# multicycle_seq_flat

Fig. 1: multicycle_seq_flat, the clock network
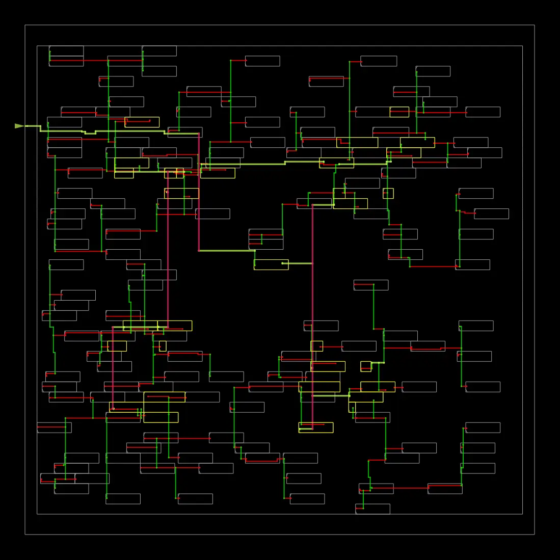

<file path="src/rtl/multicycle_seq_pkg.sv">
// Shared constants for the multi-cycle RV32I control sequencer: state encoding,
// reset IR value and register-file write-source selects.
package multicycle_seq_pkg;

    localparam logic [2:0] S_BOOT   = 3'd0;
    localparam logic [2:0] S_FETCH  = 3'd1;
    localparam logic [2:0] S_DECODE = 3'd2;
    localparam logic [2:0] S_EXEC   = 3'd3;
    localparam logic [2:0] S_MEM    = 3'd4;
    localparam logic [2:0] S_WB     = 3'd5;
    localparam logic [2:0] S_HALT   = 3'd6;

    localparam logic [31:0] NOP = 32'h0000_0013;

    localparam logic WB_SEL_ALU = 1'b0;
    localparam logic WB_SEL_MEM = 1'b1;

    // Only the low two address bits decide word alignment of a jump target.
    function automatic logic is_misaligned(input logic [1:0] addr_lo);
        return addr_lo != 2'b00;
    endfunction

endpackage

</file>
<file path="src/rtl/multicycle_seq_if.sv">
// Sequencer-side bundle: memory handshakes, decoder/ALU inputs and the
// architectural state exported to the datapath. master = sequencer.
interface multicycle_seq_if;

    logic        imem_req;
    logic        imem_ack;
    logic [31:0] imem_rdata;

    logic        dmem_req;
    logic        dmem_we;
    logic        dmem_ack;
    logic [31:0] dmem_rdata;

    logic        dec_is_load;
    logic        dec_is_store;
    logic        dec_reg_we;
    logic        dec_is_ecall;

    logic        br_taken;
    logic [31:0] alu_result;
    logic [31:0] br_target;

    logic [31:0] pc;
    logic [31:0] ir;
    logic [31:0] alu_out;
    logic [31:0] mdr;
    logic        wb_sel;
    logic        rf_we;
    logic        retire;
    logic        halted;
    logic        fault;

    modport master (
        output imem_req,
        input  imem_ack, imem_rdata,
        output dmem_req, dmem_we,
        input  dmem_ack, dmem_rdata,
        input  dec_is_load, dec_is_store, dec_reg_we, dec_is_ecall,
        input  br_taken, alu_result, br_target,
        output pc, ir, alu_out, mdr, wb_sel, rf_we, retire, halted, fault
    );

    modport slave (
        input  imem_req,
        output imem_ack, imem_rdata,
        input  dmem_req, dmem_we,
        output dmem_ack, dmem_rdata,
        output dec_is_load, dec_is_store, dec_reg_we, dec_is_ecall,
        output br_taken, alu_result, br_target,
        input  pc, ir, alu_out, mdr, wb_sel, rf_we, retire, halted, fault
    );

endinterface

</file>
<file path="src/rtl/seq_perf_cnt.sv">
// Free-running cycle and retired-instruction counters, both wrapping at 2^32.
// Only instantiated by multicycle_seq when SEQ_PERF_EN is defined.
module seq_perf_cnt (
    input  logic        clk,
    input  logic        rst,
    input  logic        cnt_en_i,
    input  logic        retire_i,
    output logic [31:0] cycle_cnt_o,
    output logic [31:0] instret_o
);

    logic [31:0] cycle_q, cycle_d;
    logic [31:0] instret_q, instret_d;

    always_comb begin
        cycle_d   = cnt_en_i ? cycle_q + 32'd1 : cycle_q;
        instret_d = retire_i ? instret_q + 32'd1 : instret_q;
    end

    always_ff @(posedge clk or posedge rst) begin
        if (rst) begin
            cycle_q   <= 32'd0;
            instret_q <= 32'd0;
        end else begin
            cycle_q   <= cycle_d;
            instret_q <= instret_d;
        end
    end

    assign cycle_cnt_o = cycle_q;
    assign instret_o   = instret_q;

endmodule

</file>
<file path="src/rtl/multicycle_seq.sv">
// Multi-cycle RV32I control sequencer: FETCH/DECODE/EXEC/MEM/WB around a shared ALU.
// Optional SEQ_PERF_EN adds cycle_cnt/instret counter outputs.
module multicycle_seq
    import multicycle_seq_pkg::*;
#(
    parameter logic [31:0] RESET_VECTOR = 32'h0000_0000
) (
    input  logic               clk,
    input  logic               rst,
    multicycle_seq_if.master   bus
`ifdef SEQ_PERF_EN
    ,
    output logic [31:0]        cycle_cnt,
    output logic [31:0]        instret
`endif
);

    logic [2:0]  state_q, state_d;
    logic [31:0] pc_q, pc_d;
    logic [31:0] ir_q, ir_d;
    logic [31:0] alu_out_q, alu_out_d;
    logic [31:0] mdr_q, mdr_d;
    logic        br_q, br_d;
    logic        halted_q, halted_d;
    logic        fault_q, fault_d;

    logic        in_fetch;
    logic        in_mem;
    logic        in_wb;
    logic        tgt_bad;
    logic        wb_commit;

    // Strobes come straight from the state register, with rst folded in so a
    // reset mid-handshake withdraws the request before the next edge.
    assign in_fetch  = (state_q == S_FETCH) && !rst;
    assign in_mem    = (state_q == S_MEM)   && !rst;
    assign in_wb     = (state_q == S_WB)    && !rst;
    assign tgt_bad   = br_q && is_misaligned(bus.br_target[1:0]);
    assign wb_commit = in_wb && !tgt_bad;

    always_comb begin
        state_d   = state_q;
        pc_d      = pc_q;
        ir_d      = ir_q;
        alu_out_d = alu_out_q;
        mdr_d     = mdr_q;
        br_d      = br_q;
        halted_d  = halted_q;
        fault_d   = fault_q;

        case (state_q)
            S_BOOT: begin
                state_d = S_FETCH;
            end
            S_FETCH: begin
                if (bus.imem_ack) begin
                    ir_d    = bus.imem_rdata;
                    state_d = S_DECODE;
                end
            end
            S_DECODE: begin
                if (bus.dec_is_ecall) begin
                    halted_d = 1'b1;
                    state_d  = S_HALT;
                end else begin
                    state_d  = S_EXEC;
                end
            end
            S_EXEC: begin
                alu_out_d = bus.alu_result;
                br_d      = bus.br_taken;
                state_d   = (bus.dec_is_load || bus.dec_is_store) ? S_MEM : S_WB;
            end
            S_MEM: begin
                if (bus.dmem_ack) begin
                    if (bus.dec_is_load) begin
                        mdr_d = bus.dmem_rdata;
                    end
                    state_d = S_WB;
                end
            end
            S_WB: begin
                // A taken branch to a non-word address stops the core with PC intact.
                if (tgt_bad) begin
                    fault_d = 1'b1;
                    state_d = S_HALT;
                end else begin
                    pc_d    = br_q ? bus.br_target : pc_q + 32'd4;
                    state_d = S_FETCH;
                end
            end
            S_HALT: begin
                state_d = S_HALT;
            end
            default: begin
                state_d = S_HALT;
            end
        endcase
    end

    always_ff @(posedge clk or posedge rst) begin
        if (rst) begin
            state_q   <= S_BOOT;
            pc_q      <= RESET_VECTOR;
            ir_q      <= NOP;
            alu_out_q <= 32'd0;
            mdr_q     <= 32'd0;
            br_q      <= 1'b0;
            halted_q  <= 1'b0;
            fault_q   <= 1'b0;
        end else begin
            state_q   <= state_d;
            pc_q      <= pc_d;
            ir_q      <= ir_d;
            alu_out_q <= alu_out_d;
            mdr_q     <= mdr_d;
            br_q      <= br_d;
            halted_q  <= halted_d;
            fault_q   <= fault_d;
        end
    end

    assign bus.imem_req = in_fetch;
    assign bus.dmem_req = in_mem;
    assign bus.dmem_we  = in_mem && bus.dec_is_store;
    assign bus.rf_we    = wb_commit && bus.dec_reg_we && (ir_q[11:7] != 5'd0);
    assign bus.retire   = wb_commit;
    assign bus.wb_sel   = bus.dec_is_load ? WB_SEL_MEM : WB_SEL_ALU;
    assign bus.pc       = pc_q;
    assign bus.ir       = ir_q;
    assign bus.alu_out  = alu_out_q;
    assign bus.mdr      = mdr_q;
    assign bus.halted   = halted_q;
    assign bus.fault    = fault_q;

`ifdef SEQ_PERF_EN
    seq_perf_cnt u_perf (
        .clk         (clk),
        .rst         (rst),
        .cnt_en_i    (state_q != S_HALT),
        .retire_i    (wb_commit),
        .cycle_cnt_o (cycle_cnt),
        .instret_o   (instret)
    );
`endif

    a_one_mem_req: assert property (@(posedge clk) disable iff (rst)
        !(bus.imem_req && bus.dmem_req));
    a_we_needs_retire: assert property (@(posedge clk) disable iff (rst)
        bus.rf_we |-> bus.retire);

endmodule

</file>
<file path="src/flat_wrapper.sv">
// flat-port wrapper written by rule: the top's interface ports become plain ports
module multicycle_seq_flat import multicycle_seq_pkg::*;
#(
    parameter logic [31:0] RESET_VECTOR = 32'h0000_0000
)
  (clk, rst, bus_imem_req, bus_imem_ack, bus_imem_rdata, bus_dmem_req, bus_dmem_we, bus_dmem_ack, bus_dmem_rdata, bus_dec_is_load, bus_dec_is_store, bus_dec_reg_we, bus_dec_is_ecall, bus_br_taken, bus_alu_result, bus_br_target, bus_pc, bus_ir, bus_alu_out, bus_mdr, bus_wb_sel, bus_rf_we, bus_retire, bus_halted, bus_fault);
  multicycle_seq_if bus_i ();
  input  logic clk;
  input  logic rst;
  output wire logic [$bits(bus_i.imem_req)-1:0] bus_imem_req;
  input wire logic [$bits(bus_i.imem_ack)-1:0] bus_imem_ack;
  input wire logic [$bits(bus_i.imem_rdata)-1:0] bus_imem_rdata;
  output wire logic [$bits(bus_i.dmem_req)-1:0] bus_dmem_req;
  output wire logic [$bits(bus_i.dmem_we)-1:0] bus_dmem_we;
  input wire logic [$bits(bus_i.dmem_ack)-1:0] bus_dmem_ack;
  input wire logic [$bits(bus_i.dmem_rdata)-1:0] bus_dmem_rdata;
  input wire logic [$bits(bus_i.dec_is_load)-1:0] bus_dec_is_load;
  input wire logic [$bits(bus_i.dec_is_store)-1:0] bus_dec_is_store;
  input wire logic [$bits(bus_i.dec_reg_we)-1:0] bus_dec_reg_we;
  input wire logic [$bits(bus_i.dec_is_ecall)-1:0] bus_dec_is_ecall;
  input wire logic [$bits(bus_i.br_taken)-1:0] bus_br_taken;
  input wire logic [$bits(bus_i.alu_result)-1:0] bus_alu_result;
  input wire logic [$bits(bus_i.br_target)-1:0] bus_br_target;
  output wire logic [$bits(bus_i.pc)-1:0] bus_pc;
  output wire logic [$bits(bus_i.ir)-1:0] bus_ir;
  output wire logic [$bits(bus_i.alu_out)-1:0] bus_alu_out;
  output wire logic [$bits(bus_i.mdr)-1:0] bus_mdr;
  output wire logic [$bits(bus_i.wb_sel)-1:0] bus_wb_sel;
  output wire logic [$bits(bus_i.rf_we)-1:0] bus_rf_we;
  output wire logic [$bits(bus_i.retire)-1:0] bus_retire;
  output wire logic [$bits(bus_i.halted)-1:0] bus_halted;
  output wire logic [$bits(bus_i.fault)-1:0] bus_fault;
  assign bus_imem_req = bus_i.imem_req;
  assign bus_i.imem_ack = bus_imem_ack;
  assign bus_i.imem_rdata = bus_imem_rdata;
  assign bus_dmem_req = bus_i.dmem_req;
  assign bus_dmem_we = bus_i.dmem_we;
  assign bus_i.dmem_ack = bus_dmem_ack;
  assign bus_i.dmem_rdata = bus_dmem_rdata;
  assign bus_i.dec_is_load = bus_dec_is_load;
  assign bus_i.dec_is_store = bus_dec_is_store;
  assign bus_i.dec_reg_we = bus_dec_reg_we;
  assign bus_i.dec_is_ecall = bus_dec_is_ecall;
  assign bus_i.br_taken = bus_br_taken;
  assign bus_i.alu_result = bus_alu_result;
  assign bus_i.br_target = bus_br_target;
  assign bus_pc = bus_i.pc;
  assign bus_ir = bus_i.ir;
  assign bus_alu_out = bus_i.alu_out;
  assign bus_mdr = bus_i.mdr;
  assign bus_wb_sel = bus_i.wb_sel;
  assign bus_rf_we = bus_i.rf_we;
  assign bus_retire = bus_i.retire;
  assign bus_halted = bus_i.halted;
  assign bus_fault = bus_i.fault;
  multicycle_seq #(.RESET_VECTOR(RESET_VECTOR)) u_core (.clk(clk), .rst(rst), .bus(bus_i));
endmodule
</file>
<file path="config.mk">
export PLATFORM = sky130hd
export DESIGN_NAME = multicycle_seq_flat
export DESIGN_NICKNAME = d
export VERILOG_FILES = /design/src/rtl/multicycle_seq_pkg.sv /design/src/rtl/multicycle_seq_if.sv /design/src/rtl/seq_perf_cnt.sv /design/src/rtl/multicycle_seq.sv /design/src/flat_wrapper.sv
export SDC_FILE = /design/constraint.sdc
export NUM_CORES = 1
export LEC_CHECK = 0
export CAP_MARGIN = 10
export CORE_MARGIN = 3
export CORE_UTILIZATION = 35
export DETAILED_ROUTE_END_ITERATION = 8
export GPL_TIMING_DRIVEN = 0
export PLACE_DENSITY = 0.7
export SETUP_SLACK_MARGIN = 0.02
export SKIP_LAST_GASP = 1
export SYNTH_ARGS = -nofsm -noshare
export SYNTH_HDL_FRONTEND = slang
export SYNTH_SLANG_ARGS = --single-unit
</file>
<file path="constraint.sdc">
create_clock -name clk -period 8.27 [get_ports clk]
set_input_delay 1.654 -clock clk [delete_from_list [all_inputs] [get_ports clk]]
set_output_delay 1.654 -clock clk [all_outputs]
set_load 0.005 [all_outputs]
</file>
# alignment_collector

**src/rtl/alignment_collector_pkg.sv**
```systemverilog
// Shared definitions for the alignment collector: symbol codes, default sizes
// and the control state encoding.
package alignment_collector_pkg;

  localparam int ALN_BP_WIDTH       = 2;
  localparam int ALN_PACK           = 16;
  localparam int ALN_OUT_FIFO_DEPTH = 8;
  localparam int ALN_LEN_WIDTH      = 16;

  localparam logic [1:0] ALN_MATCH    = 2'b00;
  localparam logic [1:0] ALN_MISMATCH = 2'b01;
  localparam logic [1:0] ALN_INS      = 2'b10;
  localparam logic [1:0] ALN_DEL      = 2'b11;

  typedef enum logic [1:0] {
    ST_IDLE    = 2'd0,
    ST_COLLECT = 2'd1,
    ST_FLUSH   = 2'd2,
    ST_DRAIN   = 2'd3
  } aln_state_e;

endpackage

```
**src/rtl/aln_sync_fifo.sv**
```systemverilog
// Show-ahead synchronous FIFO; a push into a full FIFO is accepted only when
// a pop frees a slot in the same cycle, otherwise the push is discarded.
module aln_sync_fifo #(
  parameter int WIDTH = 8,
  parameter int DEPTH = 8
) (
  input  logic             clk,
  input  logic             rst_n,
  input  logic             i_push,
  input  logic [WIDTH-1:0] i_data,
  input  logic             i_pop,
  output logic [WIDTH-1:0] o_data,
  output logic             o_full,
  output logic             o_empty
);

  localparam int AW = $clog2(DEPTH);

  logic [WIDTH-1:0] r_mem [DEPTH];
  logic [AW-1:0]    r_wr_ptr;
  logic [AW-1:0]    r_rd_ptr;
  logic [AW:0]      r_cnt;
  logic             w_do_push;
  logic             w_do_pop;

  assign o_full    = (r_cnt == (AW+1)'(DEPTH));
  assign o_empty   = (r_cnt == '0);
  assign w_do_pop  = i_pop & ~o_empty;
  assign w_do_push = i_push & (~o_full | w_do_pop);
  assign o_data    = r_mem[r_rd_ptr];

  always_ff @(posedge clk) begin
    if (w_do_push) r_mem[r_wr_ptr] <= i_data;
  end

  always_ff @(posedge clk or negedge rst_n) begin
    if (!rst_n) begin
      r_wr_ptr <= '0;
      r_rd_ptr <= '0;
      r_cnt    <= '0;
    end else begin
      if (w_do_push) r_wr_ptr <= r_wr_ptr + 1'b1;
      if (w_do_pop)  r_rd_ptr <= r_rd_ptr + 1'b1;
      case ({w_do_push, w_do_pop})
        2'b10:   r_cnt <= r_cnt + 1'b1;
        2'b01:   r_cnt <= r_cnt - 1'b1;
        default: r_cnt <= r_cnt;
      endcase
    end
  end

endmodule

```
**src/rtl/alignment_collector.sv**
```systemverilog
// Packs the traceback symbol stream into PACK-symbol words, buffers them and
// hands them to the host with last/count framing and overflow tracking.
module alignment_collector
  import alignment_collector_pkg::*;
#(
  parameter int BP_WIDTH   = ALN_BP_WIDTH,
  parameter int PACK       = ALN_PACK,
  parameter int FIFO_DEPTH = ALN_OUT_FIFO_DEPTH,
  parameter int LEN_WIDTH  = ALN_LEN_WIDTH
) (
  input  logic                       clk,
  input  logic                       reset_i,
  input  logic                       tb_valid,
  input  logic [BP_WIDTH-1:0]        alignment_in,
  input  logic                       alignment_valid,
  input  logic                       done,
  output logic [PACK*BP_WIDTH-1:0]   out_data,
  output logic [$clog2(PACK):0]      out_count,
  output logic                       out_last,
  output logic                       out_valid,
  input  logic                       out_ready,
  output logic [LEN_WIDTH-1:0]       total_len,
  output logic                       overflow,
  output logic                       busy
);

  localparam int WORD_W = PACK * BP_WIDTH;
  localparam int CNT_W  = $clog2(PACK) + 1;
  localparam int ENT_W  = WORD_W + CNT_W + 1;

  function automatic logic [LEN_WIDTH-1:0] sat_inc(input logic [LEN_WIDTH-1:0] v);
    return (&v) ? v : v + 1'b1;
  endfunction

  aln_state_e            r_state;
  aln_state_e            w_state_nxt;
  logic                  r_tb_prev;
  logic [WORD_W-1:0]     r_word;
  logic [CNT_W-1:0]      r_idx;
  logic [LEN_WIDTH-1:0]  r_len;
  logic                  r_ovf;

  logic                  w_rise;
  logic                  w_sym;
  logic                  w_held_full;
  logic                  w_pop;
  logic                  w_push_ok;
  logic                  w_push;
  logic                  w_push_last;
  logic [CNT_W-1:0]      w_push_cnt;
  logic [ENT_W-1:0]      w_push_data;
  logic [ENT_W-1:0]      w_head;
  logic                  w_full;
  logic                  w_empty;
  int                    w_lo;

  assign w_rise      = tb_valid & ~r_tb_prev;
  assign w_sym       = (r_state == ST_COLLECT) & alignment_valid;
  assign w_held_full = (r_idx == CNT_W'(PACK));
  assign w_pop       = ~w_empty & out_ready;
  assign w_push_ok   = ~w_full | w_pop;
  assign w_lo        = int'(r_idx) * BP_WIDTH;

  always_ff @(posedge clk or negedge reset_i) begin
    if (!reset_i) r_state <= ST_IDLE;
    else          r_state <= w_state_nxt;
  end

  always_comb begin
    w_state_nxt = r_state;
    case (r_state)
      ST_IDLE:    if (w_rise)    w_state_nxt = ST_COLLECT;
      ST_COLLECT: if (done)      w_state_nxt = ST_FLUSH;
      ST_FLUSH:   if (w_push_ok) w_state_nxt = ST_DRAIN;
      ST_DRAIN:   if (w_empty)   w_state_nxt = ST_IDLE;
      default:                   w_state_nxt = ST_IDLE;
    endcase
  end

  // A full word is only released once the next symbol proves it is not the last.
  always_comb begin
    w_push      = 1'b0;
    w_push_last = 1'b0;
    w_push_cnt  = CNT_W'(PACK);
    case (r_state)
      ST_COLLECT: w_push = w_sym & w_held_full;
      ST_FLUSH: begin
        w_push      = 1'b1;
        w_push_last = 1'b1;
        w_push_cnt  = r_idx;
      end
      default: ;
    endcase
  end

  assign w_push_data = {w_push_last, w_push_cnt, r_word};

  always_ff @(posedge clk or negedge reset_i) begin
    if (!reset_i) begin
      r_tb_prev <= 1'b0;
      r_word    <= '0;
      r_idx     <= '0;
      r_len     <= '0;
      r_ovf     <= 1'b0;
    end else begin
      r_tb_prev <= tb_valid;
      if ((r_state == ST_IDLE) && w_rise) begin
        r_idx <= '0;
        r_len <= '0;
        r_ovf <= 1'b0;
      end else if (w_sym) begin
        r_len <= sat_inc(r_len);
        if (w_held_full || (r_idx == '0)) begin
          // Starting a fresh word clears stale symbols from the previous one.
          r_word <= WORD_W'(alignment_in);
          r_idx  <= CNT_W'(1);
          if (w_held_full && !w_push_ok) r_ovf <= 1'b1;
        end else begin
          r_word[w_lo +: BP_WIDTH] <= alignment_in;
          r_idx                    <= r_idx + 1'b1;
        end
      end
    end
  end

  aln_sync_fifo #(
    .WIDTH (ENT_W),
    .DEPTH (FIFO_DEPTH)
  ) u_fifo (
    .clk     (clk),
    .rst_n   (reset_i),
    .i_push  (w_push),
    .i_data  (w_push_data),
    .i_pop   (w_pop),
    .o_data  (w_head),
    .o_full  (w_full),
    .o_empty (w_empty)
  );

  // Gate the head so unwritten FIFO storage never reaches the host.
  assign out_valid = ~w_empty;
  assign out_data  = out_valid ? w_head[WORD_W-1:0]               : '0;
  assign out_count = out_valid ? w_head[WORD_W +: CNT_W]          : '0;
  assign out_last  = out_valid ? w_head[ENT_W-1]                  : 1'b0;
  assign total_len = r_len;
  assign overflow  = r_ovf;
  assign busy      = (r_state != ST_IDLE);

endmodule

```
**config.mk**
```make
export PLATFORM = sky130hd
export DESIGN_NAME = alignment_collector
export DESIGN_NICKNAME = d
export VERILOG_FILES = /design/src/rtl/alignment_collector_pkg.sv /design/src/rtl/aln_sync_fifo.sv /design/src/rtl/alignment_collector.sv
export SDC_FILE = /design/constraint.sdc
export NUM_CORES = 1
export LEC_CHECK = 0
export CAP_MARGIN = 20
export CORE_ASPECT_RATIO = 1.1
export CORE_MARGIN = 5
export CORE_UTILIZATION = 30
export CTS_BUF_LIST = sky130_fd_sc_hd__clkbuf_16
export CTS_CLUSTER_DIAMETER = 40
export CTS_CLUSTER_SIZE = 24
export DETAILED_ROUTE_END_ITERATION = 10
export PLACE_DENSITY = 0.56
export SLEW_MARGIN = 20
export SYNTH_ARGS = -nofsm -noshare
export SYNTH_HDL_FRONTEND = slang
export SYNTH_SLANG_ARGS = --single-unit
```
**constraint.sdc**
```tcl
create_clock -name clk -period 14.8 [get_ports clk]
set_input_delay 2.96 -clock clk [delete_from_list [all_inputs] [get_ports clk]]
set_output_delay 2.96 -clock clk [all_outputs]
set_load 0.02 [all_outputs]
```
Fig. 2: multicycle_seq_flat, cell classes on the final placement
Scale: 3 px per um. Fill, decap, tap and diode cells in gray.
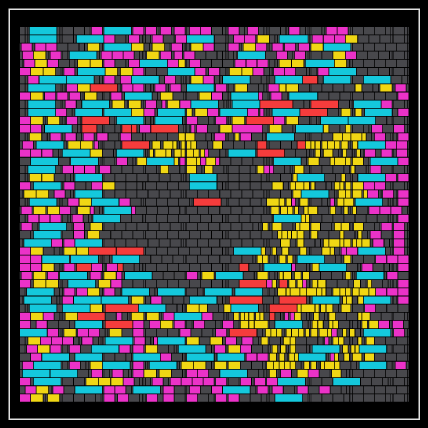
| class | color | cells | share of their area |
|---|---|---|---|
| all other logic | yellow | 329 | 26% |
| clock drivers and dummy loads | red | 31 | 6.6% |
| flops | cyan | 134 | 36% |
| other buffers and delay cells | magenta | 301 | 31% |
flop share of the area: 0.351
number of placement rows: 46
Final Cell Area: 0.00957 mm^2
post-layout util: 0.590
area of the placeable core: 0.0162 mm^2

Notes on Fig. 1 above:
number of clock buffers inserted by TritonCTS: 17
clock network power: 0.784 mW
Insertion Delay late pin: 0.41 ns

==> flow.log, multicycle_seq_flat <==
[flow] collecting metrics
INFO  metric status = completed
INFO  metric synth.cellmix.compoundShare = 0.104
INFO  metric dp_worst_setup_slack = 2.12 ns
INFO  metric critPathCaptureType = primary output
INFO  metric grt_start_max_net_pins = 99
INFO  metric timing_worst_setup_path_type = in -> out
INFO  metric antenna_cells = 0
INFO  metric post_synth_inst_count = 490
INFO  metric crit_path_top_delay_cell = sky130_fd_sc_hd__o21ai_1
INFO  metric final-nonclk-buf-share = 0.300
INFO  metric ys.warnings.count = 0
INFO  metric hold_viol = 0
INFO  metric r2r-start = u_core.state_q[1]
INFO  metric drv_slew = 0
INFO  metric topRoutingLayerUsed = met5
INFO  metric via_count_normalized_by_instance_count = 5.21
INFO  metric grt.busiest_layer = met2
INFO  metric final.clkbuf_count = 20
INFO  metric yosys_area = 0.00593 mm^2
INFO  metric nMultiInputCombCells = 320
INFO  metric crit_top_cell = sky130_fd_sc_hd__clkdlybuf4s50_1
INFO  metric cp-endpoint = bus_rf_we
INFO  metric remaining_drc_errors = 0
INFO  metric intPower = 2.18 mW
INFO  metric timing.critical_path.buf_inv = 3
INFO  metric p_per_cell_area = 321 mW/mm^2
INFO  metric antenna_found_initial = 1
INFO  metric fa_ha_area_frac = 0.00211
INFO  metric grt_overflow = 0
INFO  metric cp_data_arrival_time = 4.50 ns
INFO  metric slew-limit-headroom = 0.323
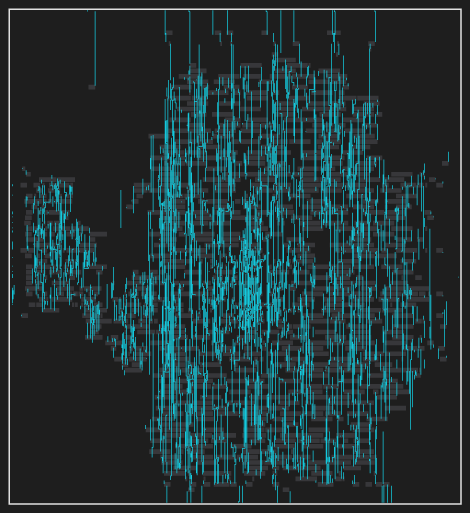
Fig. 3. Met2 routing (alignment_collector).
Scale: 2 px per um. Cells faint in the background.
wire length on this layer: 16700 um
share of all routed wire: 49%
main direction: vertical
met2 layer usage reported by global route: 0.201
wire length reported by the detailed router: 33900 um
routed vias: 8167

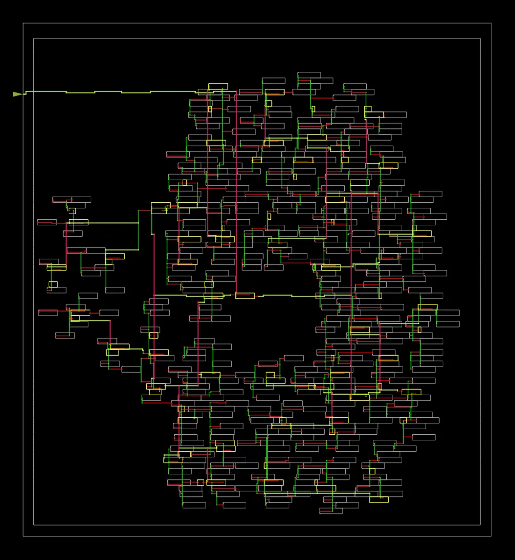
Fig. 4. The clock network (alignment_collector).
number of clock buffers inserted by TritonCTS: 46
worst clock skew: 0.0219 ns
Insertion Delay late pin: 0.57 ns

==> flow.log, alignment_collector <==
[flow] collecting metrics
INFO  metric status = completed
INFO  metric fin_worst_hold_slack = 0.461 ns
INFO  metric top_cell = sky130_fd_sc_hd__edfxtp_1
INFO  metric dp_hpwl = 19100 um
INFO  metric critPathCaptureType = primary output
INFO  metric worst_r2r_path_cells = 11
INFO  metric regMostFlops = u_fifo.r_mem
INFO  metric power_combinational = 1.14 mW
INFO  metric vias_in_the_first_global_route = 8588
INFO  metric remaining_drc_errors = 0
INFO  metric setup_viol = 0
INFO  metric worst_tran_pin_value = 1.04 ns
INFO  metric grtUsageTotal = 0.123
INFO  metric topRoutingLayerUsed = met5
INFO  metric clockBufferDepth = 3
INFO  metric avg_synthesized_cell_area = 17.3 um^2
INFO  metric final-clk-cell-share = 0.0826
INFO  metric via_count_normalized_by_instance_count = 4.91
INFO  metric power_leakage = 6.03 nW

# layer2_pool_writer

Fig. 5: layer2_pool_writer, clock wires, drivers and flops
Scale: 1 px per um.
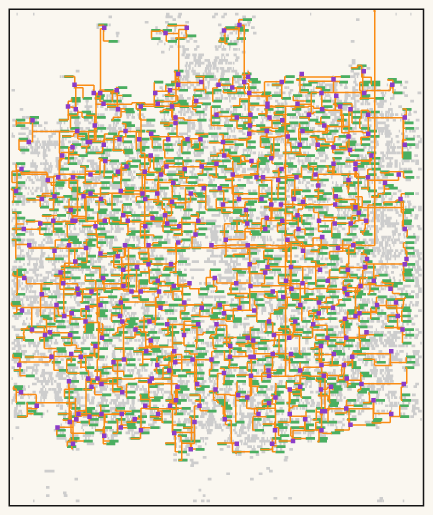

<file path="src/rtl/cnn_pkg.sv">
// Shared constants, pixel type and pooling helper for the layer-2 pool/write stage.
// Layer sizes come from def.svh when it is included ahead of this file. Otherwise the
// defaults below apply. CH and OUT_W are derived from those macros so they always agree.
`ifndef LAYER2_OUTPUT_LENGTH
`define LAYER2_OUTPUT_LENGTH 128
`endif
`ifndef LAYER3_WIDTH
`define LAYER3_WIDTH 8
`endif

package cnn_pkg;

    localparam int DW    = 16;                          // bits per channel, signed
    localparam int CH    = `LAYER2_OUTPUT_LENGTH / DW;  // channels per packed pixel
    localparam int OUT_W = `LAYER3_WIDTH;               // pooled map width/height
    localparam int IN_W  = 2 * OUT_W;                   // conv map width/height
    localparam int PW    = CH * DW;                     // packed pixel width
    localparam int CW    = $clog2(IN_W);                // conv row/col counter width
    localparam int AW    = 16;                          // result memory address width

    typedef logic [PW-1:0] pixel_t;

    // Per-channel signed max of two packed pixels, with negative results clamped to 0
    function automatic pixel_t relu_max(input pixel_t a, input pixel_t b);
        pixel_t           r;
        logic [DW-1:0]    ca;
        logic [DW-1:0]    cb;
        logic [DW-1:0]    m;
        r = '0;
        for (int k = 0; k < CH; k++) begin
            ca = a[k*DW +: DW];
            cb = b[k*DW +: DW];
            m  = ($signed(ca) >= $signed(cb)) ? ca : cb;
            r[k*DW +: DW] = m[DW-1] ? '0 : m;
        end
        return r;
    endfunction

endpackage

</file>
<file path="src/rtl/pool_max_ch.sv">
// One channel of the pooling datapath: signed max of two values, plus the ReLU-clamped max.
module pool_max_ch #(
    parameter int DW = 16
) (
    input  logic [DW-1:0] a,
    input  logic [DW-1:0] b,
    output logic [DW-1:0] max_out,
    output logic [DW-1:0] relu_out
);

    // Full-width signed compare; the clamp only looks at the sign bit of the winner
    always_comb begin
        max_out  = ($signed(a) >= $signed(b)) ? a : b;
        relu_out = max_out[DW-1] ? '0 : max_out;
    end

endmodule

</file>
<file path="src/rtl/layer2_pool_writer.sv">
// Layer-2 conv stream -> 2x2/stride-2 max-pool + ReLU -> layer-2 result memory writes.
// Handshake: a pixel transfers on any rising edge where in_valid and in_ready are both 1;
// in_ready depends only on reset/clear, never on in_valid, and the memory side never stalls.
// Even rows build horizontal pair maxima in h_reg and park them in linebuf; odd rows fold
// the parked value back in so that the odd/odd pixel completes a 2x2 window and emits a write.
module layer2_pool_writer
    import cnn_pkg::*;
(
    input  logic          clk,
    input  logic          rst,
    input  logic          clear,
    input  logic          in_valid,
    output logic          in_ready,
    input  pixel_t        in_data,
    output logic          save_enable,
    output logic [AW-1:0] save_row_addr,
    output logic [AW-1:0] save_col_addr,
    output pixel_t        layer2_result_store_data_in,
    output logic          layer2_done
);

    localparam logic [CW-1:0] LAST_IDX = CW'(IN_W - 1);

    logic [CW-1:0]   icol;
    logic [CW-1:0]   irow;
    logic            ready_q;
    logic            xfer;
    logic            row_odd;
    logic            col_odd;
    logic [CW-2:0]   pos;
    pixel_t          h_reg;
    pixel_t          linebuf [OUT_W];
    pixel_t          cmp_a;
    pixel_t          max_px;
    pixel_t          relu_px;

    assign in_ready = ready_q & ~clear;
    assign xfer     = in_valid & in_ready;
    assign row_odd  = irow[0];
    assign col_odd  = icol[0];
    assign pos      = icol[CW-1:1];

    // Odd-row even-col pixels fold in the parked even-row pair; every other case uses h_reg
    always_comb begin
        cmp_a = h_reg;
        if (row_odd && !col_odd) begin
            cmp_a = linebuf[pos];
        end
    end

    for (genvar k = 0; k < CH; k++) begin : g_ch
        pool_max_ch #(.DW(DW)) u_max (
            .a        (cmp_a[k*DW +: DW]),
            .b        (in_data[k*DW +: DW]),
            .max_out  (max_px[k*DW +: DW]),
            .relu_out (relu_px[k*DW +: DW])
        );
    end

    // in_ready comes up on the first clock edge after reset is released
    always_ff @(posedge clk or negedge rst) begin
        if (!rst) begin
            ready_q <= 1'b0;
        end else begin
            ready_q <= 1'b1;
        end
    end

    // Raster position of the next pixel; wraps into the next frame without a gap
    always_ff @(posedge clk or negedge rst) begin
        if (!rst) begin
            icol <= '0;
            irow <= '0;
        end else if (clear) begin
            icol <= '0;
            irow <= '0;
        end else if (xfer) begin
            if (icol == LAST_IDX) begin
                icol <= '0;
                irow <= (irow == LAST_IDX) ? '0 : irow + CW'(1);
            end else begin
                icol <= icol + CW'(1);
            end
        end
    end

    // Horizontal partial: raw pixel on even/even, vertical fold on odd/even
    always_ff @(posedge clk or negedge rst) begin
        if (!rst) begin
            h_reg <= '0;
        end else if (clear) begin
            h_reg <= '0;
        end else if (xfer && !col_odd) begin
            h_reg <= row_odd ? max_px : in_data;
        end
    end

    // Line buffer holds one pair maximum per pooled column between the two rows of a window
    always_ff @(posedge clk or negedge rst) begin
        if (!rst) begin
            for (int i = 0; i < OUT_W; i++) begin
                linebuf[i] <= '0;
            end
        end else if (clear) begin
            for (int i = 0; i < OUT_W; i++) begin
                linebuf[i] <= '0;
            end
        end else if (xfer && !row_odd && col_odd) begin
            linebuf[pos] <= max_px;
        end
    end

    // Registered write port: strobe for one cycle per window, address/data hold otherwise
    always_ff @(posedge clk or negedge rst) begin
        if (!rst) begin
            save_enable                 <= 1'b0;
            save_row_addr               <= '0;
            save_col_addr               <= '0;
            layer2_result_store_data_in <= '0;
            layer2_done                 <= 1'b0;
        end else if (clear) begin
            save_enable                 <= 1'b0;
            save_row_addr               <= '0;
            save_col_addr               <= '0;
            layer2_result_store_data_in <= '0;
            layer2_done                 <= 1'b0;
        end else begin
            save_enable <= 1'b0;
            layer2_done <= 1'b0;
            if (xfer && row_odd && col_odd) begin
                save_enable                 <= 1'b1;
                save_row_addr               <= AW'(irow[CW-1:1]);
                save_col_addr               <= AW'(icol[CW-1:1]);
                layer2_result_store_data_in <= relu_px;
                layer2_done                 <= (irow == LAST_IDX) && (icol == LAST_IDX);
            end
        end
    end

endmodule

</file>
<file path="config.mk">
export PLATFORM = sky130hd
export DESIGN_NAME = layer2_pool_writer
export DESIGN_NICKNAME = d
export VERILOG_FILES = /design/src/rtl/cnn_pkg.sv /design/src/rtl/pool_max_ch.sv /design/src/rtl/layer2_pool_writer.sv
export SDC_FILE = /design/constraint.sdc
export NUM_CORES = 2
export LEC_CHECK = 0
export CAP_MARGIN = 0
export CELL_PAD_IN_SITES_DETAIL_PLACEMENT = 0
export CELL_PAD_IN_SITES_GLOBAL_PLACEMENT = 1
export CORE_ASPECT_RATIO = 1.2
export CORE_UTILIZATION = 35
export CTS_BUF_LIST = sky130_fd_sc_hd__clkbuf_2
export CTS_CLUSTER_SIZE = 14
export DETAILED_ROUTE_END_ITERATION = 16
export GPL_ROUTABILITY_DRIVEN = 0
export PLACE_DENSITY = 0.74
export SYNTH_ARGS = -nofsm -noshare
export SYNTH_HDL_FRONTEND = slang
export SYNTH_HIERARCHICAL = 1
export SYNTH_SLANG_ARGS = --single-unit
export TNS_END_PERCENT = 10
</file>
<file path="constraint.sdc">
create_clock -name clk -period 6.24 [get_ports clk]
set_input_delay 1.248 -clock clk [delete_from_list [all_inputs] [get_ports clk]]
set_output_delay 1.248 -clock clk [all_outputs]
set_load 0.005 [all_outputs]
</file>
# input_conditioner

[src/rtl/input_conditioner_pkg.sv]
// rtl/input_conditioner_pkg.sv - shared types and sizing helpers for the input conditioner
package input_conditioner_pkg;

    // Debounce FSM states: two stable levels, each with a qualification state
    typedef enum logic [1:0] {
        ST_LO   = 2'd0,
        WAIT_HI = 2'd1,
        ST_HI   = 2'd2,
        WAIT_LO = 2'd3
    } cond_state_t;

    localparam int DEFAULT_SYNC_STAGES     = 2;
    localparam int DEFAULT_DEBOUNCE_CYCLES = 4;

    // Counter width for a debounce window, never narrower than one bit
    function automatic int cnt_width(input int cycles);
        int w;
        w = $clog2(cycles);
        return (w < 1) ? 1 : w;
    endfunction

endpackage

[src/rtl/input_conditioner_bit_sync.sv]
// rtl/input_conditioner_bit_sync.sv - multi-flop synchroniser for one asynchronous bit
module bit_sync #(
    parameter int SYNC_STAGES = 2
) (
    input  logic i_clk,
    input  logic i_rst_n,
    input  logic i_d,
    output logic o_q
);

    logic [SYNC_STAGES-1:0] r_chain;

    // Shift the raw bit through the chain; only the last stage is safe to use
    always_ff @(posedge i_clk or negedge i_rst_n) begin
        if (!i_rst_n) begin
            r_chain <= '0;
        end else begin
            r_chain <= {r_chain[SYNC_STAGES-2:0], i_d};
        end
    end

    assign o_q = r_chain[SYNC_STAGES-1];

endmodule

[src/rtl/input_conditioner.sv]
// rtl/input_conditioner.sv - synchronise and debounce one raw input into a clean level with edge strobes
module input_conditioner
    import input_conditioner_pkg::*;
#(
    parameter int SYNC_STAGES     = DEFAULT_SYNC_STAGES,
    parameter int DEBOUNCE_CYCLES = DEFAULT_DEBOUNCE_CYCLES
) (
    input  logic clock,
    input  logic reset_n,
    input  logic din,
    output logic vint,
    output logic rise,
    output logic fall,
    output logic busy
);

    localparam int               CNT_W    = cnt_width(DEBOUNCE_CYCLES);
    localparam logic [CNT_W-1:0] CNT_ONE  = CNT_W'(1);
    localparam logic [CNT_W-1:0] CNT_LAST = CNT_W'(DEBOUNCE_CYCLES - 1);

    logic              w_s;
    cond_state_t       r_state;
    cond_state_t       w_state_nx;
    logic [CNT_W-1:0]  r_cnt;
    logic [CNT_W-1:0]  w_cnt_nx;
    logic              r_vint;
    logic              w_vint_nx;
    logic              r_rise;
    logic              w_rise_nx;
    logic              r_fall;
    logic              w_fall_nx;
    logic              r_busy;
    logic              w_busy_nx;

    bit_sync #(
        .SYNC_STAGES (SYNC_STAGES)
    ) u_sync (
        .i_clk   (clock),
        .i_rst_n (reset_n),
        .i_d     (din),
        .o_q     (w_s)
    );

    // Next-state logic: a new level must persist for the whole window before it is committed
    always_comb begin
        w_state_nx = r_state;
        w_cnt_nx   = r_cnt;
        w_vint_nx  = r_vint;
        w_rise_nx  = 1'b0;
        w_fall_nx  = 1'b0;
        case (r_state)
            ST_LO: begin
                if (w_s) begin
                    w_state_nx = WAIT_HI;
                    w_cnt_nx   = CNT_ONE;
                end
            end
            WAIT_HI: begin
                if (!w_s) begin
                    w_state_nx = ST_LO;
                    w_cnt_nx   = '0;
                end else if (r_cnt == CNT_LAST) begin
                    w_state_nx = ST_HI;
                    w_vint_nx  = 1'b1;
                    w_rise_nx  = 1'b1;
                    w_cnt_nx   = '0;
                end else begin
                    w_cnt_nx   = r_cnt + CNT_ONE;
                end
            end
            ST_HI: begin
                if (!w_s) begin
                    w_state_nx = WAIT_LO;
                    w_cnt_nx   = CNT_ONE;
                end
            end
            WAIT_LO: begin
                if (w_s) begin
                    w_state_nx = ST_HI;
                    w_cnt_nx   = '0;
                end else if (r_cnt == CNT_LAST) begin
                    w_state_nx = ST_LO;
                    w_vint_nx  = 1'b0;
                    w_fall_nx  = 1'b1;
                    w_cnt_nx   = '0;
                end else begin
                    w_cnt_nx   = r_cnt + CNT_ONE;
                end
            end
            default: begin
                w_state_nx = ST_LO;
                w_cnt_nx   = '0;
                w_vint_nx  = 1'b0;
            end
        endcase
        w_busy_nx = (w_state_nx == WAIT_HI) || (w_state_nx == WAIT_LO);
    end

    // State, counter and all outputs are registered so downstream sees glitch-free levels
    always_ff @(posedge clock or negedge reset_n) begin
        if (!reset_n) begin
            r_state <= ST_LO;
            r_cnt   <= '0;
            r_vint  <= 1'b0;
            r_rise  <= 1'b0;
            r_fall  <= 1'b0;
            r_busy  <= 1'b0;
        end else begin
            r_state <= w_state_nx;
            r_cnt   <= w_cnt_nx;
            r_vint  <= w_vint_nx;
            r_rise  <= w_rise_nx;
            r_fall  <= w_fall_nx;
            r_busy  <= w_busy_nx;
        end
    end

    assign vint = r_vint;
    assign rise = r_rise;
    assign fall = r_fall;
    assign busy = r_busy;

endmodule

[config.mk]
export PLATFORM = sky130hd
export DESIGN_NAME = input_conditioner
export DESIGN_NICKNAME = d
export VERILOG_FILES = /design/src/rtl/input_conditioner_pkg.sv /design/src/rtl/input_conditioner_bit_sync.sv /design/src/rtl/input_conditioner.sv
export SDC_FILE = /design/constraint.sdc
export NUM_CORES = 1
export LEC_CHECK = 0
export CAP_MARGIN = 30
export CORE_AREA = 2 2 39 41
export CTS_BUF_LIST = sky130_fd_sc_hd__clkbuf_8
export DETAILED_ROUTE_END_ITERATION = 12
export DIE_AREA = 0 0 41 43
export RECOVER_POWER = 100
export SETUP_SLACK_MARGIN = 0.05
export SYNTH_ARGS = -nofsm -noshare
export SYNTH_HDL_FRONTEND = slang
export SYNTH_SLANG_ARGS = --single-unit
[constraint.sdc]
create_clock -name clock -period 1.08 [get_ports clock]
set_input_delay 0.162 -clock clock [delete_from_list [all_inputs] [get_ports clock]]
set_output_delay 0.162 -clock clock [all_outputs]
set_load 0.02 [all_outputs]
# pci_arbiter

===== src/rtl/pci_pkg.sv =====
// Shared PCI definitions: arbiter states, bus command codes and the device
// address map used by both the arbiter and the bus devices.
package pci_pkg;

  typedef enum logic [1:0] {
    IDLE       = 2'd0,
    GRANTED    = 2'd1,
    BUSY       = 2'd2,
    TURNAROUND = 2'd3
  } arb_state_e;

  localparam logic [3:0] CBE_WRITE = 4'b0011;
  localparam logic [3:0] CBE_READ  = 4'b0010;

  localparam logic [31:0] ADDR_DEV_A = 32'h0000_00AD;
  localparam logic [31:0] ADDR_DEV_B = 32'h0000_00BD;
  localparam logic [31:0] ADDR_DEV_C = 32'h0000_00CD;

endpackage


===== src/rtl/pci_rr_picker.sv =====
// Combinational round-robin search: first active-low request strictly after
// the last-served index, wrapping around.
module pci_rr_picker #(
  parameter int NUM_MASTERS = 3,
  parameter int IDX_W       = $clog2(NUM_MASTERS)
) (
  input  logic [NUM_MASTERS-1:0] req_n_i,
  input  logic [IDX_W-1:0]       last_i,
  output logic                   found_o,
  output logic [IDX_W-1:0]       idx_o
);

  int               cand;
  logic [IDX_W-1:0] cand_idx;
  logic             hit;

  always_comb begin
    hit      = 1'b0;
    idx_o    = '0;
    cand     = 0;
    cand_idx = '0;
    // Offsets 1..NUM_MASTERS so the last-served master is tried last.
    for (int k = 1; k <= NUM_MASTERS; k++) begin
      cand     = (int'(last_i) + k) % NUM_MASTERS;
      cand_idx = IDX_W'(cand);
      if (!hit && !req_n_i[cand_idx]) begin
        hit   = 1'b1;
        idx_o = cand_idx;
      end
    end
    found_o = hit;
  end

endmodule


===== src/rtl/pci_arbiter.sv =====
// Central round-robin PCI arbiter: one active-low GNT at a time, handed out
// only on an idle bus, with a turnaround cycle between consecutive grants.
module pci_arbiter
  import pci_pkg::*;
#(
  parameter int NUM_MASTERS = 3,
  parameter int GNT_TIMEOUT = 16,
  parameter int IDX_W       = $clog2(NUM_MASTERS)
) (
  input  logic                   clk,
  input  logic                   rst,
  input  logic [NUM_MASTERS-1:0] REQ,
  output logic [NUM_MASTERS-1:0] GNT,
  input  logic                   FRAME,
  input  logic                   IRDY,
  output logic [IDX_W-1:0]       owner,
  output logic                   grant_active,
  output logic                   timeout_pulse
);

  localparam int               TMR_W     = $clog2(GNT_TIMEOUT) + 1;
  localparam logic [TMR_W-1:0] TMR_LAST  = TMR_W'(GNT_TIMEOUT - 1);
  localparam logic [IDX_W-1:0] LAST_INIT = IDX_W'(NUM_MASTERS - 1);

  arb_state_e             state_q, state_d;
  logic [TMR_W-1:0]       timer_q, timer_d;
  logic [IDX_W-1:0]       last_q, last_d;
  logic [IDX_W-1:0]       owner_q, owner_d;
  logic [NUM_MASTERS-1:0] gnt_q, gnt_d;
  logic                   tmo_q, tmo_d;

  logic                   bus_idle;
  logic                   pick_found;
  logic [IDX_W-1:0]       pick_idx;
  logic                   grant_now, release_now, timeout_now;

  assign bus_idle = FRAME & IRDY;

  pci_rr_picker #(
    .NUM_MASTERS(NUM_MASTERS),
    .IDX_W      (IDX_W)
  ) u_picker (
    .req_n_i(REQ),
    .last_i (last_q),
    .found_o(pick_found),
    .idx_o  (pick_idx)
  );

  always_ff @(posedge clk) begin
    if (rst) begin
      state_q <= IDLE;
      timer_q <= '0;
      last_q  <= LAST_INIT;
      owner_q <= '0;
      gnt_q   <= '1;
      tmo_q   <= 1'b0;
    end else begin
      state_q <= state_d;
      timer_q <= timer_d;
      last_q  <= last_d;
      owner_q <= owner_d;
      gnt_q   <= gnt_d;
      tmo_q   <= tmo_d;
    end
  end

  always_comb begin
    state_d     = state_q;
    grant_now   = 1'b0;
    release_now = 1'b0;
    timeout_now = 1'b0;
    case (state_q)
      IDLE: begin
        if (bus_idle && pick_found) begin
          grant_now = 1'b1;
          state_d   = GRANTED;
        end
      end
      GRANTED: begin
        // FRAME falling wins over a same-cycle request drop or timeout.
        if (!FRAME) begin
          state_d = BUSY;
        end else if (REQ[owner_q]) begin
          release_now = 1'b1;
          state_d     = TURNAROUND;
        end else if (timer_q == TMR_LAST) begin
          release_now = 1'b1;
          timeout_now = 1'b1;
          state_d     = TURNAROUND;
        end
      end
      BUSY: begin
        if (bus_idle) begin
          release_now = 1'b1;
          state_d     = TURNAROUND;
        end
      end
      TURNAROUND: state_d = IDLE;
      default:    state_d = IDLE;
    endcase
  end

  always_comb begin
    gnt_d   = gnt_q;
    owner_d = owner_q;
    last_d  = last_q;
    timer_d = timer_q;
    tmo_d   = timeout_now;
    if (grant_now) begin
      gnt_d   = ~(NUM_MASTERS'(1) << pick_idx);
      owner_d = pick_idx;
      timer_d = '0;
    end else if (release_now) begin
      gnt_d  = '1;
      last_d = owner_q;
    end else if (state_q == GRANTED && timer_q != TMR_LAST) begin
      timer_d = timer_q + 1'b1;
    end
  end

  assign GNT           = gnt_q;
  assign owner         = owner_q;
  assign grant_active  = ~&gnt_q;
  assign timeout_pulse = tmo_q;

endmodule

===== config.mk =====
export PLATFORM = sky130hd
export DESIGN_NAME = pci_arbiter
export DESIGN_NICKNAME = d
export VERILOG_FILES = /design/src/rtl/pci_pkg.sv /design/src/rtl/pci_rr_picker.sv /design/src/rtl/pci_arbiter.sv
export SDC_FILE = /design/constraint.sdc
export NUM_CORES = 1
export LEC_CHECK = 0
export CORE_MARGIN = 3
export CORE_UTILIZATION = 43
export DETAILED_ROUTE_END_ITERATION = 6
export GPL_TIMING_DRIVEN = 0
export PLACE_DENSITY = 0.7
export SLEW_MARGIN = 40
export SYNTH_ARGS = -nofsm -noshare
export SYNTH_HDL_FRONTEND = slang
export SYNTH_SLANG_ARGS = --single-unit

===== constraint.sdc =====
create_clock -name clk -period 2.94 [get_ports clk]
set_input_delay 0.735 -clock clk [delete_from_list [all_inputs] [get_ports clk]]
set_output_delay 0.735 -clock clk [all_outputs]
set_load 0.05 [all_outputs]

Fig. 6: pci_arbiter, port wiring
Scale: 6 px per um.
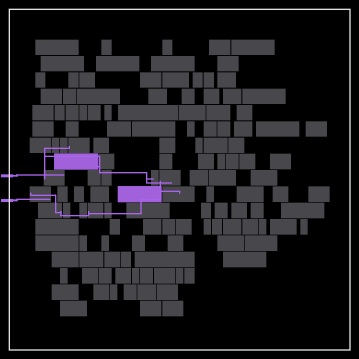
| port | color | direction | edge | end cells | buffers | wire |
|---|---|---|---|---|---|---|
| owner | purple | output | left | 2 | 2 | 87.0 um |
number of top-level pins: 14
port buffer count: 12

==> flow.log, pci_arbiter <==
[flow] collecting metrics
INFO  metric status = completed
INFO  metric fa_ha_area_frac = 0.103
INFO  metric p_switching = 0.333 mW
INFO  metric vias_in_the_first_global_route = 945
INFO  metric filler_cells = 200
INFO  metric edf_count = 0
INFO  metric grt_overflow = 0
INFO  metric timing.critical_path.buf_inv = 2
INFO  metric fp.dieArea = 0.00320 mm^2
INFO  metric combinationalPowerShare = 0.514
INFO  metric tritoncts = yes
INFO  metric layout_top_cell = sky130_fd_sc_hd__dfxtp_1
INFO  metric path_depth = 6
INFO  metric final-clk-cell-share = 0.0234
INFO  metric r2r_end = timer_q[4]
INFO  metric max_stage_delay = 0.59 ns
INFO  metric top_library_cells_by_usage_in_the_layout_fill_and_taps_aside = 15 x sky130_fd_sc_hd__dfxtp_1, 12 x sky130_fd_sc_hd__clkdlybuf4s50_1, 9 x sky130_fd_sc_hd__inv_1, 9 x sky130_fd_sc_hd__ha_1, 8 x sky130_fd_sc_hd__nor2_1
INFO  metric top_cell = sky130_fd_sc_hd__dfxtp_1
INFO  metric finish.cell_count_without_fillers = 162
INFO  metric fp.coreArea = 0.00232 mm^2
INFO  metric regMostFlops = timer_q
INFO  metric die_x = 56.5 um
INFO  metric grt.met3_usage = 0.0437
INFO  metric setup_viol = 0
INFO  metric cp-endpoint = last_q[0]
INFO  metric grt_first_pass_wirelength = 4050 um
INFO  metric postLayoutCoreUtil = 0.554
INFO  metric numClockSinks = 15
INFO  metric totalNegativeSetupSlack = 0 ns
INFO  metric cts_hold_buf = 0
INFO  metric initial_utilization = 0.474
INFO  metric std_cell_rows = 17
INFO  metric number_of_cell_instances_after_yosys_synthesis = 118
INFO  metric post_route_cells_drive_above_1_share = 0.142
INFO  metric layout.nets = 151
INFO  metric p_clk = 0.124 mW
INFO  metric dp_worst_setup_slack = 0.266 ns
INFO  metric finish.instance_area = 0.00128 mm^2
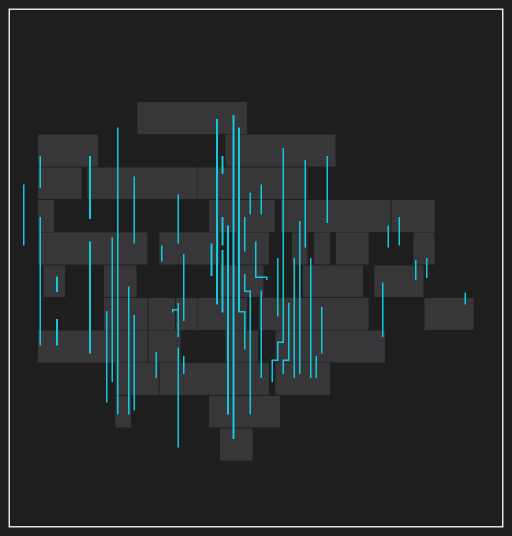
Fig. 7. Met2 routing (input_conditioner).
Scale: 12 px per um. Cells faint in the background.
nets with wire on the layer: 36
wire length on this layer: 340 um
routed vias: 229
wire length reported by the detailed router: 648 um

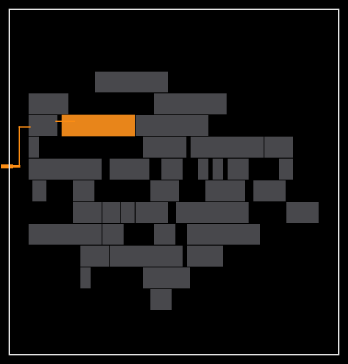
Fig. 8. Port wiring (input_conditioner).
Scale: 8 px per um.
| port | color | direction | edge | end cells | buffers | wire |
|---|---|---|---|---|---|---|
| din | orange | input | left | 1 | 1 | 9.30 um |
port buffer count: 6
number of top-level pins: 7

==> flow.log, input_conditioner <==
[flow] collecting metrics
INFO  metric grt_setup_unrepaired = true
INFO  metric top_cell = sky130_fd_sc_hd__dfrtp_1
INFO  metric post_route_cells_drive_above_1_share = 0.421
INFO  metric layout_top_cell = sky130_fd_sc_hd__dfrtp_1
INFO  metric tritoncts = yes
INFO  metric final.min_clock_period = 1.08 ns
INFO  metric grt_first_pass_wirelength = 1060 um
INFO  metric flop_cell = sky130_fd_sc_hd__dfrtp_1
INFO  metric num-nonclk-inverters = 1
INFO  metric yosysTopAreaCell = sky130_fd_sc_hd__dfrtp_1
INFO  metric fp.coreArea = 0.00138 mm^2
INFO  metric dp_hpwl = 399 um
INFO  metric nMultiInputCombCells = 14
INFO  metric drt_first_iter_violations = 5
INFO  metric route.layer.met1.wl = 256 um
INFO  metric clk_root_buffer_cell = sky130_fd_sc_hd__clkbuf_8
INFO  metric yosys_area = 348 um^2
INFO  metric setup_viol = 0
INFO  metric power_leakage = 0.250 nW
INFO  metric fin_worst_hold_slack = 0.297 ns
INFO  metric synth_xor_xnor_area_share = 0.0252
INFO  metric cp_data_arrival_time = 1.18 ns
INFO  metric final-clk-cell-share = 0.0865
INFO  metric topRoutingLayerUsed = met3
INFO  metric status = completed
INFO  metric tap-cell-count = 16
INFO  metric area.share.sequential = 0.433
INFO  metric areaGrowthSynthToFinish = 49.6%
INFO  metric combinationalPowerShare = 0.343
INFO  metric pwr-share-clk = 0.275
INFO  metric post_synth_and_or_nand_nor_area_fraction = 0.129
INFO  metric layout.sequential_cells = 9
INFO  metric grt.met2_usage = 0.144
INFO  metric layout.nets = 43
INFO  metric r2r_end = r_state[1]
INFO  metric p_switching = 0.412 mW
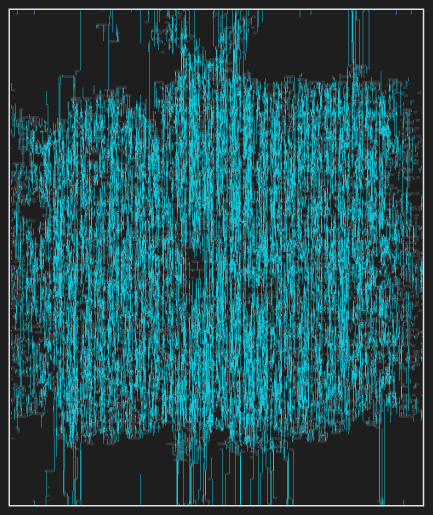
Fig. 9. Met2 routing (layer2_pool_writer).
Scale: 1 px per um. Cells faint in the background.
wire length on this layer: 119 mm
share of all routed wire: 46%
longest straight run: 144 um
main direction: vertical

## Picture notes: Fig. 5
[cells driving clock nets] purple | count: 373
[clock wires] orange | length: 21.0 mm
[flip-flops] green | count: 1297
routed clock nets: 374
share of total power in the clock network: 0.357
Insertion Delay late pin: 1.83 ns
worst clock skew: 0.187 ns
clock network power: 6.20 mW

==> flow.log, layer2_pool_writer <==
[flow] collecting metrics
INFO  metric tritoncts = yes
INFO  metric flop_cell = sky130_fd_sc_hd__dfrtp_1
INFO  metric finish.instance_area = 0.0791 mm^2
INFO  metric layout_top_cell = sky130_fd_sc_hd__nand2_1
INFO  metric yosysTopAreaCell = sky130_fd_sc_hd__dfrtp_1
INFO  metric layout.sequential_cells = 1297
INFO  metric io_buffers = 268
INFO  metric max_stage_delay = 0.86 ns
INFO  metric drv_slew = 0
INFO  metric cp_data_arrival_time = 6.86 ns
INFO  metric timing.critical_path.buf_inv = 2
INFO  metric critPathCaptureType = flip-flop
INFO  metric clock.fmax = 188 MHz
INFO  metric netlist_top_cells_count = 2357 x sky130_fd_sc_hd__nand2_1, 1297 x sky130_fd_sc_hd__dfrtp_1, 1252 x sky130_fd_sc_hd__a21oi_1
INFO  metric dp_hpwl = 142000 um
INFO  metric topCombFamilyByArea = AND-OR/OR-AND gates
INFO  metric wire_length_per_cell_after_detailed_routing = 23.2 um
INFO  metric die_x = 413 um
INFO  metric detailroute.wirelength.met2 = 119000 um
INFO  metric fp.dieArea = 0.204 mm^2
INFO  metric edf_count = 0
INFO  metric dp_worst_setup_slack = 0.905 ns
INFO  metric final-nonclk-buf-share = 0.0703
INFO  metric post_synth_inst_count = 8105
INFO  metric drt_first_iter_violations = 5888
INFO  metric switching_share_of_total_power = 0.322
INFO  metric overall_die_height = 495 um
INFO  metric nMultiInputCombCells = 5868
INFO  metric maxPowerGroup = sequential cells
INFO  metric worst_ep_required_time = 7.80 ns
INFO  metric antenna_cells = 5
INFO  metric top_cell_class_by_occupied_area = multi-input combinational cells
INFO  metric fin_worst_hold_slack = 0.228 ns
INFO  metric post_synth_and_or_nand_nor_area_fraction = 0.161
INFO  metric grt_overflow = 0
INFO  metric status = completed
INFO  metric final.min_clock_period = 5.31 ns
INFO  metric ys.flops = 1297
INFO  metric worstPathCellList = buf_4 -> nand2_2 -> buf_4 -> o21ai_0 -> o22a_1 -> ha_1 -> nand4_1 -> or2_1 -> a211o_1 -> and3_1 -> mux2i_4 -> mux2_2 -> mux2i_1 -> o31ai_1
INFO  metric path_depth = 14
INFO  metric vias_in_the_first_global_route = 62800
INFO  metric yosys_area = 0.0709 mm^2

# seg_execute_operand_stage

Fig. 10: seg_execute_operand_stage, met2 routing
Scale: 2 px per um. Cells faint in the background.
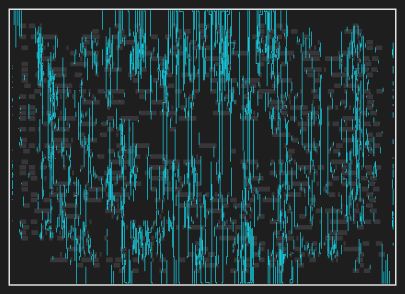

## src/rtl/mips_defs_pkg.sv

```systemverilog
// Shared MIPS-subset definitions for the execute operand stage: ALUctl codes,
// opcode/funct codes, widths, the ID/EX bubble constant and the instruction decoder.
package mips_defs_pkg;

  localparam int DATA_LEN = 32;
  localparam int ALUCTL_W = 4;
  localparam int REG_W    = 5;

  localparam logic [3:0] ALU_AND  = 4'b0000;
  localparam logic [3:0] ALU_OR   = 4'b0001;
  localparam logic [3:0] ALU_ADDU = 4'b0010;
  localparam logic [3:0] ALU_ADDI = 4'b0011;
  localparam logic [3:0] ALU_SUBU = 4'b0110;
  localparam logic [3:0] ALU_SLT  = 4'b0111;
  localparam logic [3:0] ALU_LUI  = 4'b1000;
  localparam logic [3:0] ALU_XOR  = 4'b1001;
  localparam logic [3:0] ALU_NOR  = 4'b1010;
  localparam logic [3:0] ALU_SLL  = 4'b1011;
  localparam logic [3:0] ALU_SRL  = 4'b1100;
  localparam logic [3:0] ALU_SRA  = 4'b1101;

  localparam logic [5:0] OP_RTYPE = 6'h00;
  localparam logic [5:0] OP_ADDI  = 6'h08;
  localparam logic [5:0] OP_SLTI  = 6'h0A;
  localparam logic [5:0] OP_ANDI  = 6'h0C;
  localparam logic [5:0] OP_ORI   = 6'h0D;
  localparam logic [5:0] OP_XORI  = 6'h0E;
  localparam logic [5:0] OP_LUI   = 6'h0F;
  localparam logic [5:0] OP_LW    = 6'h23;
  localparam logic [5:0] OP_SW    = 6'h2B;

  localparam logic [5:0] FN_SLL  = 6'h00;
  localparam logic [5:0] FN_SRL  = 6'h02;
  localparam logic [5:0] FN_SRA  = 6'h03;
  localparam logic [5:0] FN_SLLV = 6'h04;
  localparam logic [5:0] FN_SRLV = 6'h06;
  localparam logic [5:0] FN_SRAV = 6'h07;
  localparam logic [5:0] FN_ADDU = 6'h21;
  localparam logic [5:0] FN_SUBU = 6'h23;
  localparam logic [5:0] FN_AND  = 6'h24;
  localparam logic [5:0] FN_OR   = 6'h25;
  localparam logic [5:0] FN_XOR  = 6'h26;
  localparam logic [5:0] FN_NOR  = 6'h27;
  localparam logic [5:0] FN_SLT  = 6'h2A;

  typedef enum logic [1:0] {
    K_R_ALU     = 2'd0,
    K_SHIFT_IMM = 2'd1,
    K_SHIFT_VAR = 2'd2,
    K_I_TYPE    = 2'd3
  } op_kind_t;

  typedef enum logic [1:0] {
    FWD_REG   = 2'd0,
    FWD_EXMEM = 2'd1,
    FWD_MEMWB = 2'd2
  } fwd_sel_t;

  typedef struct packed {
    logic                valid;
    logic [ALUCTL_W-1:0] aluctl;
    logic                regwrite;
    logic                memread;
    logic                memwrite;
  } ex_ctl_t;

  localparam ex_ctl_t EX_BUBBLE = '0;

  typedef struct packed {
    logic [ALUCTL_W-1:0] aluctl;
    logic                regwrite;
    logic                memread;
    logic                memwrite;
    logic                sign_ext;
    logic                is_rtype;
    op_kind_t            kind;
  } dec_t;

  // Unsupported encodings fall through with every control bit cleared.
  function automatic dec_t decode(input logic [5:0] opcode, input logic [5:0] funct);
    dec_t d;
    d = '0;
    d.kind = K_R_ALU;
    if (opcode == OP_RTYPE) begin
      d.is_rtype = 1'b1;
      d.regwrite = 1'b1;
      case (funct)
        FN_AND:  d.aluctl = ALU_AND;
        FN_OR:   d.aluctl = ALU_OR;
        FN_ADDU: d.aluctl = ALU_ADDU;
        FN_SUBU: d.aluctl = ALU_SUBU;
        FN_SLT:  d.aluctl = ALU_SLT;
        FN_XOR:  d.aluctl = ALU_XOR;
        FN_NOR:  d.aluctl = ALU_NOR;
        FN_SLL:  begin d.aluctl = ALU_SLL; d.kind = K_SHIFT_IMM; end
        FN_SRL:  begin d.aluctl = ALU_SRL; d.kind = K_SHIFT_IMM; end
        FN_SRA:  begin d.aluctl = ALU_SRA; d.kind = K_SHIFT_IMM; end
        FN_SLLV: begin d.aluctl = ALU_SLL; d.kind = K_SHIFT_VAR; end
        FN_SRLV: begin d.aluctl = ALU_SRL; d.kind = K_SHIFT_VAR; end
        FN_SRAV: begin d.aluctl = ALU_SRA; d.kind = K_SHIFT_VAR; end
        default: d.regwrite = 1'b0;
      endcase
    end else begin
      d.kind = K_I_TYPE;
      case (opcode)
        OP_ADDI: begin d.aluctl = ALU_ADDI; d.regwrite = 1'b1; d.sign_ext = 1'b1; end
        OP_SLTI: begin d.aluctl = ALU_SLT;  d.regwrite = 1'b1; d.sign_ext = 1'b1; end
        OP_ANDI: begin d.aluctl = ALU_AND;  d.regwrite = 1'b1; end
        OP_ORI:  begin d.aluctl = ALU_OR;   d.regwrite = 1'b1; end
        OP_XORI: begin d.aluctl = ALU_XOR;  d.regwrite = 1'b1; end
        OP_LUI:  begin d.aluctl = ALU_LUI;  d.regwrite = 1'b1; end
        OP_LW: begin
          d.aluctl   = ALU_ADDU;
          d.regwrite = 1'b1;
          d.memread  = 1'b1;
          d.sign_ext = 1'b1;
        end
        OP_SW: begin
          d.aluctl   = ALU_ADDU;
          d.memwrite = 1'b1;
          d.sign_ext = 1'b1;
        end
        default: d.aluctl = ALU_AND;
      endcase
    end
    return d;
  endfunction

endpackage

```

## src/rtl/seg_execute_forward_unit.sv

```systemverilog
// Forwarding-select generation for the rs and rt operands of the instruction in EX.
// EX/MEM wins over MEM/WB; register $0 always reads the latched value.
module seg_execute_forward_unit
  import mips_defs_pkg::*;
#(
  parameter int NB_REG = REG_W
) (
  input  logic [NB_REG-1:0] i_rs,
  input  logic [NB_REG-1:0] i_rt,
  input  logic              i_exmem_regwrite,
  input  logic [NB_REG-1:0] i_exmem_rd,
  input  logic              i_memwb_regwrite,
  input  logic [NB_REG-1:0] i_memwb_rd,
  output logic [1:0]        o_sel_rs,
  output logic [1:0]        o_sel_rt
);

  function automatic fwd_sel_t sel_for(input logic [NB_REG-1:0] r);
    fwd_sel_t s;
    s = FWD_REG;
    if (r != '0) begin
      if (i_exmem_regwrite && (i_exmem_rd == r)) s = FWD_EXMEM;
      else if (i_memwb_regwrite && (i_memwb_rd == r)) s = FWD_MEMWB;
    end
    return s;
  endfunction

  always_comb begin
    o_sel_rs = sel_for(i_rs);
    o_sel_rt = sel_for(i_rt);
  end

endmodule

```

## src/rtl/seg_execute_operand_stage.sv

```systemverilog
// ID/EX pipeline register and ALU operand builder with load-use hazard detection.
// Optional macro SEG_EX_FORWARD_EN enables EX/MEM and MEM/WB operand forwarding.
module seg_execute_operand_stage
  import mips_defs_pkg::*;
#(
  parameter int LEN       = DATA_LEN,
  parameter int NB_ALUCTL = ALUCTL_W,
  parameter int NB_REG    = REG_W
) (
  input  logic                 i_clk,
  input  logic                 i_rst,
  input  logic                 i_stall,
  input  logic                 i_flush,
  input  logic                 i_valid,
  input  logic [5:0]           i_opcode,
  input  logic [5:0]           i_funct,
  input  logic [4:0]           i_shamt,
  input  logic [15:0]          i_imm,
  input  logic [NB_REG-1:0]    i_rs,
  input  logic [NB_REG-1:0]    i_rt,
  input  logic [NB_REG-1:0]    i_rd,
  input  logic [LEN-1:0]       i_rs_data,
  input  logic [LEN-1:0]       i_rt_data,
  input  logic                 i_exmem_regwrite,
  input  logic [NB_REG-1:0]    i_exmem_rd,
  input  logic [LEN-1:0]       i_exmem_data,
  input  logic                 i_memwb_regwrite,
  input  logic [NB_REG-1:0]    i_memwb_rd,
  input  logic [LEN-1:0]       i_memwb_data,
  output logic                 o_valid,
  output logic [NB_ALUCTL-1:0] o_ALUctl,
  output logic [LEN-1:0]       o_data_a,
  output logic [LEN-1:0]       o_data_b,
  output logic [LEN-1:0]       o_store_data,
  output logic [NB_REG-1:0]    o_write_reg,
  output logic                 o_regwrite,
  output logic                 o_memread,
  output logic                 o_memwrite,
  output logic                 o_hazard_stall
);

  ex_ctl_t           r_ctl;
  op_kind_t          r_kind;
  logic [NB_REG-1:0] r_rs;
  logic [NB_REG-1:0] r_rt;
  logic [NB_REG-1:0] r_write_reg;
  logic [4:0]        r_shamt;
  logic [LEN-1:0]    r_rs_data;
  logic [LEN-1:0]    r_rt_data;
  logic [LEN-1:0]    r_imm_ext;

  dec_t              w_dec;
  logic [LEN-1:0]    w_imm_ext;
  logic [1:0]        w_sel_rs;
  logic [1:0]        w_sel_rt;
  logic [LEN-1:0]    w_fwd_rs;
  logic [LEN-1:0]    w_fwd_rt;

  assign w_dec     = decode(i_opcode, i_funct);
  assign w_imm_ext = w_dec.sign_ext ? {{(LEN-16){i_imm[15]}}, i_imm}
                                    : {{(LEN-16){1'b0}}, i_imm};

  always_ff @(posedge i_clk or posedge i_rst) begin
    if (i_rst) begin
      r_ctl       <= EX_BUBBLE;
      r_kind      <= K_R_ALU;
      r_rs        <= '0;
      r_rt        <= '0;
      r_write_reg <= '0;
      r_shamt     <= '0;
      r_rs_data   <= '0;
      r_rt_data   <= '0;
      r_imm_ext   <= '0;
    end else if (i_flush || (!i_stall && !i_valid)) begin
      r_ctl       <= EX_BUBBLE;
      r_kind      <= K_R_ALU;
      r_rs        <= '0;
      r_rt        <= '0;
      r_write_reg <= '0;
      r_shamt     <= '0;
      r_rs_data   <= '0;
      r_rt_data   <= '0;
      r_imm_ext   <= '0;
    end else if (!i_stall) begin
      r_ctl.valid    <= 1'b1;
      r_ctl.aluctl   <= w_dec.aluctl;
      r_ctl.regwrite <= w_dec.regwrite;
      r_ctl.memread  <= w_dec.memread;
      r_ctl.memwrite <= w_dec.memwrite;
      r_kind         <= w_dec.kind;
      r_rs           <= i_rs;
      r_rt           <= i_rt;
      r_write_reg    <= w_dec.is_rtype ? i_rd : i_rt;
      r_shamt        <= i_shamt;
      r_rs_data      <= i_rs_data;
      r_rt_data      <= i_rt_data;
      r_imm_ext      <= w_imm_ext;
    end
  end

`ifdef SEG_EX_FORWARD_EN
  seg_execute_forward_unit #(
    .NB_REG (NB_REG)
  ) u_forward_unit (
    .i_rs             (r_rs),
    .i_rt             (r_rt),
    .i_exmem_regwrite (i_exmem_regwrite),
    .i_exmem_rd       (i_exmem_rd),
    .i_memwb_regwrite (i_memwb_regwrite),
    .i_memwb_rd       (i_memwb_rd),
    .o_sel_rs         (w_sel_rs),
    .o_sel_rt         (w_sel_rt)
  );

  // Load-use: the loaded value only exists after MEM, so forwarding cannot cover it.
  assign o_hazard_stall = r_ctl.memread && r_ctl.valid && (r_rt != '0) &&
                          ((r_rt == i_rs) || (r_rt == i_rt));
`else
  assign w_sel_rs = FWD_REG;
  assign w_sel_rt = FWD_REG;

  // Without forwarding any pending register write must drain before ID reads it.
  assign o_hazard_stall = r_ctl.valid && r_ctl.regwrite && (r_write_reg != '0) &&
                          ((r_write_reg == i_rs) || (r_write_reg == i_rt));

  logic w_unused_fwd;
  assign w_unused_fwd = ^{i_exmem_regwrite, i_exmem_rd, i_exmem_data,
                          i_memwb_regwrite, i_memwb_rd, i_memwb_data, r_rs, r_rt};
`endif

  always_comb begin
    w_fwd_rs = r_rs_data;
    w_fwd_rt = r_rt_data;
    case (w_sel_rs)
      FWD_EXMEM: w_fwd_rs = i_exmem_data;
      FWD_MEMWB: w_fwd_rs = i_memwb_data;
      default:   w_fwd_rs = r_rs_data;
    endcase
    case (w_sel_rt)
      FWD_EXMEM: w_fwd_rt = i_exmem_data;
      FWD_MEMWB: w_fwd_rt = i_memwb_data;
      default:   w_fwd_rt = r_rt_data;
    endcase
  end

  always_comb begin
    o_data_a = w_fwd_rs;
    o_data_b = w_fwd_rt;
    case (r_kind)
      K_SHIFT_IMM: begin
        o_data_a = w_fwd_rt;
        o_data_b = {{(LEN-5){1'b0}}, r_shamt};
      end
      K_SHIFT_VAR: begin
        o_data_a = w_fwd_rt;
        o_data_b = {{(LEN-5){1'b0}}, w_fwd_rs[4:0]};
      end
      K_I_TYPE: begin
        o_data_a = w_fwd_rs;
        o_data_b = r_imm_ext;
      end
      default: begin
        o_data_a = w_fwd_rs;
        o_data_b = w_fwd_rt;
      end
    endcase
  end

  assign o_valid      = r_ctl.valid;
  assign o_ALUctl     = r_ctl.aluctl;
  assign o_regwrite   = r_ctl.regwrite;
  assign o_memread    = r_ctl.memread;
  assign o_memwrite   = r_ctl.memwrite;
  assign o_write_reg  = r_write_reg;
  assign o_store_data = w_fwd_rt;

endmodule

```

## config.mk

```make
export PLATFORM = sky130hd
export DESIGN_NAME = seg_execute_operand_stage
export DESIGN_NICKNAME = d
export VERILOG_FILES = /design/src/rtl/mips_defs_pkg.sv /design/src/rtl/seg_execute_forward_unit.sv /design/src/rtl/seg_execute_operand_stage.sv
export SDC_FILE = /design/constraint.sdc
export NUM_CORES = 1
export LEC_CHECK = 0
export ABC_AREA = 1
export CAP_MARGIN = 20
export CELL_PAD_IN_SITES_DETAIL_PLACEMENT = 1
export CELL_PAD_IN_SITES_GLOBAL_PLACEMENT = 2
export CORE_ASPECT_RATIO = 0.7
export CORE_MARGIN = 4
export CORE_UTILIZATION = 22
export DETAILED_ROUTE_END_ITERATION = 10
export PLACE_DENSITY_LB_ADDON = 0.1
export SLEW_MARGIN = 20
export SYNTH_ARGS = -nofsm -noshare
export SYNTH_HDL_FRONTEND = slang
export SYNTH_SLANG_ARGS = --single-unit
```

## constraint.sdc

```tcl
create_clock -name i_clk -period 6.72 [get_ports i_clk]
set_clock_uncertainty 0.2 [all_clocks]
set_input_delay 1.344 -clock i_clk [delete_from_list [all_inputs] [get_ports i_clk]]
set_output_delay 1.344 -clock i_clk [all_outputs]
set_load 0.005 [all_outputs]
```

# dmem_arbiter

$ cat src/rtl/dmem_arbiter.sv
// Round-robin arbiter sharing one single-port synchronous data memory between
// the core load/store path (c_) and an auxiliary master (a_), with read return routing.
module dmem_arbiter #(
  parameter int ADDR_W = 10,
  parameter int DATA_W = 32,
  parameter int RD_LAT = 1
) (
  input  logic              clk,
  input  logic              rst_n,
  input  logic              c_req,
  input  logic              c_we,
  input  logic [ADDR_W-1:0] c_addr,
  input  logic [DATA_W-1:0] c_wdata,
  output logic              c_gnt,
  output logic              c_rvalid,
  output logic [DATA_W-1:0] c_rdata,
  input  logic              a_req,
  input  logic              a_we,
  input  logic [ADDR_W-1:0] a_addr,
  input  logic [DATA_W-1:0] a_wdata,
  output logic              a_gnt,
  output logic              a_rvalid,
  output logic [DATA_W-1:0] a_rdata,
  output logic [ADDR_W-1:0] mem_address,
  output logic [DATA_W-1:0] mem_data,
  output logic              mem_wren,
  input  logic [DATA_W-1:0] mem_q,
  output logic [15:0]       conflict_cnt
);

  // state  | meaning
  // OWN_C  | core held the most recent grant; aux wins the next conflict
  // OWN_A  | aux held the most recent grant; core wins the next conflict
  typedef enum logic {OWN_C = 1'b0, OWN_A = 1'b1} owner_e;

  owner_e            owner_q, owner_d;
  logic [RD_LAT-1:0] vld_q, vld_d;
  logic [RD_LAT-1:0] own_q, own_d;
  logic [15:0]       cnt_q, cnt_d;
  logic              gnt_c, gnt_a, rd_push;

  always_ff @(posedge clk or negedge rst_n) begin
    if (!rst_n) begin
      owner_q <= OWN_A;
    end else begin
      owner_q <= owner_d;
    end
  end

  // Grants are gated by rst_n so every output is quiet while reset is held.
  always_comb begin
    gnt_c       = 1'b0;
    gnt_a       = 1'b0;
    owner_d     = owner_q;
    mem_address = '0;
    mem_data    = '0;
    mem_wren    = 1'b0;
    if (rst_n) begin
      if (c_req && (!a_req || owner_q == OWN_A)) begin
        gnt_c = 1'b1;
      end else if (a_req) begin
        gnt_a = 1'b1;
      end
    end
    if (gnt_c) begin
      owner_d     = OWN_C;
      mem_address = c_addr;
      mem_data    = c_wdata;
      mem_wren    = c_we;
    end else if (gnt_a) begin
      owner_d     = OWN_A;
      mem_address = a_addr;
      mem_data    = a_wdata;
      mem_wren    = a_we;
    end
  end

  assign rd_push = (gnt_c && !c_we) || (gnt_a && !a_we);

  always_comb begin
    vld_d    = '0;
    own_d    = '0;
    vld_d[0] = rd_push;
    own_d[0] = gnt_a;
    for (int i = 1; i < RD_LAT; i++) begin
      vld_d[i] = vld_q[i-1];
      own_d[i] = own_q[i-1];
    end
  end

  always_comb begin
    cnt_d = cnt_q;
    if (c_req && a_req && cnt_q != 16'hFFFF) begin
      cnt_d = cnt_q + 16'd1;
    end
  end

  always_ff @(posedge clk or negedge rst_n) begin
    if (!rst_n) begin
      vld_q <= '0;
      own_q <= '0;
      cnt_q <= '0;
    end else begin
      vld_q <= vld_d;
      own_q <= own_d;
      cnt_q <= cnt_d;
    end
  end

  // The last pipeline stage lines up with mem_q for the read it tracks.
  assign c_gnt        = gnt_c;
  assign a_gnt        = gnt_a;
  assign c_rvalid     = vld_q[RD_LAT-1] && !own_q[RD_LAT-1];
  assign a_rvalid     = vld_q[RD_LAT-1] && own_q[RD_LAT-1];
  assign c_rdata      = c_rvalid ? mem_q : '0;
  assign a_rdata      = a_rvalid ? mem_q : '0;
  assign conflict_cnt = cnt_q;

endmodule
$ cat config.mk
export PLATFORM = sky130hd
export DESIGN_NAME = dmem_arbiter
export DESIGN_NICKNAME = d
export VERILOG_FILES = /design/src/rtl/dmem_arbiter.sv
export SDC_FILE = /design/constraint.sdc
export NUM_CORES = 1
export LEC_CHECK = 0
export CORE_AREA = 2 2 97 99
export DETAILED_ROUTE_END_ITERATION = 16
export DIE_AREA = 0 0 99 101
export GPL_TIMING_DRIVEN = 0
export PLACE_DENSITY = 0.69
export SLEW_MARGIN = 20
export SYNTH_ARGS = -nofsm -noshare
export SYNTH_HDL_FRONTEND = slang
export SYNTH_SLANG_ARGS = --single-unit
export TNS_END_PERCENT = 30
$ cat constraint.sdc
create_clock -name clk -period 2.2 [get_ports clk]
set_input_delay 0.66 -clock clk [delete_from_list [all_inputs] [get_ports clk]]
set_output_delay 0.66 -clock clk [all_outputs]
set_load 0.01 [all_outputs]
# layer1_sequencer

===== config.mk =====
export PLATFORM = sky130hd
export DESIGN_NAME = layer1_sequencer
export DESIGN_NICKNAME = d
export VERILOG_FILES = /design/src/rtl/layer1_sequencer_pkg.sv /design/src/rtl/layer1_sequencer_sign_activation.sv /design/src/rtl/layer1_sequencer.sv
export SDC_FILE = /design/constraint.sdc
export NUM_CORES = 1
export LEC_CHECK = 0
export CAP_MARGIN = 20
export CORE_MARGIN = 2
export CORE_UTILIZATION = 59
export CTS_BUF_LIST = sky130_fd_sc_hd__clkbuf_8
export CTS_CLUSTER_DIAMETER = 150
export DETAILED_ROUTE_END_ITERATION = 8
export GPL_TIMING_DRIVEN = 1
export HOLD_SLACK_MARGIN = 0.02
export PLACE_DENSITY = 0.88
export REMOVE_ABC_BUFFERS = 1
export SYNTH_ARGS = -nofsm -noshare
export SYNTH_HDL_FRONTEND = slang
export SYNTH_SLANG_ARGS = --single-unit

===== constraint.sdc =====
create_clock -name clk -period 7.8 [get_ports clk]
set_input_delay 1.56 -clock clk [delete_from_list [all_inputs] [get_ports clk]]
set_output_delay 1.56 -clock clk [all_outputs]
set_load 0.03 [all_outputs]

===== src/rtl/layer1_sequencer_pkg.sv =====
// Shared types and arithmetic helpers for the hidden-layer sequencer.
// Holds the FSM state enum, ternary weight/activation codes and saturation.
package layer1_sequencer_pkg;

  typedef enum logic [1:0] {
    IDLE  = 2'd0,
    ACCUM = 2'd1,
    BIAS  = 2'd2,
    DONE  = 2'd3
  } seq_state_e;

  localparam logic [1:0] PLUS1   = 2'b01;
  localparam logic [1:0] MINUS1  = 2'b11;
  localparam logic [1:0] ZERO    = 2'b00;
  localparam logic [1:0] ILLEGAL = 2'b10;

  // Clamp v into the signed range of a w-bit value.
  function automatic int sat(input int v, input int w);
    int hi;
    int lo;
    hi = (1 << (w - 1)) - 1;
    lo = -(1 << (w - 1));
    if (v > hi) return hi;
    if (v < lo) return lo;
    return v;
  endfunction

endpackage


===== src/rtl/layer1_sequencer_sign_activation.sv =====
// Sign activation: maps a signed pre-activation to a ternary code.
// Non-negative values (including zero) give +1, negative values give -1.
module sign_activation
  import layer1_sequencer_pkg::*;
#(
  parameter int W = 7
) (
  input  logic signed [W-1:0] s,
  output logic        [1:0]   act
);

  assign act = s[W-1] ? MINUS1 : PLUS1;

endmodule


===== src/rtl/layer1_sequencer.sv =====
// Hidden-layer sequencer: walks inputs per neuron, accumulates ternary weights,
// adds a saturated bias and stores the sign activation into a packed register.
module layer1_sequencer
  import layer1_sequencer_pkg::*;
#(
  parameter int N_IN  = 8,
  parameter int N_HID = 4,
  parameter int ACC_W = 7,
  localparam int WA_W = (N_IN * N_HID > 1) ? $clog2(N_IN * N_HID) : 1,
  localparam int BA_W = (N_HID > 1) ? $clog2(N_HID) : 1
) (
  input  logic                    clk,
  input  logic                    rst_n,
  input  logic                    start,
  input  logic [N_IN-1:0]         x_in,
  output logic [WA_W-1:0]         w_addr,
  input  logic [1:0]              w_data,
  output logic [BA_W-1:0]         b_addr,
  input  logic signed [ACC_W-1:0] b_data,
  output logic                    busy,
  output logic                    done,
  output logic [2*N_HID-1:0]      hidden,
  output logic                    hidden_valid,
  output seq_state_e              state_dbg
);

  // Handshake: start is a single-cycle request honoured only while IDLE; busy
  // covers ACCUM/BIAS/DONE; done pulses for the DONE cycle, and hidden_valid
  // rises with done and stays high until the next accepted start or reset.

  localparam int J_W = (N_IN > 1) ? $clog2(N_IN) : 1;

  seq_state_e              state_q, state_d;
  logic [N_IN-1:0]         x_q;
  logic [BA_W-1:0]         i_q;
  logic [J_W-1:0]          j_q;
  logic signed [ACC_W-1:0] acc_q;
  logic [2*N_HID-1:0]      hidden_q;
  logic                    hv_q;
  logic [WA_W-1:0]         w_addr_q;
  logic [BA_W-1:0]         b_addr_q;
  logic [WA_W-1:0]         wa_cur;

  logic                    last_j;
  logic                    last_i;
  logic signed [ACC_W-1:0] term;
  logic signed [ACC_W:0]   acc_sum;
  logic signed [ACC_W:0]   bias_sum;
  logic signed [ACC_W-1:0] acc_sat;
  logic signed [ACC_W-1:0] bias_sat;
  logic [1:0]              act;

  assign last_j = (j_q == J_W'(N_IN - 1));
  assign last_i = (i_q == BA_W'(N_HID - 1));
  assign wa_cur = WA_W'(int'(i_q) * N_IN + int'(j_q));

  // Illegal weight code 10 and inactive inputs both contribute nothing.
  always_comb begin
    term = '0;
    if (x_q[j_q] && (w_data != ILLEGAL)) begin
      term = {{(ACC_W-2){w_data[1]}}, w_data};
    end
  end

  // Sums carry one guard bit so saturation sees the true result.
  assign acc_sum  = {acc_q[ACC_W-1], acc_q} + {term[ACC_W-1], term};
  assign bias_sum = {acc_q[ACC_W-1], acc_q} + {b_data[ACC_W-1], b_data};
  assign acc_sat  = ACC_W'(sat(int'(acc_sum), ACC_W));
  assign bias_sat = ACC_W'(sat(int'(bias_sum), ACC_W));

  sign_activation #(
    .W (ACC_W)
  ) u_sign (
    .s   (bias_sat),
    .act (act)
  );

  always_comb begin
    state_d = state_q;
    case (state_q)
      IDLE:    if (start) state_d = ACCUM;
      ACCUM:   if (last_j) state_d = BIAS;
      BIAS:    state_d = last_i ? DONE : ACCUM;
      DONE:    state_d = IDLE;
      default: state_d = IDLE;
    endcase
  end

  // FSM register, counters, captured inputs and the activation register.
  always_ff @(posedge clk) begin
    if (!rst_n) begin
      state_q  <= IDLE;
      x_q      <= '0;
      i_q      <= '0;
      j_q      <= '0;
      hidden_q <= '0;
      hv_q     <= 1'b0;
      w_addr_q <= '0;
      b_addr_q <= '0;
    end else begin
      state_q <= state_d;
      case (state_q)
        IDLE: begin
          if (start) begin
            x_q  <= x_in;
            i_q  <= '0;
            j_q  <= '0;
            hv_q <= 1'b0;
          end
        end
        ACCUM: begin
          w_addr_q <= wa_cur;
          if (!last_j) j_q <= j_q + 1'b1;
        end
        BIAS: begin
          b_addr_q <= i_q;
          for (int n = 0; n < N_HID; n++) begin
            if (i_q == BA_W'(n)) hidden_q[2*n +: 2] <= act;
          end
          // Valid is raised on entry to DONE so it coincides with the done pulse.
          if (last_i) begin
            hv_q <= 1'b1;
          end else begin
            i_q <= i_q + 1'b1;
            j_q <= '0;
          end
        end
        default: ;
      endcase
    end
  end

  always_ff @(posedge clk) begin
    if (!rst_n) begin
      acc_q <= '0;
    end else begin
      case (state_q)
        IDLE:    if (start) acc_q <= '0;
        ACCUM:   acc_q <= acc_sat;
        BIAS:    if (!last_i) acc_q <= '0;
        default: ;
      endcase
    end
  end

  // Addresses hold their last driven value outside their active state.
  assign w_addr       = (state_q == ACCUM) ? wa_cur : w_addr_q;
  assign b_addr       = (state_q == BIAS) ? i_q : b_addr_q;
  assign busy         = (state_q != IDLE);
  assign done         = (state_q == DONE);
  assign hidden       = hidden_q;
  assign hidden_valid = hv_q;
  assign state_dbg    = state_q;

  a_done_valid : assert property (@(posedge clk) disable iff (!rst_n) done |-> hidden_valid);
  a_done_busy  : assert property (@(posedge clk) disable iff (!rst_n) done |-> busy);
  a_done_pulse : assert property (@(posedge clk) disable iff (!rst_n) done |=> !done);

endmodule


# tdm_demux_1x16

File: src/rtl/tdm_demux_1x16.sv
// tdm_demux_1x16: 1-to-16 TDM receive demultiplexer.
// Collects slot beats into a shadow frame and publishes whole frames on dout.
module tdm_demux_1x16 #(
  parameter int DATA_W = 1,
  parameter int SLOTS  = 16,
  parameter int SEL_W  = 4
) (
  input  logic                      clk,
  input  logic                      rst_n,
  input  logic                      din_valid,
  input  logic [DATA_W-1:0]         din,
  input  logic                      frame_sync,
  output logic [SLOTS*DATA_W-1:0]   dout,
  output logic                      dout_valid,
  output logic [SEL_W-1:0]          slot,
  output logic                      locked,
  output logic                      sync_err
);

  typedef enum logic {
    HUNT   = 1'b0,
    LOCKED = 1'b1
  } state_t;

  localparam logic [SEL_W-1:0] LAST = SEL_W'(SLOTS - 1);
  localparam logic [SEL_W-1:0] ONE  = SEL_W'(1);

  state_t                    state_q, state_d;
  logic [SEL_W-1:0]          slot_q, slot_d;
  logic [SLOTS*DATA_W-1:0]   shadow_q, shadow_d;
  logic [SLOTS*DATA_W-1:0]   dout_q, dout_d;
  logic                      dout_valid_q, dout_valid_d;
  logic                      sync_err_q, sync_err_d;

  always_comb begin
    state_d      = state_q;
    slot_d       = slot_q;
    shadow_d     = shadow_q;
    dout_d       = dout_q;
    dout_valid_d = 1'b0;
    sync_err_d   = 1'b0;
    if (din_valid) begin
      unique case (state_q)
        HUNT: begin
          if (frame_sync) begin
            shadow_d[DATA_W-1:0] = din;
            slot_d  = ONE;
            state_d = LOCKED;
          end
        end
        LOCKED: begin
          unique case (1'b1)
            (slot_q == '0) && frame_sync: begin
              shadow_d[DATA_W-1:0] = din;
              slot_d = ONE;
            end
            (slot_q == '0) && !frame_sync: begin
              sync_err_d = 1'b1;
              slot_d     = '0;
              state_d    = HUNT;
            end
            (slot_q != '0) && frame_sync: begin
              // early sync restarts the frame at this beat
              sync_err_d = 1'b1;
              shadow_d[DATA_W-1:0] = din;
              slot_d = ONE;
            end
            default: begin
              shadow_d[int'(slot_q)*DATA_W +: DATA_W] = din;
              slot_d = slot_q + ONE;
              if (slot_q == LAST) begin
                dout_d       = shadow_d;
                dout_valid_d = 1'b1;
                slot_d       = '0;
              end
            end
          endcase
        end
        default: state_d = HUNT;
      endcase
    end
  end

  always_ff @(posedge clk or negedge rst_n) begin
    if (!rst_n) begin
      state_q      <= HUNT;
      slot_q       <= '0;
      shadow_q     <= '0;
      dout_q       <= '0;
      dout_valid_q <= 1'b0;
      sync_err_q   <= 1'b0;
    end else begin
      state_q      <= state_d;
      slot_q       <= slot_d;
      shadow_q     <= shadow_d;
      dout_q       <= dout_d;
      dout_valid_q <= dout_valid_d;
      sync_err_q   <= sync_err_d;
    end
  end

  assign dout       = dout_q;
  assign dout_valid = dout_valid_q;
  assign slot       = slot_q;
  assign locked     = (state_q == LOCKED);
  assign sync_err   = sync_err_q;

endmodule

File: config.mk
export PLATFORM = sky130hd
export DESIGN_NAME = tdm_demux_1x16
export DESIGN_NICKNAME = d
export VERILOG_FILES = /design/src/rtl/tdm_demux_1x16.sv
export SDC_FILE = /design/constraint.sdc
export NUM_CORES = 1
export LEC_CHECK = 0
export CORE_MARGIN = 2
export CORE_UTILIZATION = 59
export CTS_CLUSTER_SIZE = 24
export DETAILED_ROUTE_END_ITERATION = 12
export HOLD_SLACK_MARGIN = 0.12
export PLACE_DENSITY = 0.81
export SLEW_MARGIN = 20
export SYNTH_ARGS = -nofsm -noshare
export SYNTH_HDL_FRONTEND = slang
export SYNTH_SLANG_ARGS = --single-unit
File: constraint.sdc
create_clock -name clk -period 4.9 [get_ports clk]
set_input_delay 1.47 -clock clk [delete_from_list [all_inputs] [get_ports clk]]
set_output_delay 1.47 -clock clk [all_outputs]
set_load 0.005 [all_outputs]
Fig. 11: seg_execute_operand_stage, clock wires, drivers and flops
Scale: 2 px per um.
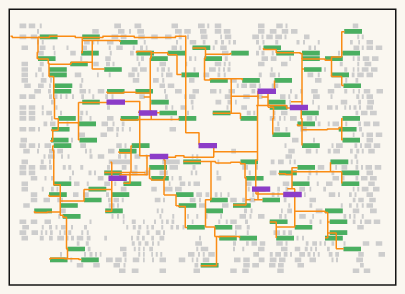
[clock wires] orange | length: 1590 um
[flip-flops] green | count: 101
[cells driving clock nets] purple | count: 9
routed clock nets: 10
flops lie: all over the die

## Picture notes: Fig. 10
longest straight run: 67.7 um
wire length on this layer: 8880 um
nets with wire on the layer: 820
main direction: vertical
share of all routed wire: 44%

==> flow.log, seg_execute_operand_stage <==
[flow] collecting metrics
INFO  metric combinationalPowerShare = 0.211
INFO  metric detailedRoute.firstPassIterationCount = 4
INFO  metric nMultiInputCombCells = 400
INFO  metric placed_cell_area = 0.00775 mm^2
INFO  metric worst_r2r_path_cells = 2
INFO  metric final-nonclk-buf-share = 0.285
INFO  metric finish.cell_count_without_fillers = 1165
INFO  metric synth_largest_type_area_fraction = 0.482
INFO  metric final.min_clock_period = 4.48 ns
INFO  metric dp_worst_setup_slack = 2.23 ns
INFO  metric buffers_excl_clock = 230
INFO  metric filler_cells = 2747
INFO  metric sequentialPowerShare = 0.431
INFO  metric grt_overflow = 0
INFO  metric grt_first_pass_wirelength = 31300 um
INFO  metric std_cell_rows = 46
INFO  metric log.warning_count = 105
INFO  metric layout_top_cell = sky130_fd_sc_hd__clkdlybuf4s50_1
INFO  metric yosys-top-cells-area = sky130_fd_sc_hd__dfrtp_1 48%, sky130_fd_sc_hd__nand2_1 11%, sky130_fd_sc_hd__o21ai_0 9.4%
INFO  metric combAreaFraction = 0.266
INFO  metric edf_count = 0
INFO  metric multi_input_comb_area = 0.00214 mm^2
INFO  metric fp.dieArea = 0.0264 mm^2
INFO  metric path_depth = 6
INFO  metric top_cell_class_by_occupied_area = registers
INFO  metric die_x = 193 um
INFO  metric grt_setup_unrepaired = false
INFO  metric avg_synthesized_cell_area = 8.19 um^2
INFO  metric vias_in_the_first_global_route = 5452
INFO  metric status = completed
INFO  metric netlist_top_cells_count = 150 x sky130_fd_sc_hd__nand2_1, 102 x sky130_fd_sc_hd__inv_1, 101 x sky130_fd_sc_hd__dfrtp_1
INFO  metric cts_hold_buf = 0
INFO  metric yosys-mux-area-fraction = 0
INFO  metric worst_tran_pin_value = 0.943 ns
INFO  metric yosysTopAreaCell = sky130_fd_sc_hd__dfrtp_1
INFO  metric fa_ha_area_frac = 0.00954
INFO  metric critPathCaptureType = primary output
INFO  metric postLayoutCoreUtil = 0.350
INFO  metric ys.warnings.count = 0
INFO  metric syn_nets = 837
INFO  metric max_stage_delay = 0.51 ns
INFO  metric global_route.usage.met1 = 0.219
INFO  metric drv_slew = 0
INFO  metric clk_pin_slew_worst_paths = 0.07 ns
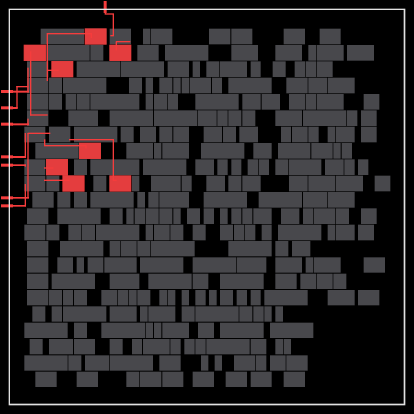
Fig. 12. Port wiring (layer1_sequencer).
Scale: 6 px per um.
| port | color | direction | edge | end cells | buffers | wire |
|---|---|---|---|---|---|---|
| x_in | red | input | 7 left, 1 top | 8 | 8 | 116 um |

==> flow.log, layer1_sequencer <==
[flow] collecting metrics
INFO  metric status = completed
INFO  metric synth.yosys.seq_area_share = 0.339
INFO  metric yosys-top-cells-area = sky130_fd_sc_hd__dfxtp_1 34%, sky130_fd_sc_hd__ha_1 11%, sky130_fd_sc_hd__nor2b_1 6.1%
INFO  metric grt_first_pass_wirelength = 8020 um
INFO  metric postCtsSetupBuffers = 0
INFO  metric dp_hpwl = 3420 um
INFO  metric hold_class = reg -> reg
INFO  metric max_cap_viol_count = 0
INFO  metric post-route-period-util = 0.538
INFO  metric grt_setup_unrepaired = false
INFO  metric combAreaFraction = 0.519
INFO  metric pwr-share-clk = 0.320
INFO  metric final-clk-cell-share = 0.0290
INFO  metric final.min_clock_period = 4.20 ns
INFO  metric grt.met2_usage = 0.381
INFO  metric numClockSinks = 38
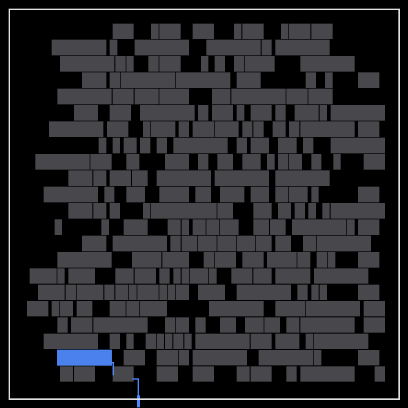
Fig. 13. Port wiring (tdm_demux_1x16).
Scale: 6 px per um.
| port | color | direction | edge | end cells | buffers | wire |
|---|---|---|---|---|---|---|
| sync_err | blue | output | bottom | 1 | 1 | 6.30 um |

==> flow.log, tdm_demux_1x16 <==
[flow] collecting metrics
INFO  metric maxPowerGroup = sequential cells
INFO  metric yosys-top-cells-area = sky130_fd_sc_hd__dfrtp_1 45%, sky130_fd_sc_hd__mux2_2 7.2%, sky130_fd_sc_hd__mux2i_1 4.1%
INFO  metric status = completed
INFO  metric post_route_cells_drive_above_1_share = 0.143
INFO  metric top_cell_class_by_occupied_area = multi-input combinational cells
INFO  metric path_depth = 8
INFO  metric r2r_setup_slack = 1.60 ns
INFO  metric layout_top_cell = sky130_fd_sc_hd__dfrtp_1
INFO  metric worstPathCellList = clkdlybuf4s50_1 -> inv_1 -> ha_1 -> and3_1 -> nand2_1 -> inv_1 -> o311ai_0 -> nand3_1
INFO  metric ys.warnings.count = 0
INFO  metric worst_tran_pin_value = 0.849 ns
INFO  metric top_cell = sky130_fd_sc_hd__dfrtp_1
INFO  metric layout.sequential_cells = 39
INFO  metric yosys-mux-area-fraction = 0.119
INFO  metric final.min_clock_period = 3.52 ns
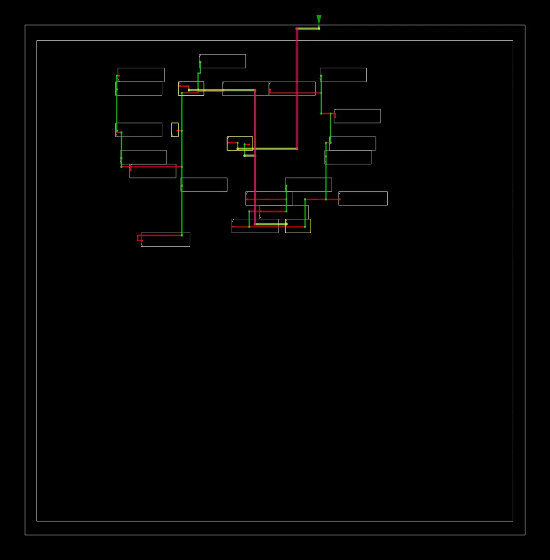
Fig. 14. The clock network (dmem_arbiter).
clock network power: 0.246 mW
number of clock buffers inserted by TritonCTS: 3
worst clock skew: 0.00266 ns
number of sequential cells: 19

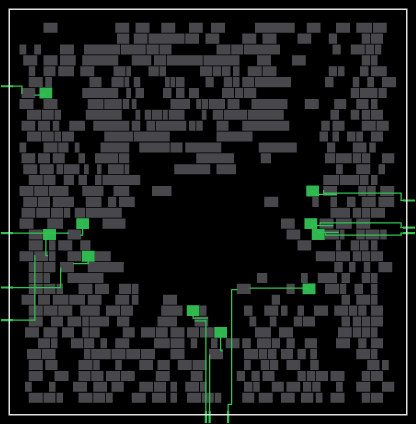
Fig. 15. Port wiring (dmem_arbiter).
Scale: 4 px per um.
| port | color | direction | edge | end cells | buffers | wire |
|---|---|---|---|---|---|---|
| c_addr | green | input | 4 left, 3 bottom, 3 right | 10 | 10 | 257 um |

==> flow.log, dmem_arbiter <==
[flow] collecting metrics
INFO  metric postLayoutCoreUtil = 0.509
INFO  metric ys.flops = 19
INFO  metric yosys-mux-area-fraction = 0.00621
INFO  metric clk-insertion-delay-late = 0.26 ns
INFO  metric synth_largest_type_area_fraction = 0.248
INFO  metric r2r_end = conflict_cnt[12]
INFO  metric filler_cells = 875
INFO  metric antenna_found_initial = 0
INFO  metric synth.yosys.seq_area_share = 0.263
INFO  metric hold_viol = 0
INFO  metric pwr-share-clk = 0.140
INFO  metric yosys.cell_types.count = 33
INFO  metric worst_setup_margin = -0.150 ns
INFO  metric switching_share_of_total_power = 0.345
INFO  metric grt.met3_usage = 0.0451
INFO  metric failed_checks = setup timing
INFO  metric post_synth_and_or_nand_nor_area_fraction = 0.375
INFO  metric max_cap_viol_count = 0
INFO  metric overall_die_height = 101 um
INFO  metric post-layout-total-power = 1.76 mW
INFO  metric setup_viol = 45
INFO  metric crit_family = buffers and inverters
INFO  metric clock.fmax = 426 MHz
INFO  metric synth_xor_xnor_area_share = 0.0669
INFO  metric dr_total_vias = 2782
INFO  metric largest_register_ffs = 16
INFO  metric io_buffers = 248
INFO  metric met3RoutedLength = 895 um
INFO  metric max_stage_delay = 0.22 ns
INFO  metric status = finished, violations left
INFO  metric max-vdd-ir-drop = 309 uV


## Gallery

The clock network.
(a)
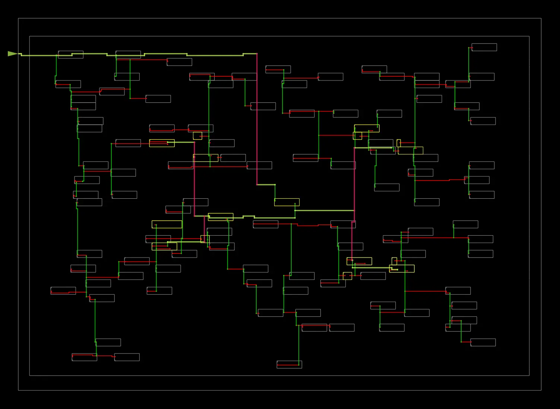
(b)
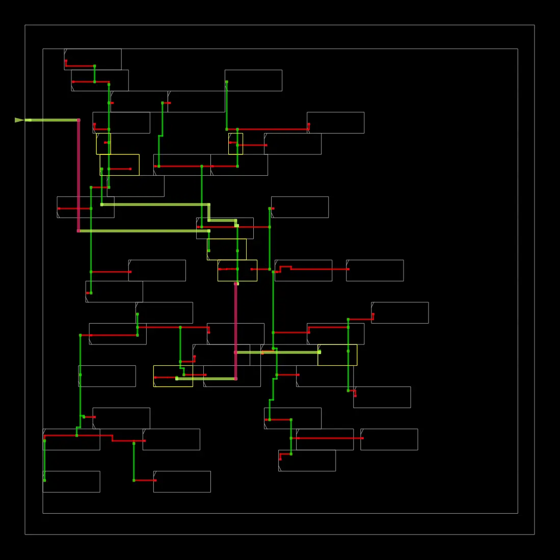
(c)
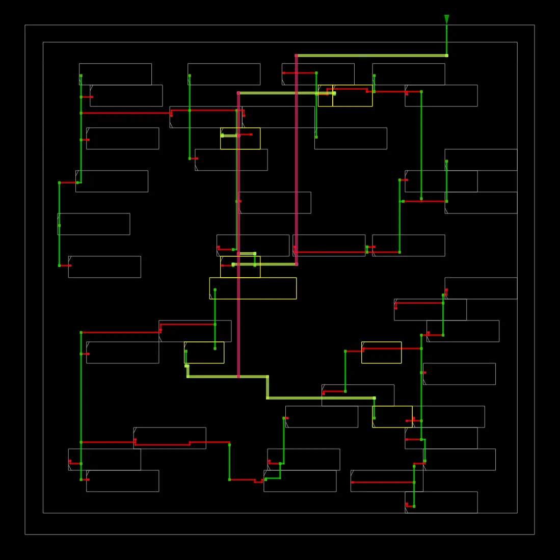
(d)
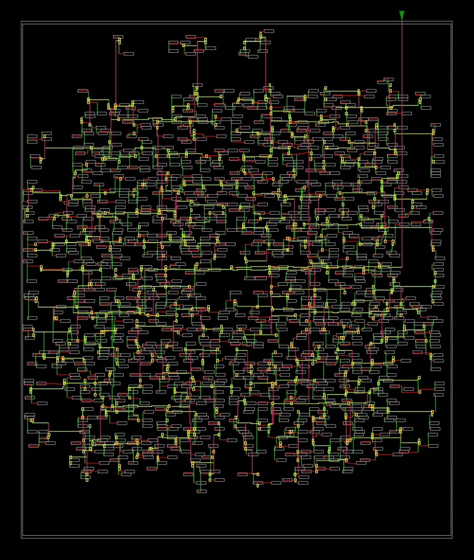
seg_execute_operand_stage is (a).
layer2_pool_writer is (d).
layer1_sequencer is (b).
tdm_demux_1x16 is (c).


==> screenshots <==
Met2 routing.
image #1
Scale: 4 px per um. Cells faint in the background.
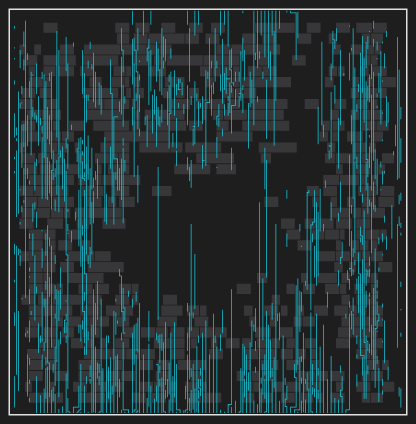
image #2
Scale: 8 px per um. Cells faint in the background.
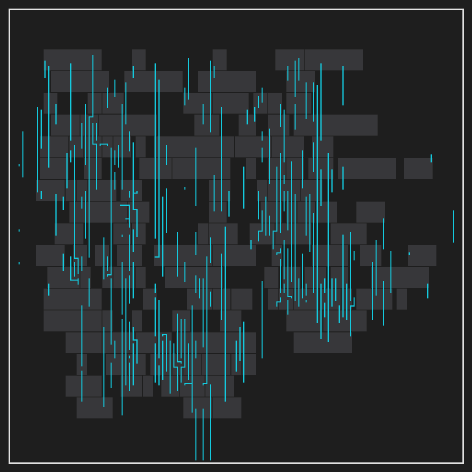
image #3
Scale: 8 px per um. Cells faint in the background.
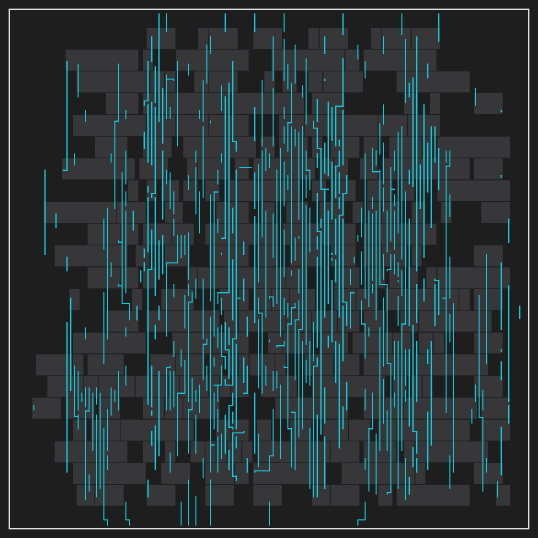
image #4
Scale: 3 px per um. Cells faint in the background.
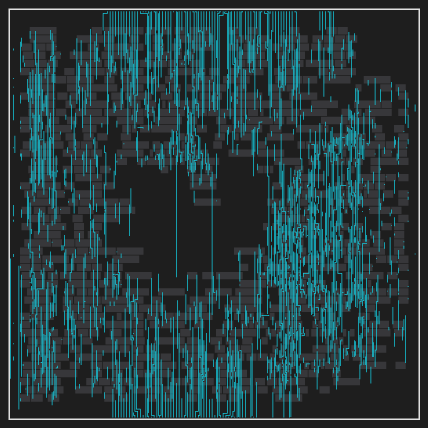
image #5
Scale: 8 px per um. Cells faint in the background.
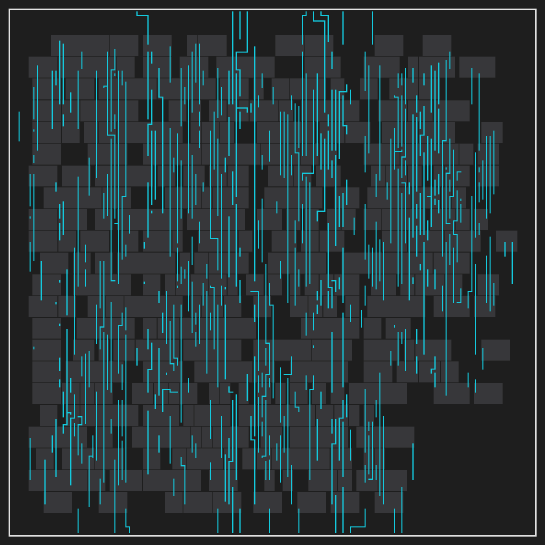
The one with the largest die is image #4.
The one with the smallest die is image #2.
Image #5 is layer1_sequencer.
Image #3 is tdm_demux_1x16.
Image #4 is multicycle_seq_flat.
Image #2 is pci_arbiter.
Image #1 is dmem_arbiter.

Power figures rest on the tool's default switching activity, not on a simulated workload.
